# ---- axis_pkt_arbiter ----
axis_pkt_arbiter, placement density heat map:
11 x 11 tiles, from black (low) to pale yellow (high), 0 to 100% covered.
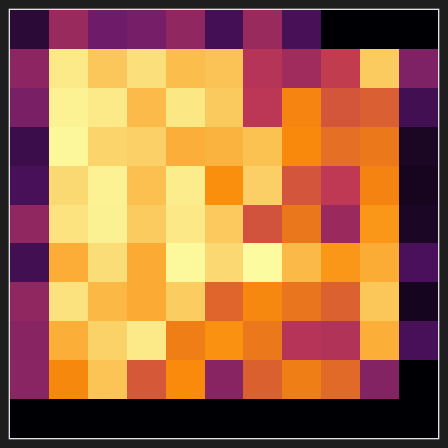

File: src/rtl/axis_pkt_arbiter_pkg.sv
// Shared definitions for the packet-atomic AXI-Stream arbiter.
//   arb_state_e : arbiter FSM states (IDLE / PASS / DROP)
//   clog2       : ceiling log2, used for grant index widths
package axis_pkt_arbiter_pkg;

   typedef enum logic [1:0] {
      ST_IDLE = 2'd0,
      ST_PASS = 2'd1,
      ST_DROP = 2'd2
   } arb_state_e;

   function automatic int unsigned clog2(input int unsigned v);
      int unsigned r;
      r = 0;
      for (int unsigned i = 0; i < 32; i++) begin
         if ((64'd1 << i) < 64'(v)) r = i + 1;
      end
      return r;
   endfunction

endpackage

File: src/rtl/axis_pkt_arbiter_rr_pick.sv
// Combinational round-robin picker.
//   req        : request vector, one bit per port
//   last_grant : most recently granted port (lowest priority this round)
//   next_grant : first requesting port searching upward from last_grant+1, mod N
//   any_req    : at least one request is set
module axis_pkt_arbiter_rr_pick
   import axis_pkt_arbiter_pkg::*;
#(
   parameter int unsigned N  = 2,
   parameter int unsigned GW = 1
) (
   input  logic [N-1:0]  req,
   input  logic [GW-1:0] last_grant,
   output logic [GW-1:0] next_grant,
   output logic          any_req
);

   logic        found;
   int unsigned cand;

   always_comb begin
      next_grant = last_grant;
      any_req    = |req;
      found      = 1'b0;
      cand       = 0;
      // Offsets 1..N visit every port once, ending on last_grant itself.
      for (int unsigned k = 1; k <= N; k++) begin
         cand = (32'(last_grant) + k) % N;
         for (int unsigned i = 0; i < N; i++) begin
            if (!found && (i == cand) && req[i]) begin
               next_grant = GW'(i);
               found      = 1'b1;
            end
         end
      end
   end

endmodule

File: src/rtl/axis_pkt_arbiter.sv
// Packet-atomic round-robin arbiter sharing one 8-bit AXI-Stream path
// between N requesters. A grant is held from the first beat to tlast;
// packets longer than MAX_LEN beats are cut (last forwarded beat carries
// tlast=1, tuser=1) and the rest of the source packet is drained.
//   axis_aclk, axis_areset : clock, synchronous active-high reset
//   s_axis_*               : N slave ports, data port i at [8i+7:8i]
//   m_axis_*               : single master port toward the transmitter
//   grant_id               : current or last granted port
//   trunc_pulse            : one-cycle pulse after a truncated packet
module axis_pkt_arbiter
   import axis_pkt_arbiter_pkg::*;
#(
   parameter int unsigned N       = 2,
   parameter int unsigned MAX_LEN = 1518,
   parameter int unsigned CW      = 11
) (
   input  logic                  axis_aclk,
   input  logic                  axis_areset,
   input  logic [N*8-1:0]        s_axis_tdata,
   input  logic [N-1:0]          s_axis_tuser,
   input  logic [N-1:0]          s_axis_tlast,
   input  logic [N-1:0]          s_axis_tvalid,
   output logic [N-1:0]          s_axis_tready,
   output logic [7:0]            m_axis_tdata,
   output logic                  m_axis_tuser,
   output logic                  m_axis_tlast,
   output logic                  m_axis_tvalid,
   input  logic                  m_axis_tready,
   output logic [clog2(N)-1:0]   grant_id,
   output logic                  trunc_pulse
);

   localparam int unsigned   GW        = clog2(N);
   localparam logic [CW-1:0] LAST_CNT  = CW'(MAX_LEN - 1);
   localparam logic [CW-1:0] SAT_CNT   = CW'(MAX_LEN);
   localparam logic [GW-1:0] RST_GRANT = GW'(N - 1);

   arb_state_e    state_q, state_d;
   logic [GW-1:0] grant_q, grant_d;
   logic [CW-1:0] beat_cnt_q, beat_cnt_d;
   logic          trunc_q, trunc_d;

   logic [7:0]    sel_data;
   logic          sel_user, sel_last, sel_valid;
   logic [N-1:0]  sel_mask;
   logic [GW-1:0] pick;
   logic          any_req;
   logic          at_limit;

   axis_pkt_arbiter_rr_pick #(
      .N  (N),
      .GW (GW)
   ) u_rr_pick (
      .req        (s_axis_tvalid),
      .last_grant (grant_q),
      .next_grant (pick),
      .any_req    (any_req)
   );

   // Select the granted port's signals; sel_mask is its one-hot position.
   always_comb begin
      sel_data  = '0;
      sel_user  = 1'b0;
      sel_last  = 1'b0;
      sel_valid = 1'b0;
      sel_mask  = '0;
      for (int unsigned i = 0; i < N; i++) begin
         if (grant_q == GW'(i)) begin
            sel_data    = s_axis_tdata[i*8 +: 8];
            sel_user    = s_axis_tuser[i];
            sel_last    = s_axis_tlast[i];
            sel_valid   = s_axis_tvalid[i];
            sel_mask[i] = 1'b1;
         end
      end
   end

   always_comb begin
      state_d       = state_q;
      grant_d       = grant_q;
      beat_cnt_d    = beat_cnt_q;
      trunc_d       = 1'b0;
      m_axis_tvalid = 1'b0;
      s_axis_tready = '0;
      m_axis_tdata  = sel_data;
      m_axis_tuser  = sel_user;
      m_axis_tlast  = sel_last;
      // Last beat we may forward, and the source is not ending here itself.
      at_limit      = (state_q == ST_PASS) && (beat_cnt_q == LAST_CNT) && !sel_last;

      case (state_q)
         ST_IDLE: begin
            if (any_req) begin
               grant_d    = pick;
               beat_cnt_d = '0;
               state_d    = ST_PASS;
            end
         end
         ST_PASS: begin
            m_axis_tvalid = sel_valid;
            s_axis_tready = sel_mask & {N{m_axis_tready}};
            if (at_limit) begin
               m_axis_tlast = 1'b1;
               m_axis_tuser = 1'b1;
            end
            if (sel_valid && m_axis_tready) begin
               beat_cnt_d = (beat_cnt_q == SAT_CNT) ? beat_cnt_q : beat_cnt_q + 1'b1;
               if (sel_last) begin
                  state_d = ST_IDLE;
               end else if (at_limit) begin
                  state_d = ST_DROP;
                  trunc_d = 1'b1;
               end
            end
         end
         ST_DROP: begin
            s_axis_tready = sel_mask;
            if (sel_valid && sel_last) state_d = ST_IDLE;
         end
         default: state_d = ST_IDLE;
      endcase
   end

   always_ff @(posedge axis_aclk) begin
      if (axis_areset) begin
         state_q    <= ST_IDLE;
         grant_q    <= RST_GRANT;
         beat_cnt_q <= '0;
         trunc_q    <= 1'b0;
      end else begin
         state_q    <= state_d;
         grant_q    <= grant_d;
         beat_cnt_q <= beat_cnt_d;
         trunc_q    <= trunc_d;
      end
   end

   assign grant_id    = grant_q;
   assign trunc_pulse = trunc_q;

endmodule

File: config.mk
export PLATFORM = sky130hd
export DESIGN_NAME = axis_pkt_arbiter
export DESIGN_NICKNAME = d
export VERILOG_FILES = /design/src/rtl/axis_pkt_arbiter_pkg.sv /design/src/rtl/axis_pkt_arbiter_rr_pick.sv /design/src/rtl/axis_pkt_arbiter.sv
export SDC_FILE = /design/constraint.sdc
export NUM_CORES = 1
export LEC_CHECK = 0
export ABC_AREA = 1
export CORE_MARGIN = 3
export CORE_UTILIZATION = 46
export DETAILED_ROUTE_END_ITERATION = 8
export GPL_ROUTABILITY_DRIVEN = 0
export GPL_TIMING_DRIVEN = 0
export PLACE_DENSITY = 0.78
export SYNTH_ARGS = -nofsm -noshare
export SYNTH_HDL_FRONTEND = slang
export SYNTH_SLANG_ARGS = --single-unit
File: constraint.sdc
create_clock -name axis_aclk -period 2.2 [get_ports axis_aclk]
set_input_delay 0.66 -clock axis_aclk [delete_from_list [all_inputs] [get_ports axis_aclk]]
set_output_delay 0.66 -clock axis_aclk [all_outputs]
set_load 0.02 [all_outputs]
# ---- if_id_stage ----
## src/rtl/core_pkg.sv

```systemverilog
// Shared definitions for the IF/ID pipeline register and its field decoder.
// Holds the IF/ID state type, the NOP encoding, instruction field bit
// positions, the IF/ID payload struct and a 16-bit sign-extension helper.
package core_pkg;

  localparam int unsigned XLEN = 32;

  localparam logic [XLEN-1:0] NOP_INSTR = 32'h0000_0000;

  // Instruction field bit positions
  localparam int unsigned OPCODE_HI = 31;
  localparam int unsigned OPCODE_LO = 26;
  localparam int unsigned RS_HI     = 25;
  localparam int unsigned RS_LO     = 21;
  localparam int unsigned RT_HI     = 20;
  localparam int unsigned RT_LO     = 16;
  localparam int unsigned RD_HI     = 15;
  localparam int unsigned RD_LO     = 11;
  localparam int unsigned SHAMT_HI  = 10;
  localparam int unsigned SHAMT_LO  = 6;
  localparam int unsigned FUNCT_HI  = 5;
  localparam int unsigned FUNCT_LO  = 0;
  localparam int unsigned IMM_HI    = 15;
  localparam int unsigned IMM_LO    = 0;
  localparam int unsigned JADDR_HI  = 25;
  localparam int unsigned JADDR_LO  = 0;

  typedef enum logic [1:0] {
    ST_EMPTY = 2'd0,
    ST_RUN   = 2'd1,
    ST_HOLD  = 2'd2
  } ifid_state_e;

  // Contents of the IF/ID pipeline register
  typedef struct packed {
    logic [XLEN-1:0] instr;
    logic [XLEN-1:0] pc;
    logic [XLEN-1:0] pc_plus4;
    logic            valid;
  } ifid_payload_t;

  function automatic logic [XLEN-1:0] sext16(input logic [15:0] v);
    return {{(XLEN - 16){v[15]}}, v};
  endfunction

endpackage

```

## src/rtl/instr_field_decode.sv

```systemverilog
// Combinational field slicing, immediate sign extension and branch/jump
// target computation from the registered instruction and its PC+4.
// Ports:
//   instr_i          registered instruction
//   pc_plus4_i       registered PC+4 of that instruction
//   opcode_o..funct_o instruction fields
//   imm_sext_o       sign-extended 16-bit immediate
//   branch_target_o  pc_plus4 + (imm_sext << 2), wraps modulo 2^32
//   jump_target_o    {pc_plus4[31:28], instr[25:0], 2'b00}
module instr_field_decode
  import core_pkg::*;
(
  input  logic [XLEN-1:0] instr_i,
  input  logic [XLEN-1:0] pc_plus4_i,
  output logic [5:0]      opcode_o,
  output logic [4:0]      rs_o,
  output logic [4:0]      rt_o,
  output logic [4:0]      rd_o,
  output logic [4:0]      shamt_o,
  output logic [5:0]      funct_o,
  output logic [XLEN-1:0] imm_sext_o,
  output logic [XLEN-1:0] branch_target_o,
  output logic [XLEN-1:0] jump_target_o
);

  assign opcode_o = instr_i[OPCODE_HI:OPCODE_LO];
  assign rs_o     = instr_i[RS_HI:RS_LO];
  assign rt_o     = instr_i[RT_HI:RT_LO];
  assign rd_o     = instr_i[RD_HI:RD_LO];
  assign shamt_o  = instr_i[SHAMT_HI:SHAMT_LO];
  assign funct_o  = instr_i[FUNCT_HI:FUNCT_LO];

  assign imm_sext_o = sext16(instr_i[IMM_HI:IMM_LO]);

  // Word offset: the top two bits of the immediate fall off the shift
  assign branch_target_o = pc_plus4_i + {imm_sext_o[XLEN-3:0], 2'b00};

  assign jump_target_o = {pc_plus4_i[XLEN-1:XLEN-4], instr_i[JADDR_HI:JADDR_LO], 2'b00};

endmodule

```

## src/rtl/if_id_stage.sv

```systemverilog
// IF/ID pipeline register: captures the fetched instruction and its PCs,
// holds them under stall, turns them into a bubble under flush, drives the
// fetch PC write-enable and presents decoded fields and branch/jump targets.
// Ports:
//   clk, reset        clock, asynchronous active-high reset
//   instruction_in, pc_current_in, pc_next_in, fetch_valid   fetch outputs
//   stall, flush      hazard controls (flush wins over stall)
//   pc_write_en       combinational fetch PC write-enable
//   instruction_out, pc_out, pc_plus4_out, valid_out         registered values
//   opcode..funct, imm_sext, branch_target, jump_target      derived from regs
//   stall_count       saturating count of stalled cycles
// Only WIDTH = 32 is supported.
module if_id_stage
  import core_pkg::*;
#(
  parameter int unsigned     WIDTH       = 32,
  parameter logic [XLEN-1:0] NOP         = NOP_INSTR,
  parameter int unsigned     STALL_CNT_W = 8
) (
  input  logic                   clk,
  input  logic                   reset,
  input  logic [WIDTH-1:0]       instruction_in,
  input  logic [WIDTH-1:0]       pc_current_in,
  input  logic [WIDTH-1:0]       pc_next_in,
  input  logic                   fetch_valid,
  input  logic                   stall,
  input  logic                   flush,
  output logic                   pc_write_en,
  output logic [WIDTH-1:0]       instruction_out,
  output logic [WIDTH-1:0]       pc_out,
  output logic [WIDTH-1:0]       pc_plus4_out,
  output logic                   valid_out,
  output logic [5:0]             opcode,
  output logic [4:0]             rs,
  output logic [4:0]             rt,
  output logic [4:0]             rd,
  output logic [4:0]             shamt,
  output logic [5:0]             funct,
  output logic [WIDTH-1:0]       imm_sext,
  output logic [WIDTH-1:0]       branch_target,
  output logic [WIDTH-1:0]       jump_target,
  output logic [STALL_CNT_W-1:0] stall_count
);

  localparam ifid_payload_t BUBBLE = '{instr: NOP, pc: '0, pc_plus4: '0, valid: 1'b0};

  ifid_payload_t               reg_q, reg_d;
  ifid_state_e                 state_q, state_d;
  logic [STALL_CNT_W-1:0]      scnt_q, scnt_d;

  // Stateless on purpose: fetch feeds back through this path
  assign pc_write_en = !stall || flush;

  // Next-state: flush > stall > load; illegal encodings recover to a bubble
  always_comb begin
    reg_d   = reg_q;
    state_d = state_q;
    scnt_d  = scnt_q;
    case (state_q)
      ST_EMPTY, ST_RUN, ST_HOLD: begin
        if (flush) begin
          reg_d   = BUBBLE;
          state_d = ST_EMPTY;
        end else if (stall) begin
          state_d = ST_HOLD;
          if (scnt_q != '1) scnt_d = scnt_q + STALL_CNT_W'(1);
        end else begin
          reg_d   = '{instr: instruction_in, pc: pc_current_in,
                      pc_plus4: pc_next_in, valid: fetch_valid};
          state_d = fetch_valid ? ST_RUN : ST_EMPTY;
        end
      end
      default: begin
        reg_d   = BUBBLE;
        state_d = ST_EMPTY;
      end
    endcase
  end

  // State, payload and counter registers
  always_ff @(posedge clk or posedge reset) begin
    if (reset) begin
      reg_q   <= BUBBLE;
      state_q <= ST_EMPTY;
      scnt_q  <= '0;
    end else begin
      reg_q   <= reg_d;
      state_q <= state_d;
      scnt_q  <= scnt_d;
    end
  end

  assign instruction_out = reg_q.instr;
  assign pc_out          = reg_q.pc;
  assign pc_plus4_out    = reg_q.pc_plus4;
  assign valid_out       = reg_q.valid;
  assign stall_count     = scnt_q;

  instr_field_decode u_decode (
    .instr_i         (reg_q.instr),
    .pc_plus4_i      (reg_q.pc_plus4),
    .opcode_o        (opcode),
    .rs_o            (rs),
    .rt_o            (rt),
    .rd_o            (rd),
    .shamt_o         (shamt),
    .funct_o         (funct),
    .imm_sext_o      (imm_sext),
    .branch_target_o (branch_target),
    .jump_target_o   (jump_target)
  );

endmodule

```

## config.mk

```make
export PLATFORM = sky130hd
export DESIGN_NAME = if_id_stage
export DESIGN_NICKNAME = d
export VERILOG_FILES = /design/src/rtl/core_pkg.sv /design/src/rtl/instr_field_decode.sv /design/src/rtl/if_id_stage.sv
export SDC_FILE = /design/constraint.sdc
export NUM_CORES = 1
export LEC_CHECK = 0
export CAP_MARGIN = 20
export CORE_UTILIZATION = 29
export CTS_BUF_LIST = sky130_fd_sc_hd__clkbuf_2 sky130_fd_sc_hd__clkbuf_4 sky130_fd_sc_hd__clkbuf_8
export CTS_CLUSTER_SIZE = 40
export DETAILED_ROUTE_END_ITERATION = 8
export PLACE_DENSITY = 0.64
export SLEW_MARGIN = 10
export SYNTH_ARGS = -nofsm -noshare
export SYNTH_HDL_FRONTEND = slang
export SYNTH_HIERARCHICAL = 1
export SYNTH_SLANG_ARGS = --single-unit
```

## constraint.sdc

```tcl
create_clock -name clk -period 8.3 [get_ports clk]
set_input_delay 1.66 -clock clk [delete_from_list [all_inputs] [get_ports clk]]
set_output_delay 1.66 -clock clk [all_outputs]
set_load 0.02 [all_outputs]
```

if_id_stage, register map, names as in the netlist:
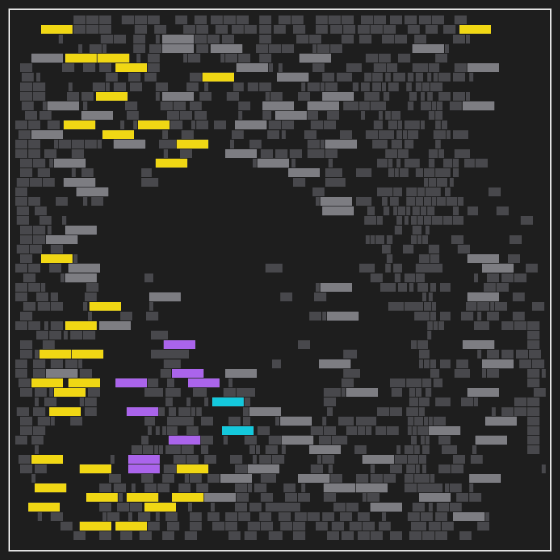
netlist name	color	flops
`pc_out`	yellow	32
`state_q`	cyan	2
`stall_count`	purple	8
not colored	65
Seq group: 0.612 mW
sequential share of cell area: 27.4%
FF+latch area: 2680 um2

==> GITHUB_STEP_SUMMARY, if_id_stage <==
### Yosys + OpenROAD results

| Metric | Value |
|---|---|
| Yosys stat cell total | `677` |
| Final Power | `1.50 mW` |
| H-tree levels | `3` |
| WP data arrival | `3.73 ns` |
| Distinct lib cells | `55` |
| Max-Cap Viols | `0` |
| Setup Skew | `0.0164 ns` |
| Crit-path most repeated cell | `a211o_1` |
| Top cells by area | `dfrtp_1, mux2i_1, buf_4, nor2_1, ha_1` |
| Outcome | `finished clean` |
| DRC | `0` |
| Crit share post-route | `65.0%` |
| Avg Vias per Cell | `4.61` |
| Top pwr grp | `sequential cells` |
| P_comb | `0.538 mW` |
| DP Area | `9530 um2` |
| Die X | `154 um` |
| Logic area | `3100 um2` |
| Gate power share | `35.8%` |
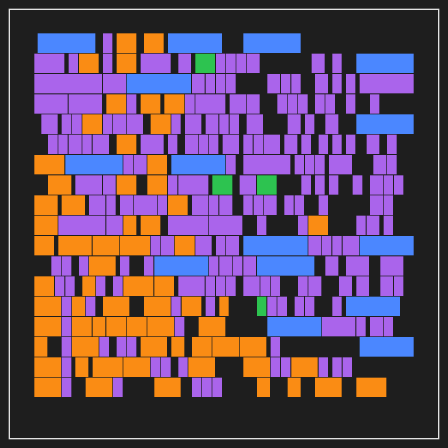
axis_pkt_arbiter: cell classes on the final placement
class	color	cells	share of their area
combinational and other logic	purple	194	53%
clock drivers and dummy loads	green	4	1.4%
other buffers and delay cells	orange	66	29%
flops	blue	15	17%
Finished Core Util: 76.9%
Final Instance Area: 1920 um2

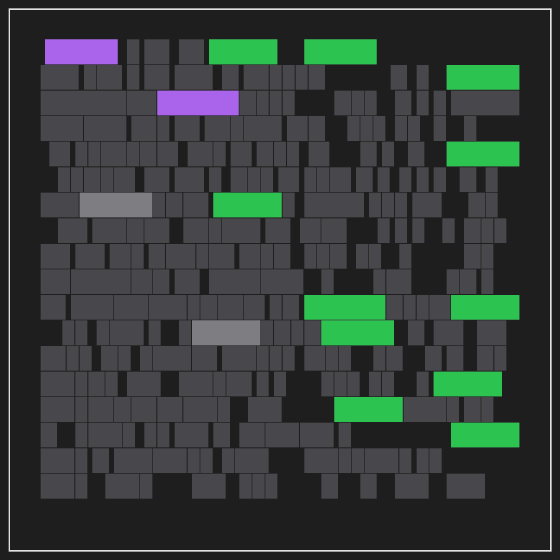
axis_pkt_arbiter: register map, names as in the netlist
netlist name	color	flops
`state_q`	purple	2
`beat_cnt_q`	green	11
Seq group: 0.310 mW
sequential share of cell area: 16.4%

## Picture notes: 'placement density heat map' of axis_pkt_arbiter
mean over tiles	57%
nearly empty tiles	12%
tiles over 75% full	41%
Core Area: 2500 um2
Initial Utilization: 48.8%

==> GITHUB_STEP_SUMMARY, axis_pkt_arbiter <==
### Yosys + OpenROAD results

| Metric | Value |
|---|---|
| Most frequent cells after synthesis | `nand2_1, nor2_1, inv_1` |
| Reg power frac | `29.9%` |
| Metal-1 WL | `1.83 mm` |
| Slew margin rel. | `62.8%` |
| Non-Filler Instances | `309` |
| P_comb | `0.557 mW` |
| Avg Vias per Cell | `5.14` |
| Post-DR wirelength/cell | `13.8 um` |
| Clock Tree Buf Depth | `2` |
| Number of clock-tree buffers in the layout | `4` |
| Fillers | `194` |
| Gate power share | `53.8%` |
| Placed Cells | `283` |
| Top-area cell share | `24.9%` |
| Mux frac, synth | `0%` |
| CP Capture Point | `m_axis_tuser` |
| DP Area | `1650 um2` |
| Die Footprint | `3310 um2` |
| Finish-stage setup viols | `0` |
| Antenna-violating nets left | `0` |
| Tool warnings | `32` |
| Final global-route overflow total | `0` |
| Fin nets | `311` |
| First-pass GRT wire length | `6.84 mm` |
| Outcome | `finished clean` |
| CTS sink count | `15` |
| Crit-path max cell delay | `0.37 ns` |

# ---- data_request_ctrl_flat ----
--- src/rtl/data_request_ctrl_if.sv ---
// ---------------------------------------------------------------------------
// data_request_ctrl_if
//
// Bundle of the data-request handshake between the decode/fetch side of the
// pipeline, the data request controller and the data memory port.
//
// Parameters
//   ADDR_W : width of the data address
//   DATA_W : width of the store data
//
// Signals
//   ihit        : instruction fetch completes this cycle
//   dhit        : data access completes this cycle
//   dREN/dWEN   : decoded instruction asks for a load / store
//   daddr       : load/store address
//   dstore      : store data
//   flush       : suppresses capture of a new request
//   dmemREN     : registered read request towards memory
//   dmemWEN     : registered write request towards memory
//   dmemaddr    : latched request address
//   dmemstore   : latched store data
//   pcen        : PC advance enable
//   busy        : a memory request is outstanding
//   timeout_err : sticky flag, a request was abandoned after waiting too long
//
// Modports
//   slave  : the controller itself
//   master : the pipeline / memory side that drives the controller
// ---------------------------------------------------------------------------
interface data_request_ctrl_if #(
  parameter int ADDR_W = 32,
  parameter int DATA_W = 32
);

  logic              ihit;
  logic              dhit;
  logic              dREN;
  logic              dWEN;
  logic [ADDR_W-1:0] daddr;
  logic [DATA_W-1:0] dstore;
  logic              flush;

  logic              dmemREN;
  logic              dmemWEN;
  logic [ADDR_W-1:0] dmemaddr;
  logic [DATA_W-1:0] dmemstore;
  logic              pcen;
  logic              busy;
  logic              timeout_err;

  modport slave (
    input  ihit, dhit, dREN, dWEN, daddr, dstore, flush,
    output dmemREN, dmemWEN, dmemaddr, dmemstore, pcen, busy, timeout_err
  );

  modport master (
    output ihit, dhit, dREN, dWEN, daddr, dstore, flush,
    input  dmemREN, dmemWEN, dmemaddr, dmemstore, pcen, busy, timeout_err
  );

endinterface

--- src/rtl/data_request_ctrl.sv ---
// ---------------------------------------------------------------------------
// data_request_ctrl
//
// Turns a decoded load/store into a single registered memory request and
// holds it until the memory answers with dhit. While the request is
// outstanding the PC is frozen (pcen low) and busy is high. An optional
// wait limit abandons a request that never completes, raising a sticky
// timeout_err flag so the condition is visible to software/debug.
//
// Parameters
//   ADDR_W  : width of the data address
//   DATA_W  : width of the store data
//   TIMEOUT : maximum number of waiting cycles without dhit; 0 = wait forever
//
// Ports
//   CLK  : clock, all state changes on the rising edge
//   nRST : asynchronous, active-low reset
//   bus  : data_request_ctrl_if.slave, request inputs and memory-side outputs
// ---------------------------------------------------------------------------
module data_request_ctrl #(
  parameter int ADDR_W  = 32,
  parameter int DATA_W  = 32,
  parameter int TIMEOUT = 255
) (
  input  logic               CLK,
  input  logic               nRST,
  data_request_ctrl_if.slave bus
);

  // Wait counter only needs to reach TIMEOUT; keep at least one bit so the
  // declaration stays legal when the timeout is disabled.
  localparam int              CNT_W   = (TIMEOUT < 1) ? 1 : $clog2(TIMEOUT + 1);
  localparam logic [CNT_W-1:0] TMO_LIM = CNT_W'(TIMEOUT);
  localparam logic            TMO_EN  = (TIMEOUT != 0);

  typedef enum logic {
    IDLE = 1'b0,
    PEND = 1'b1
  } state_t;

  state_t            state;
  logic [CNT_W-1:0]  wait_cnt;
  logic              ren_q;
  logic              wen_q;
  logic              busy_q;
  logic              err_q;
  logic [ADDR_W-1:0] addr_q;
  logic [DATA_W-1:0] store_q;

  logic              any_req;
  logic              capture;
  logic              expire;

  assign any_req = bus.dREN | bus.dWEN;

  // A new request is taken only when the fetch of the instruction that
  // carries it completes, and never on a flushed cycle.
  assign capture = (state == IDLE) & bus.ihit & any_req & ~bus.flush;

  // dhit has priority: a completion in the last allowed cycle is a normal
  // completion, not a timeout.
  assign expire  = TMO_EN & (state == PEND) & ~bus.dhit & (wait_cnt == TMO_LIM);

  always_ff @(posedge CLK or negedge nRST) begin
    if (!nRST) begin
      state    <= IDLE;
      wait_cnt <= '0;
      ren_q    <= 1'b0;
      wen_q    <= 1'b0;
      busy_q   <= 1'b0;
      err_q    <= 1'b0;
      addr_q   <= '0;
      store_q  <= '0;
    end else begin
      case (state)
        IDLE: begin
          // dhit is deliberately ignored here; address/data keep their last
          // latched values.
          if (capture) begin
            state    <= PEND;
            busy_q   <= 1'b1;
            addr_q   <= bus.daddr;
            store_q  <= bus.dstore;
            // Store wins when both enables are set.
            ren_q    <= bus.dREN & ~bus.dWEN;
            wen_q    <= bus.dWEN;
            wait_cnt <= '0;
          end
        end

        PEND: begin
          // ihit and flush are ignored: the outstanding access must finish.
          if (bus.dhit) begin
            state  <= IDLE;
            busy_q <= 1'b0;
            ren_q  <= 1'b0;
            wen_q  <= 1'b0;
          end else if (expire) begin
            state  <= IDLE;
            busy_q <= 1'b0;
            ren_q  <= 1'b0;
            wen_q  <= 1'b0;
            err_q  <= 1'b1;
          end else if (TMO_EN) begin
            wait_cnt <= wait_cnt + 1'b1;
          end
        end

        default: begin
          state  <= IDLE;
          busy_q <= 1'b0;
          ren_q  <= 1'b0;
          wen_q  <= 1'b0;
        end
      endcase
    end
  end

  assign bus.dmemREN     = ren_q;
  assign bus.dmemWEN     = wen_q;
  assign bus.dmemaddr    = addr_q;
  assign bus.dmemstore   = store_q;
  assign bus.busy        = busy_q;
  assign bus.timeout_err = err_q;

  // PC may advance when a fetch completes with no data access to start (or
  // the access is flushed), or when the outstanding data access completes.
  assign bus.pcen = ((state == IDLE) & bus.ihit & (~any_req | bus.flush))
                  | ((state == PEND) & bus.dhit);

endmodule

--- src/flat_wrapper.sv ---
// flat-port wrapper written by rule: the top's interface ports become plain ports
module data_request_ctrl_flat 
#(
  parameter int ADDR_W  = 32,
  parameter int DATA_W  = 32,
  parameter int TIMEOUT = 255
)
  (CLK, nRST, bus_ihit, bus_dhit, bus_dREN, bus_dWEN, bus_daddr, bus_dstore, bus_flush, bus_dmemREN, bus_dmemWEN, bus_dmemaddr, bus_dmemstore, bus_pcen, bus_busy, bus_timeout_err);
  data_request_ctrl_if #(.ADDR_W(ADDR_W), .DATA_W(DATA_W)) bus_i ();
  input  logic CLK;
  input  logic nRST;
  input wire logic [$bits(bus_i.ihit)-1:0] bus_ihit;
  input wire logic [$bits(bus_i.dhit)-1:0] bus_dhit;
  input wire logic [$bits(bus_i.dREN)-1:0] bus_dREN;
  input wire logic [$bits(bus_i.dWEN)-1:0] bus_dWEN;
  input wire logic [$bits(bus_i.daddr)-1:0] bus_daddr;
  input wire logic [$bits(bus_i.dstore)-1:0] bus_dstore;
  input wire logic [$bits(bus_i.flush)-1:0] bus_flush;
  output wire logic [$bits(bus_i.dmemREN)-1:0] bus_dmemREN;
  output wire logic [$bits(bus_i.dmemWEN)-1:0] bus_dmemWEN;
  output wire logic [$bits(bus_i.dmemaddr)-1:0] bus_dmemaddr;
  output wire logic [$bits(bus_i.dmemstore)-1:0] bus_dmemstore;
  output wire logic [$bits(bus_i.pcen)-1:0] bus_pcen;
  output wire logic [$bits(bus_i.busy)-1:0] bus_busy;
  output wire logic [$bits(bus_i.timeout_err)-1:0] bus_timeout_err;
  assign bus_i.ihit = bus_ihit;
  assign bus_i.dhit = bus_dhit;
  assign bus_i.dREN = bus_dREN;
  assign bus_i.dWEN = bus_dWEN;
  assign bus_i.daddr = bus_daddr;
  assign bus_i.dstore = bus_dstore;
  assign bus_i.flush = bus_flush;
  assign bus_dmemREN = bus_i.dmemREN;
  assign bus_dmemWEN = bus_i.dmemWEN;
  assign bus_dmemaddr = bus_i.dmemaddr;
  assign bus_dmemstore = bus_i.dmemstore;
  assign bus_pcen = bus_i.pcen;
  assign bus_busy = bus_i.busy;
  assign bus_timeout_err = bus_i.timeout_err;
  data_request_ctrl #(.ADDR_W(ADDR_W), .DATA_W(DATA_W), .TIMEOUT(TIMEOUT)) u_core (.CLK(CLK), .nRST(nRST), .bus(bus_i));
endmodule
--- config.mk ---
export PLATFORM = sky130hd
export DESIGN_NAME = data_request_ctrl_flat
export DESIGN_NICKNAME = d
export VERILOG_FILES = /design/src/rtl/data_request_ctrl_if.sv /design/src/rtl/data_request_ctrl.sv /design/src/flat_wrapper.sv
export SDC_FILE = /design/constraint.sdc
export NUM_CORES = 1
export LEC_CHECK = 0
export CAP_MARGIN = 10
export CORE_AREA = 4 4 88 107
export DETAILED_ROUTE_END_ITERATION = 12
export DIE_AREA = 0 0 92 111
export GPL_TIMING_DRIVEN = 0
export PLACE_DENSITY_LB_ADDON = 0.1
export SLEW_MARGIN = 20
export SYNTH_ARGS = -nofsm -noshare
export SYNTH_HDL_FRONTEND = slang
export SYNTH_SLANG_ARGS = --single-unit
--- constraint.sdc ---
create_clock -name CLK -period 1.4 [get_ports CLK]
set_input_delay 0.21 -clock CLK [delete_from_list [all_inputs] [get_ports CLK]]
set_output_delay 0.21 -clock CLK [all_outputs]
set_load 0.01 [all_outputs]
# ---- id_ex_stage ----
[src/rtl/riscv_pkg.sv]
// Shared RV32I pipeline types: ALU opcodes, result selects, forward selects
// and the ID/EX control bundle.
package riscv_pkg;

    typedef enum logic [2:0] {
        ALU_ADD = 3'b000,
        ALU_SUB = 3'b001,
        ALU_AND = 3'b010,
        ALU_OR  = 3'b011,
        ALU_SLT = 3'b101
    } alu_op_e;

    typedef enum logic [1:0] {
        RES_ALU  = 2'b00,
        RES_LOAD = 2'b01,
        RES_PC4  = 2'b10
    } result_src_e;

    typedef enum logic [1:0] {
        FWD_RF  = 2'b00,
        FWD_WB  = 2'b01,
        FWD_MEM = 2'b10
    } fwd_sel_e;

    typedef struct packed {
        logic        reg_write;
        logic        mem_write;
        logic        jump;
        logic        branch;
        logic        alu_src;
        result_src_e result_src;
        alu_op_e     alu_cntrl;
    } id_ex_ctrl_t;

endpackage

[src/rtl/fwd_unit.sv]
// Combinational MEM/WB -> EX forward-select for both ALU sources.
// MEM wins over WB; x0 is never forwarded.
module fwd_unit
    import riscv_pkg::*;
#(
    parameter int unsigned REG_AW = 5
) (
    input  logic [REG_AW-1:0] rs1,
    input  logic [REG_AW-1:0] rs2,
    input  logic [REG_AW-1:0] mem_rd,
    input  logic              mem_reg_write,
    input  logic [REG_AW-1:0] wb_rd,
    input  logic              wb_reg_write,
    output fwd_sel_e          fwd_a,
    output fwd_sel_e          fwd_b
);

    always_comb begin
        fwd_a = FWD_RF;
        if (rs1 != '0) begin
            if (mem_reg_write && (mem_rd == rs1))
                fwd_a = FWD_MEM;
            else if (wb_reg_write && (wb_rd == rs1))
                fwd_a = FWD_WB;
        end
    end

    always_comb begin
        fwd_b = FWD_RF;
        if (rs2 != '0) begin
            if (mem_reg_write && (mem_rd == rs2))
                fwd_b = FWD_MEM;
            else if (wb_reg_write && (wb_rd == rs2))
                fwd_b = FWD_WB;
        end
    end

endmodule

[src/rtl/id_ex_stage.sv]
// ID/EX pipeline register with operand forwarding, branch-target adder and
// load-use hazard detection; supports stall (hold) and flush (bubble).
module id_ex_stage
    import riscv_pkg::*;
#(
    parameter int unsigned WIDTH  = 32,
    parameter int unsigned REG_AW = 5
) (
    input  logic              clk,
    input  logic              rst_n,
    input  logic              stall,
    input  logic              flush,
    input  logic              id_valid,
    input  logic [WIDTH-1:0]  id_rd1,
    input  logic [WIDTH-1:0]  id_rd2,
    input  logic [WIDTH-1:0]  id_imm_ext,
    input  logic [WIDTH-1:0]  id_pc,
    input  logic [WIDTH-1:0]  id_pc_plus4,
    input  logic [REG_AW-1:0] id_rs1,
    input  logic [REG_AW-1:0] id_rs2,
    input  logic [REG_AW-1:0] id_rd,
    input  logic              id_reg_write,
    input  logic              id_mem_write,
    input  logic              id_jump,
    input  logic              id_branch,
    input  logic              id_alu_src,
    input  logic [1:0]        id_result_src,
    input  logic [2:0]        id_alu_cntrl,
    input  logic [REG_AW-1:0] mem_rd,
    input  logic              mem_reg_write,
    input  logic [WIDTH-1:0]  mem_alu_result,
    input  logic [REG_AW-1:0] wb_rd,
    input  logic              wb_reg_write,
    input  logic [WIDTH-1:0]  wb_result,
    output logic              ex_valid,
    output logic [WIDTH-1:0]  ex_src_a,
    output logic [WIDTH-1:0]  ex_src_b,
    output logic [2:0]        ex_alu_cntrl,
    output logic [WIDTH-1:0]  ex_write_data,
    output logic [WIDTH-1:0]  ex_pc_target,
    output logic [WIDTH-1:0]  ex_pc_plus4,
    output logic [REG_AW-1:0] ex_rd,
    output logic              ex_reg_write,
    output logic              ex_mem_write,
    output logic              ex_jump,
    output logic              ex_branch,
    output logic [1:0]        ex_result_src,
    output logic [1:0]        fwd_a,
    output logic [1:0]        fwd_b,
    output logic              load_use_hazard
);

    logic              valid_q;
    logic [WIDTH-1:0]  rd1_q, rd2_q, imm_q, pc_q, pc4_q;
    logic [REG_AW-1:0] rs1_q, rs2_q, rd_q;
    id_ex_ctrl_t       ctrl_q;
    fwd_sel_e          fwd_a_s, fwd_b_s;
    logic [WIDTH-1:0]  fwd_rs2;

    // A non-valid ID slot is captured as a bubble so that an empty EX
    // always presents zero data and no enables.
    always_ff @(posedge clk or negedge rst_n) begin
        if (!rst_n) begin
            valid_q <= 1'b0;
            rd1_q   <= '0;
            rd2_q   <= '0;
            imm_q   <= '0;
            pc_q    <= '0;
            pc4_q   <= '0;
            rs1_q   <= '0;
            rs2_q   <= '0;
            rd_q    <= '0;
            ctrl_q  <= '0;
        end else if (flush || (!stall && !id_valid)) begin
            valid_q <= 1'b0;
            rd1_q   <= '0;
            rd2_q   <= '0;
            imm_q   <= '0;
            pc_q    <= '0;
            pc4_q   <= '0;
            rs1_q   <= '0;
            rs2_q   <= '0;
            rd_q    <= '0;
            ctrl_q  <= '0;
        end else if (!stall) begin
            valid_q              <= 1'b1;
            rd1_q                <= id_rd1;
            rd2_q                <= id_rd2;
            imm_q                <= id_imm_ext;
            pc_q                 <= id_pc;
            pc4_q                <= id_pc_plus4;
            rs1_q                <= id_rs1;
            rs2_q                <= id_rs2;
            rd_q                 <= id_rd;
            ctrl_q.reg_write     <= id_reg_write;
            ctrl_q.mem_write     <= id_mem_write;
            ctrl_q.jump          <= id_jump;
            ctrl_q.branch        <= id_branch;
            ctrl_q.alu_src       <= id_alu_src;
            ctrl_q.result_src    <= result_src_e'(id_result_src);
            ctrl_q.alu_cntrl     <= alu_op_e'(id_alu_cntrl);
        end
    end

    fwd_unit #(
        .REG_AW (REG_AW)
    ) u_fwd (
        .rs1           (rs1_q),
        .rs2           (rs2_q),
        .mem_rd        (mem_rd),
        .mem_reg_write (mem_reg_write),
        .wb_rd         (wb_rd),
        .wb_reg_write  (wb_reg_write),
        .fwd_a         (fwd_a_s),
        .fwd_b         (fwd_b_s)
    );

    always_comb begin
        unique case (fwd_a_s)
            FWD_MEM: ex_src_a = mem_alu_result;
            FWD_WB:  ex_src_a = wb_result;
            default: ex_src_a = rd1_q;
        endcase
    end

    always_comb begin
        unique case (fwd_b_s)
            FWD_MEM: fwd_rs2 = mem_alu_result;
            FWD_WB:  fwd_rs2 = wb_result;
            default: fwd_rs2 = rd2_q;
        endcase
    end

    assign ex_src_b      = ctrl_q.alu_src ? imm_q : fwd_rs2;
    assign ex_write_data = fwd_rs2;
    assign ex_pc_target  = pc_q + imm_q;
    assign ex_pc_plus4   = pc4_q;
    assign ex_valid      = valid_q;
    assign ex_rd         = rd_q;
    assign ex_reg_write  = ctrl_q.reg_write;
    assign ex_mem_write  = ctrl_q.mem_write;
    assign ex_jump       = ctrl_q.jump;
    assign ex_branch     = ctrl_q.branch;
    assign ex_result_src = ctrl_q.result_src;
    assign ex_alu_cntrl  = ctrl_q.alu_cntrl;
    assign fwd_a         = fwd_a_s;
    assign fwd_b         = fwd_b_s;

    assign load_use_hazard = valid_q && (ctrl_q.result_src == RES_LOAD) && (rd_q != '0)
                             && ((rd_q == id_rs1) || (rd_q == id_rs2));

endmodule

[config.mk]
export PLATFORM = sky130hd
export DESIGN_NAME = id_ex_stage
export DESIGN_NICKNAME = d
export VERILOG_FILES = /design/src/rtl/riscv_pkg.sv /design/src/rtl/fwd_unit.sv /design/src/rtl/id_ex_stage.sv
export SDC_FILE = /design/constraint.sdc
export NUM_CORES = 1
export LEC_CHECK = 0
export ABC_AREA = 0
export CORE_AREA = 2 2 172 174
export DETAILED_ROUTE_END_ITERATION = 6
export DIE_AREA = 0 0 174 176
export PLACE_DENSITY_LB_ADDON = 0.15
export SYNTH_ARGS = -nofsm -noshare
export SYNTH_HDL_FRONTEND = slang
export SYNTH_SLANG_ARGS = --single-unit
export TNS_END_PERCENT = 50
[constraint.sdc]
create_clock -name clk -period 3.2 [get_ports clk]
set_clock_uncertainty 0.05 [all_clocks]
set_input_delay 0.64 -clock clk [delete_from_list [all_inputs] [get_ports clk]]
set_output_delay 0.64 -clock clk [all_outputs]
set_load 0.01 [all_outputs]
# ---- pipeline_hazard_ctrl_flat ----
===== config.mk =====
export PLATFORM = sky130hd
export DESIGN_NAME = pipeline_hazard_ctrl_flat
export DESIGN_NICKNAME = d
export VERILOG_FILES = /design/src/rtl/pipeline_hazard_ctrl_if.sv /design/src/rtl/pipeline_hazard_ctrl.sv /design/src/flat_wrapper.sv
export SDC_FILE = /design/constraint.sdc
export NUM_CORES = 1
export LEC_CHECK = 0
export CORE_UTILIZATION = 35
export CTS_BUF_LIST = sky130_fd_sc_hd__clkbuf_4
export CTS_CLUSTER_SIZE = 28
export DETAILED_ROUTE_END_ITERATION = 10
export DONT_BUFFER_PORTS = 1
export GPL_ROUTABILITY_DRIVEN = 1
export SYNTH_ARGS = -nofsm -noshare
export SYNTH_HDL_FRONTEND = slang
export SYNTH_SLANG_ARGS = --single-unit

===== constraint.sdc =====
create_clock -name clk -period 5.7 [get_ports clk]
set_clock_uncertainty 0.1 [all_clocks]
set_input_delay 0.855 -clock clk [delete_from_list [all_inputs] [get_ports clk]]
set_output_delay 0.855 -clock clk [all_outputs]
set_load 0.005 [all_outputs]

===== src/rtl/pipeline_hazard_ctrl_if.sv =====
// ID-stage instruction fields, branch/hold inputs and the hazard-control outputs
// exchanged between the in-order core and its hazard/forwarding controller.
interface pipeline_hazard_ctrl_if #(
  parameter int REG_AW = 5,
  parameter int DEPTH  = 3,
  parameter int CNT_W  = 16
);
  localparam int FSW = $clog2(DEPTH + 1);

  logic              hold;
  logic              id_valid;
  logic [REG_AW-1:0] id_rs_a;
  logic [REG_AW-1:0] id_rs_b;
  logic              id_use_a;
  logic              id_use_b;
  logic [REG_AW-1:0] id_rd;
  logic              id_reg_write;
  logic              id_is_load;
  logic              ex_branch_taken;
  logic              stall_pc;
  logic              stall_if_id;
  logic              flush_if_id;
  logic              bubble_id_ex;
  logic [FSW-1:0]    fwd_sel_a;
  logic [FSW-1:0]    fwd_sel_b;
  logic [CNT_W-1:0]  stall_count;
  logic [CNT_W-1:0]  flush_count;

  modport master (
    output hold, id_valid, id_rs_a, id_rs_b, id_use_a, id_use_b,
           id_rd, id_reg_write, id_is_load, ex_branch_taken,
    input  stall_pc, stall_if_id, flush_if_id, bubble_id_ex,
           fwd_sel_a, fwd_sel_b, stall_count, flush_count
  );

  modport slave (
    input  hold, id_valid, id_rs_a, id_rs_b, id_use_a, id_use_b,
           id_rd, id_reg_write, id_is_load, ex_branch_taken,
    output stall_pc, stall_if_id, flush_if_id, bubble_id_ex,
           fwd_sel_a, fwd_sel_b, stall_count, flush_count
  );
endinterface


===== src/rtl/pipeline_hazard_ctrl.sv =====
// Hazard/forwarding controller: shadows EX..WB in a scoreboard and derives stalls,
// flushes, bubbles and registered EX operand forward selects from it.
module pipeline_hazard_ctrl #(
  parameter int REG_AW     = 5,
  parameter int DEPTH      = 3,
  parameter int LOAD_READY = 3,
  parameter int ZERO_REG   = 1,
  parameter int CNT_W      = 16
) (
  input logic                    clk,
  input logic                    rst,
  pipeline_hazard_ctrl_if.slave  hz
);
  localparam int FSW = $clog2(DEPTH + 1);

  typedef struct packed {
    logic              valid;
    logic [REG_AW-1:0] rd;
    logic              reg_write;
    logic              is_load;
  } sb_entry_t;

  sb_entry_t        sb_q [1:DEPTH];
  sb_entry_t        sb_d [1:DEPTH];
  logic [FSW-1:0]   fwd_a_q, fwd_a_d;
  logic [FSW-1:0]   fwd_b_q, fwd_b_d;
  logic [CNT_W-1:0] stall_cnt_q, stall_cnt_d;
  logic [CNT_W-1:0] flush_cnt_q, flush_cnt_d;

  logic hit_a, hit_b, load_a, load_b;
  int   k_a, k_b;
  logic lu, br;

  function automatic logic entry_match(input sb_entry_t e, input logic [REG_AW-1:0] r,
                                       input logic use_r);
    return use_r && e.valid && e.reg_write && (e.rd == r) &&
           !((ZERO_REG != 0) && (r == {REG_AW{1'b0}}));
  endfunction

  function automatic logic [CNT_W-1:0] sat_inc(input logic [CNT_W-1:0] v);
    return (v == {CNT_W{1'b1}}) ? v : v + CNT_W'(1);
  endfunction

  // Youngest producer per operand; the loop runs oldest-first so the lowest stage wins.
  always_comb begin
    hit_a  = 1'b0;
    load_a = 1'b0;
    k_a    = 0;
    hit_b  = 1'b0;
    load_b = 1'b0;
    k_b    = 0;
    for (int k = DEPTH - 1; k >= 1; k--) begin
      if (hz.id_valid && entry_match(sb_q[k], hz.id_rs_a, hz.id_use_a)) begin
        hit_a  = 1'b1;
        load_a = sb_q[k].is_load;
        k_a    = k;
      end else begin
        hit_a  = hit_a;
      end
      if (hz.id_valid && entry_match(sb_q[k], hz.id_rs_b, hz.id_use_b)) begin
        hit_b  = 1'b1;
        load_b = sb_q[k].is_load;
        k_b    = k;
      end else begin
        hit_b  = hit_b;
      end
    end
    lu = (hit_a && load_a && (k_a + 1 < LOAD_READY)) ||
         (hit_b && load_b && (k_b + 1 < LOAD_READY));
    br = hz.ex_branch_taken && sb_q[1].valid;
  end

  // Pipeline control strobes; hold dominates, then branch flush, then load-use stall.
  always_comb begin
    hz.stall_pc     = hz.hold || (!br && lu);
    hz.stall_if_id  = hz.hold || (!br && lu);
    hz.flush_if_id  = !hz.hold && br;
    hz.bubble_id_ex = !hz.hold && (br || lu);
  end

  // Next scoreboard, forward selects and counters.
  always_comb begin
    sb_d        = sb_q;
    fwd_a_d     = fwd_a_q;
    fwd_b_d     = fwd_b_q;
    stall_cnt_d = stall_cnt_q;
    flush_cnt_d = flush_cnt_q;
    if (!hz.hold) begin
      for (int k = 2; k <= DEPTH; k++) begin
        sb_d[k] = sb_q[k-1];
      end
      if (br) begin
        sb_d[1]     = '0;
        fwd_a_d     = {FSW{1'b0}};
        fwd_b_d     = {FSW{1'b0}};
        flush_cnt_d = sat_inc(flush_cnt_q);
      end else if (lu) begin
        sb_d[1]     = '0;
        fwd_a_d     = {FSW{1'b0}};
        fwd_b_d     = {FSW{1'b0}};
        stall_cnt_d = sat_inc(stall_cnt_q);
      end else begin
        sb_d[1].valid     = hz.id_valid;
        sb_d[1].rd        = hz.id_rd;
        sb_d[1].reg_write = hz.id_reg_write;
        sb_d[1].is_load   = hz.id_is_load;
        fwd_a_d = hit_a ? FSW'(k_a + 1) : {FSW{1'b0}};
        fwd_b_d = hit_b ? FSW'(k_b + 1) : {FSW{1'b0}};
      end
    end else begin
      sb_d = sb_q;
    end
  end

  // State registers; reset discards every in-flight entry.
  always_ff @(posedge clk or negedge rst) begin
    if (!rst) begin
      for (int k = 1; k <= DEPTH; k++) begin
        sb_q[k] <= '0;
      end
      fwd_a_q     <= {FSW{1'b0}};
      fwd_b_q     <= {FSW{1'b0}};
      stall_cnt_q <= {CNT_W{1'b0}};
      flush_cnt_q <= {CNT_W{1'b0}};
    end else begin
      sb_q        <= sb_d;
      fwd_a_q     <= fwd_a_d;
      fwd_b_q     <= fwd_b_d;
      stall_cnt_q <= stall_cnt_d;
      flush_cnt_q <= flush_cnt_d;
    end
  end

  assign hz.fwd_sel_a   = fwd_a_q;
  assign hz.fwd_sel_b   = fwd_b_q;
  assign hz.stall_count = stall_cnt_q;
  assign hz.flush_count = flush_cnt_q;
endmodule


===== src/flat_wrapper.sv =====
// flat-port wrapper written by rule: the top's interface ports become plain ports
module pipeline_hazard_ctrl_flat 
#(
  parameter int REG_AW     = 5,
  parameter int DEPTH      = 3,
  parameter int LOAD_READY = 3,
  parameter int ZERO_REG   = 1,
  parameter int CNT_W      = 16
)
  (clk, rst, hz_hold, hz_id_valid, hz_id_rs_a, hz_id_rs_b, hz_id_use_a, hz_id_use_b, hz_id_rd, hz_id_reg_write, hz_id_is_load, hz_ex_branch_taken, hz_stall_pc, hz_stall_if_id, hz_flush_if_id, hz_bubble_id_ex, hz_fwd_sel_a, hz_fwd_sel_b, hz_stall_count, hz_flush_count);
  pipeline_hazard_ctrl_if #(.REG_AW(REG_AW), .DEPTH(DEPTH), .CNT_W(CNT_W)) hz_i ();
  input logic clk;
  input logic rst;
  input wire logic [$bits(hz_i.hold)-1:0] hz_hold;
  input wire logic [$bits(hz_i.id_valid)-1:0] hz_id_valid;
  input wire logic [$bits(hz_i.id_rs_a)-1:0] hz_id_rs_a;
  input wire logic [$bits(hz_i.id_rs_b)-1:0] hz_id_rs_b;
  input wire logic [$bits(hz_i.id_use_a)-1:0] hz_id_use_a;
  input wire logic [$bits(hz_i.id_use_b)-1:0] hz_id_use_b;
  input wire logic [$bits(hz_i.id_rd)-1:0] hz_id_rd;
  input wire logic [$bits(hz_i.id_reg_write)-1:0] hz_id_reg_write;
  input wire logic [$bits(hz_i.id_is_load)-1:0] hz_id_is_load;
  input wire logic [$bits(hz_i.ex_branch_taken)-1:0] hz_ex_branch_taken;
  output wire logic [$bits(hz_i.stall_pc)-1:0] hz_stall_pc;
  output wire logic [$bits(hz_i.stall_if_id)-1:0] hz_stall_if_id;
  output wire logic [$bits(hz_i.flush_if_id)-1:0] hz_flush_if_id;
  output wire logic [$bits(hz_i.bubble_id_ex)-1:0] hz_bubble_id_ex;
  output wire logic [$bits(hz_i.fwd_sel_a)-1:0] hz_fwd_sel_a;
  output wire logic [$bits(hz_i.fwd_sel_b)-1:0] hz_fwd_sel_b;
  output wire logic [$bits(hz_i.stall_count)-1:0] hz_stall_count;
  output wire logic [$bits(hz_i.flush_count)-1:0] hz_flush_count;
  assign hz_i.hold = hz_hold;
  assign hz_i.id_valid = hz_id_valid;
  assign hz_i.id_rs_a = hz_id_rs_a;
  assign hz_i.id_rs_b = hz_id_rs_b;
  assign hz_i.id_use_a = hz_id_use_a;
  assign hz_i.id_use_b = hz_id_use_b;
  assign hz_i.id_rd = hz_id_rd;
  assign hz_i.id_reg_write = hz_id_reg_write;
  assign hz_i.id_is_load = hz_id_is_load;
  assign hz_i.ex_branch_taken = hz_ex_branch_taken;
  assign hz_stall_pc = hz_i.stall_pc;
  assign hz_stall_if_id = hz_i.stall_if_id;
  assign hz_flush_if_id = hz_i.flush_if_id;
  assign hz_bubble_id_ex = hz_i.bubble_id_ex;
  assign hz_fwd_sel_a = hz_i.fwd_sel_a;
  assign hz_fwd_sel_b = hz_i.fwd_sel_b;
  assign hz_stall_count = hz_i.stall_count;
  assign hz_flush_count = hz_i.flush_count;
  pipeline_hazard_ctrl #(.REG_AW(REG_AW), .DEPTH(DEPTH), .LOAD_READY(LOAD_READY), .ZERO_REG(ZERO_REG), .CNT_W(CNT_W)) u_core (.clk(clk), .rst(rst), .hz(hz_i));
endmodule

# ---- vram_scanout ----
$ cat src/rtl/vram_scanout.sv
// VGA 640x480@60 scanout of the Mac SE framebuffer held in VRAM: raster timing,
// VRAM reads in the non-write sequence slots, and a 1-bit pixel shifter.
module vram_scanout #(
  parameter int H_VIS  = 640,
  parameter int H_FP   = 16,
  parameter int H_SYNC = 96,
  parameter int H_BP   = 48,
  parameter int V_VIS  = 480,
  parameter int V_FP   = 10,
  parameter int V_SYNC = 2,
  parameter int V_BP   = 33,
  parameter int MAC_X0 = 64,
  parameter int MAC_Y0 = 69,
  parameter int MAC_W  = 512,
  parameter int MAC_H  = 342
) (
  input  logic        pixClock,
  input  logic        nReset,
  output logic [2:0]  seq,
  output logic [14:0] vramAddr,
  output logic        nvramOE,
  input  logic [7:0]  vramDataIn,
  output logic        hSync,
  output logic        vSync,
  output logic        vidOut,
  output logic        vidActive
);

  localparam logic [9:0] H_LAST     = 10'(H_VIS + H_FP + H_SYNC + H_BP - 1);
  localparam logic [9:0] V_LAST     = 10'(V_VIS + V_FP + V_SYNC + V_BP - 1);
  localparam logic [9:0] H_VIS_C    = 10'(H_VIS);
  localparam logic [9:0] V_VIS_C    = 10'(V_VIS);
  localparam logic [9:0] HS_START   = 10'(H_VIS + H_FP);
  localparam logic [9:0] HS_END     = 10'(H_VIS + H_FP + H_SYNC);
  localparam logic [9:0] VS_START   = 10'(V_VIS + V_FP);
  localparam logic [9:0] VS_END     = 10'(V_VIS + V_FP + V_SYNC);
  localparam logic [9:0] MAC_X_LO   = 10'(MAC_X0);
  localparam logic [9:0] MAC_X_HI   = 10'(MAC_X0 + MAC_W);
  localparam logic [9:0] MAC_Y_LO   = 10'(MAC_Y0);
  localparam logic [9:0] MAC_Y_HI   = 10'(MAC_Y0 + MAC_H);
  localparam logic [9:0] FETCH_X_LO = 10'(MAC_X0 - 8);
  localparam logic [9:0] FETCH_X_HI = 10'(MAC_X0 + MAC_W - 8);

  logic [9:0]  r_hCount;
  logic [9:0]  r_vCount;
  logic [13:0] r_wordCnt;
  logic        r_byteSel;
  logic [7:0]  r_fetchBuf;
  logic [7:0]  r_shiftReg;
  logic        r_hSync;
  logic        r_vSync;
  logic        r_vidOut;
  logic        r_vidActive;

  logic w_hLast;
  logic w_vLast;
  logic w_macLines;
  logic w_macWin;
  logic w_fetch;
  logic w_oe;

  assign w_hLast    = (r_hCount == H_LAST);
  assign w_vLast    = (r_vCount == V_LAST);
  assign w_macLines = (r_vCount >= MAC_Y_LO) && (r_vCount < MAC_Y_HI);
  assign w_macWin   = w_macLines && (r_hCount >= MAC_X_LO) && (r_hCount < MAC_X_HI);
  // Fetches run one column ahead of the displayed pixels.
  assign w_fetch    = w_macLines && (r_hCount >= FETCH_X_LO) && (r_hCount < FETCH_X_HI);
  assign w_oe       = w_fetch && (seq >= 3'd4) && (seq <= 3'd6);

  assign seq       = r_hCount[2:0];
  assign nvramOE   = ~w_oe;
  assign vramAddr  = w_oe ? {r_wordCnt, ~r_byteSel} : 15'd0;
  assign hSync     = r_hSync;
  assign vSync     = r_vSync;
  assign vidOut    = r_vidOut;
  assign vidActive = r_vidActive;

  always_ff @(posedge pixClock or negedge nReset) begin
    if (!nReset) begin
      r_hCount <= 10'd0;
      r_vCount <= 10'd0;
    end else if (w_hLast) begin
      r_hCount <= 10'd0;
      r_vCount <= w_vLast ? 10'd0 : r_vCount + 10'd1;
    end else begin
      r_hCount <= r_hCount + 10'd1;
    end
  end

  // Snoop stores each big-endian word's high byte at the odd address, so odd goes first.
  always_ff @(posedge pixClock or negedge nReset) begin
    if (!nReset) begin
      r_wordCnt  <= 14'd0;
      r_byteSel  <= 1'b0;
      r_fetchBuf <= 8'd0;
    end else if (w_hLast && w_vLast) begin
      r_wordCnt <= 14'd0;
      r_byteSel <= 1'b0;
    end else if (w_fetch && (seq == 3'd6)) begin
      r_fetchBuf <= vramDataIn;
      r_byteSel  <= ~r_byteSel;
      if (r_byteSel) begin
        r_wordCnt <= r_wordCnt + 14'd1;
      end
    end
  end

  always_ff @(posedge pixClock or negedge nReset) begin
    if (!nReset) begin
      r_shiftReg <= 8'd0;
    end else if (w_fetch && (seq == 3'd7)) begin
      r_shiftReg <= r_fetchBuf;
    end else begin
      r_shiftReg <= {r_shiftReg[6:0], 1'b0};
    end
  end

  // Mac pixels are 1 = black; everything outside the Mac window is border black.
  always_ff @(posedge pixClock or negedge nReset) begin
    if (!nReset) begin
      r_hSync     <= 1'b1;
      r_vSync     <= 1'b1;
      r_vidOut    <= 1'b0;
      r_vidActive <= 1'b0;
    end else begin
      r_hSync     <= !((r_hCount >= HS_START) && (r_hCount < HS_END));
      r_vSync     <= !((r_vCount >= VS_START) && (r_vCount < VS_END));
      r_vidActive <= (r_hCount < H_VIS_C) && (r_vCount < V_VIS_C);
      r_vidOut    <= w_macWin && !r_shiftReg[7];
    end
  end

endmodule
$ cat config.mk
export PLATFORM = sky130hd
export DESIGN_NAME = vram_scanout
export DESIGN_NICKNAME = d
export VERILOG_FILES = /design/src/rtl/vram_scanout.sv
export SDC_FILE = /design/constraint.sdc
export NUM_CORES = 1
export LEC_CHECK = 0
export ABC_AREA = 1
export CORE_AREA = 2 2 72 125
export CTS_CLUSTER_SIZE = 10
export DETAILED_ROUTE_END_ITERATION = 10
export DIE_AREA = 0 0 74 127
export DONT_BUFFER_PORTS = 1
export HOLD_SLACK_MARGIN = 0.05
export PLACE_DENSITY = 0.61
export SKIP_CTS_REPAIR_TIMING = 1
export SLEW_MARGIN = 20
export SYNTH_ARGS = -nofsm -noshare
export SYNTH_HDL_FRONTEND = slang
export SYNTH_SLANG_ARGS = --single-unit
$ cat constraint.sdc
create_clock -name pixClock -period 2.3 [get_ports pixClock]
set_input_delay 0.575 -clock pixClock [delete_from_list [all_inputs] [get_ports pixClock]]
set_output_delay 0.575 -clock pixClock [all_outputs]
set_load 0.02 [all_outputs]

==> layout pictures side by side <==
Cell classes on the final placement.
image #1
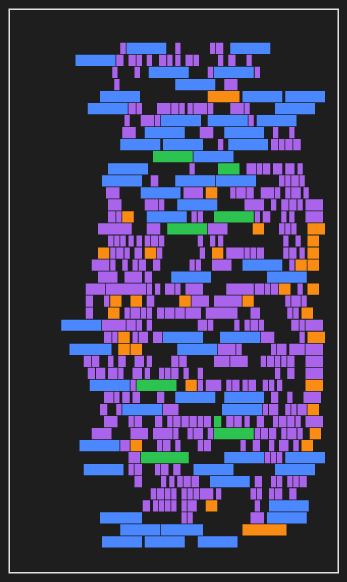
image #2
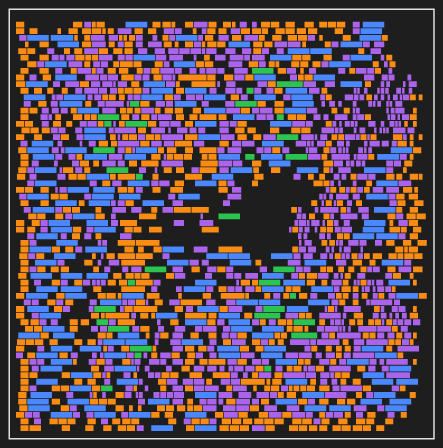
image #3
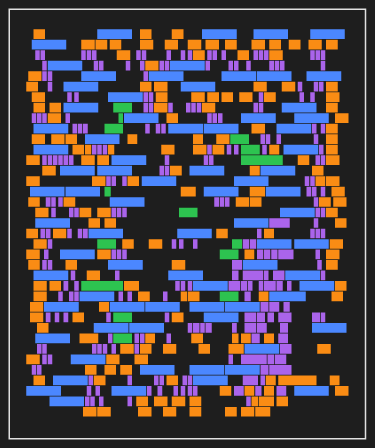
image #4
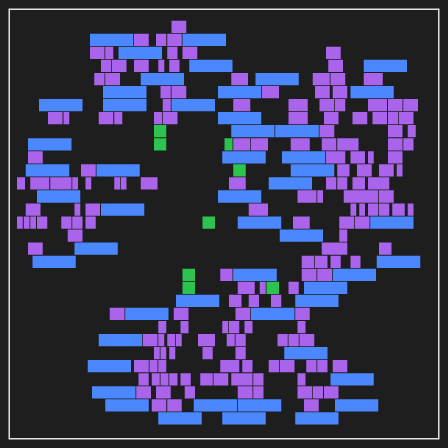
The one with the most cells is image #2.
Image #1 comes from vram_scanout.
Image #4 comes from pipeline_hazard_ctrl_flat.
Image #2 comes from id_ex_stage.
Image #3 comes from data_request_ctrl_flat.

Key to image #1:
class	color	cells	share of their area
flops	blue	55	38%
other buffers and delay cells	orange	32	7.8%
clock drivers and dummy loads	green	8	4.7%
combinational and other logic	purple	334	50%

id_ex_stage, placement density heat map:
17 x 18 tiles, from black (low) to pale yellow (high), 0 to 100% covered.
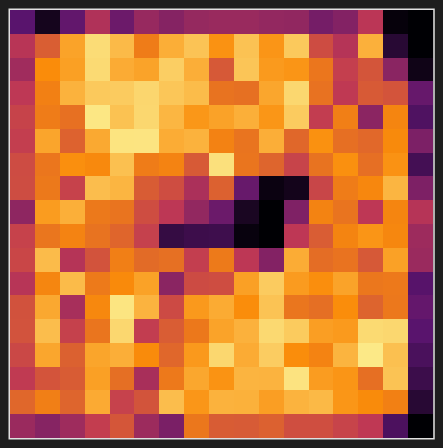
tiles over 75% full	37%
mean over tiles	63%
nearly empty tiles	2.0%
fullest tile	95%
Core Area: 28,500 um2
Finished Core Util: 69.4%
Initial Utilization: 36.4%

==> GITHUB_STEP_SUMMARY, id_ex_stage <==
### Yosys + OpenROAD results

| Metric | Value |
|---|---|
| Outcome | `finished, violations left` |
| Signal buf overhead | `35.6%` |
| Complex Gates by Area | `30.4%` |
| Worst reg2reg setup slack | `2.09 ns` |
| Final HPWL from detailed placement | `33.7 mm` |
| RD Place Congestion | `0.936` |
| H-tree levels | `4` |
| Fin crit period | `3.86 ns` |
| DRC | `0` |
| Met2 usage | `50.0%` |
| Non-Filler Instances | `2,090` |
| IO Pins | `446` |
| Post-CTS setup buffers | `52` |
| Clk slew on worst S/H paths | `0.08 ns` |
| Sequential share of cell area | `23.5%` |
| Final Worst Setup Slack | `-0.657 ns` |
| Violated checks | `setup timing` |
| Final wirelength | `47.8 mm` |
| Initial DRC count | `659` |
| Finish-stage setup viols | `117` |
| Reg2reg end | `pc_q[0]` |
| Antenna-violating nets left | `0` |
| Largest net degree at the start of global routing | `119` |
| Crit-path most repeated cell | `buf_6` |
| CTS Hold Bufs | `0` |
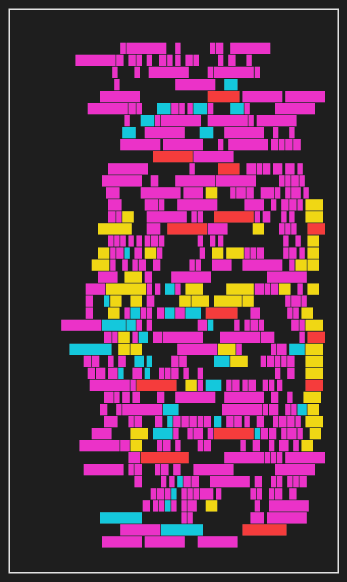
vram_scanout: sizing map
size	color	cells
_3 and _4 cells	yellow	47
_6 and larger	red	13
_2 cells	cyan	36
_0 and _1 cells	magenta	333
Layout area overhead: 15.9%
Final Instance Area: 3810 um2
Final Worst Setup Slack: -0.262 ns
Non-CTS buffers: 32

==> GITHUB_STEP_SUMMARY, vram_scanout <==
### Yosys + OpenROAD results

| Metric | Value |
|---|---|
| Worst hold margin | `0.117 ns` |
| Metal-1 WL | `2.69 mm` |
| WP data arrival | `1.99 ns` |
| Crit-path cells | `ha_1, nand2_1, inv_1, nand2_1, nand3_1, nand2_2, nand2_4, nor2_8, nand3_4, buf_6, nor2_4` |
| Final Worst Setup Slack | `-0.262 ns` |
| Syn nets | `419` |
| Crit path launch | `r_vCount[0]` |
| WL met3 | `218 um` |
| IO Pins | `33` |
| Number of diodes | `0` |
| Outcome | `finished, violations left` |
| Max Freq | `0.390 GHz` |
| Kind of cell adding the most delay to the critical path | `simple AND/OR/NAND/NOR gates` |
| Final wirelength | `7.74 mm` |
| Comb/total area | `42.0%` |
| Met3 Use GR | `2.60%` |
| Iteration tally of the first detailed-router pass | `4` |
| Violated checks | `setup timing` |
| Adder Share, Synth | `3.43%` |
| RD Place Congestion | `0.949` |
| Finish-stage setup viols | `16` |
| Yosys warns | `0` |
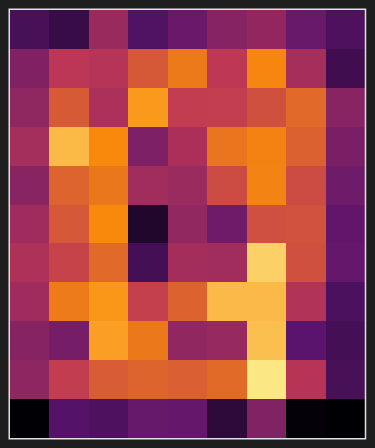
data_request_ctrl_flat: placement density heat map
9 x 11 tiles, from black (low) to pale yellow (high), 0 to 100% covered.
densest ninth of the die	left middle
fullest tile	95%
mean over tiles	47%
nearly empty tiles	3.0%
tiles over 75% full	9.1%
Core Area: 8430 um2
Initial Utilization: 36.1%
Finished Core Util: 58.4%

==> GITHUB_STEP_SUMMARY, data_request_ctrl_flat <==
### Yosys + OpenROAD results

| Metric | Value |
|---|---|
| Finish-stage setup viols | `44` |
| Violated checks | `setup timing` |
| Top logic family | `simple AND/OR/NAND/NOR gates` |
| WP buf/inv | `1` |
| Final Worst Setup Slack | `-0.108 ns` |
| Port bufs | `139` |
| Logic area | `1070 um2` |
| PostCTS Resize Cnt | `93` |
| Flip-flop and latch count | `77` |
| Final global-route overflow total | `0` |
| Complex Gates by Area | `4.37%` |
| Outcome | `finished, violations left` |
| Avg Vias per Cell | `4.38` |
| Antenna-violating nets left | `0` |
| Invs w/o clock | `3` |
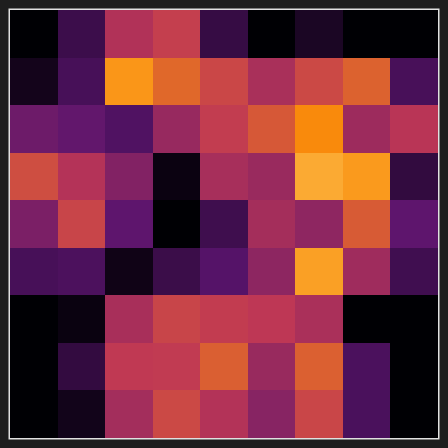
pipeline_hazard_ctrl_flat: placement density heat map
9 x 9 tiles, from black (low) to pale yellow (high), 0 to 100% covered.
fullest tile	82%
emptiest ninth of the die	bottom left
mean over tiles	34%
nearly empty tiles	15%
Initial Utilization: 36.5%
Finished Core Util: 38.2%

==> GITHUB_STEP_SUMMARY, pipeline_hazard_ctrl_flat <==
### Yosys + OpenROAD results

| Metric | Value |
|---|---|
| Outcome | `finished clean` |
| Finish-stage setup viols | `0` |
| Post-synth EDFFs | `0` |
| Non-Filler Instances | `335` |
| Flip-flop and latch count | `51` |
| Clock share of power | `25.1%` |
| Mux frac, synth | `3.81%` |
| Share of layout cells above drive strength 1 | `10.2%` |
| Largest net degree at the start of global routing | `52` |
| Top-area cell share | `48.0%` |
| WP buf/inv | `0` |
| WP data arrival | `2.38 ns` |
| Internal Pwr Total | `0.485 mW` |
| Placement Setup Slack | `2.37 ns` |
| Fillers | `764` |
| Syn avg cell area | `11.1 um2` |
| RD Place Congestion | `0.805` |
| Crit. path cell count | `5` |
| Worst hold path class | `input port to async pin` |
| Die X | `89.2 um` |
| Distinct lib cells | `41` |
| Setup TNS | `0 ns` |
| Initial DRC count | `98` |


==> layout pictures side by side <==
Register map, names as in the netlist.
shot_01.png
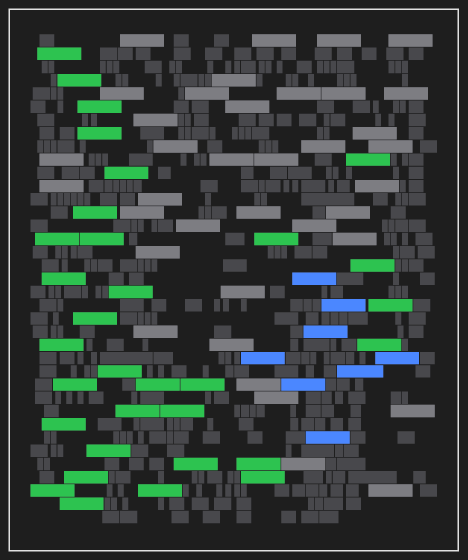
shot_02.png
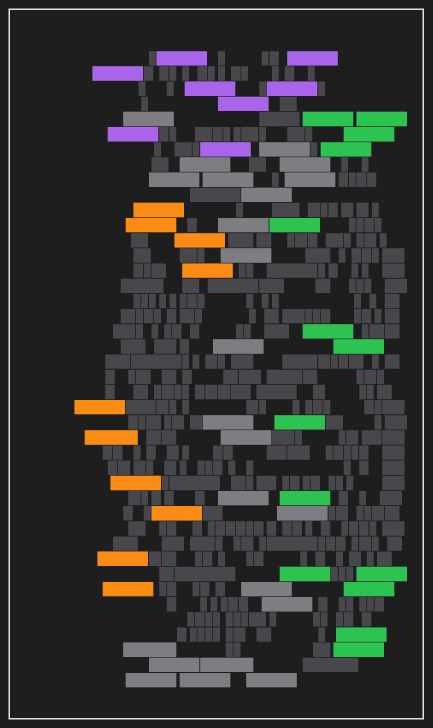
shot_03.png
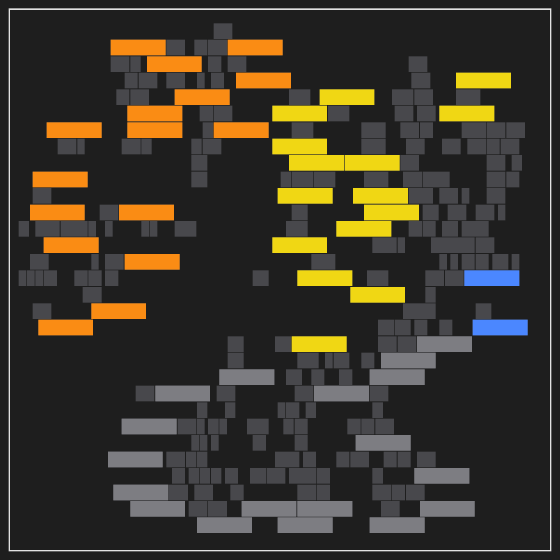
shot_03.png -> pipeline_hazard_ctrl_flat
shot_02.png -> vram_scanout
shot_01.png -> data_request_ctrl_flat
The one with the most sequential cells is shot_01.png.
The one with the fewest cells is shot_03.png.


==> layout pictures side by side <==
Sizing map.
Plate I
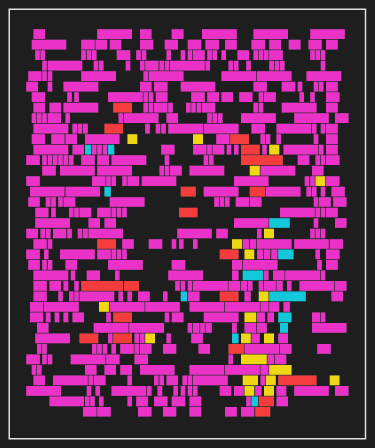
Plate II
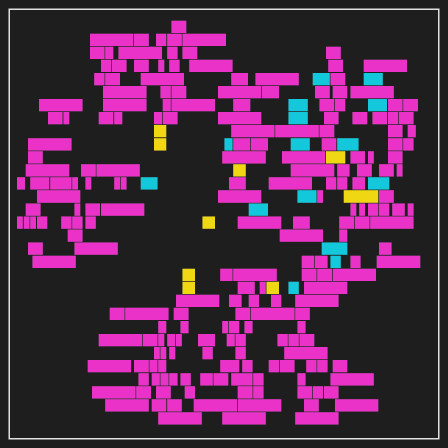
Plate III
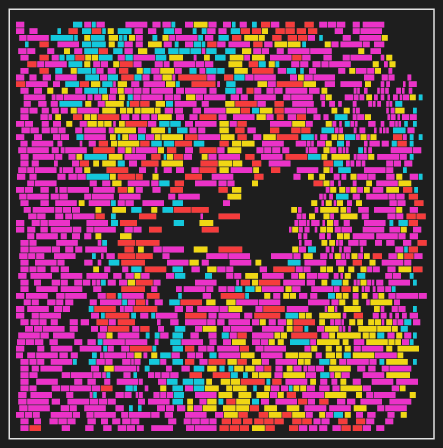
Plate IV
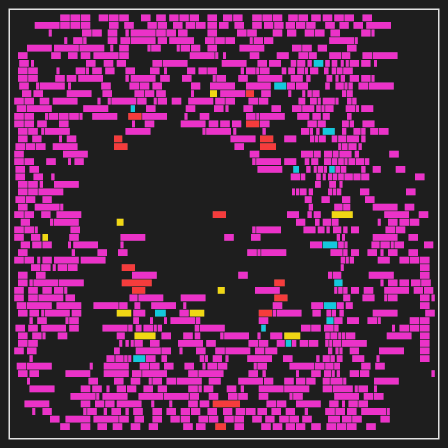
Plate V
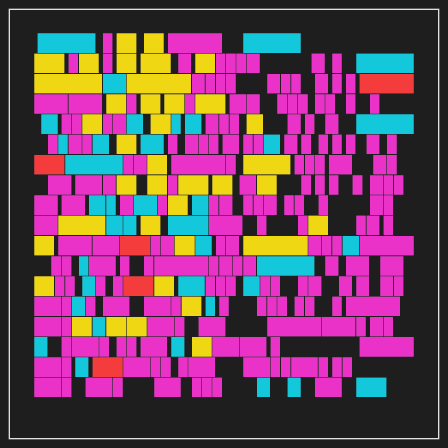
The one with the most cells is Plate III.
Plate III -> id_ex_stage
Plate V -> axis_pkt_arbiter
Plate II -> pipeline_hazard_ctrl_flat
Plate IV -> if_id_stage
Plate I -> data_request_ctrl_flat

No activity file was given, so power comes from the tool's default toggle rates.
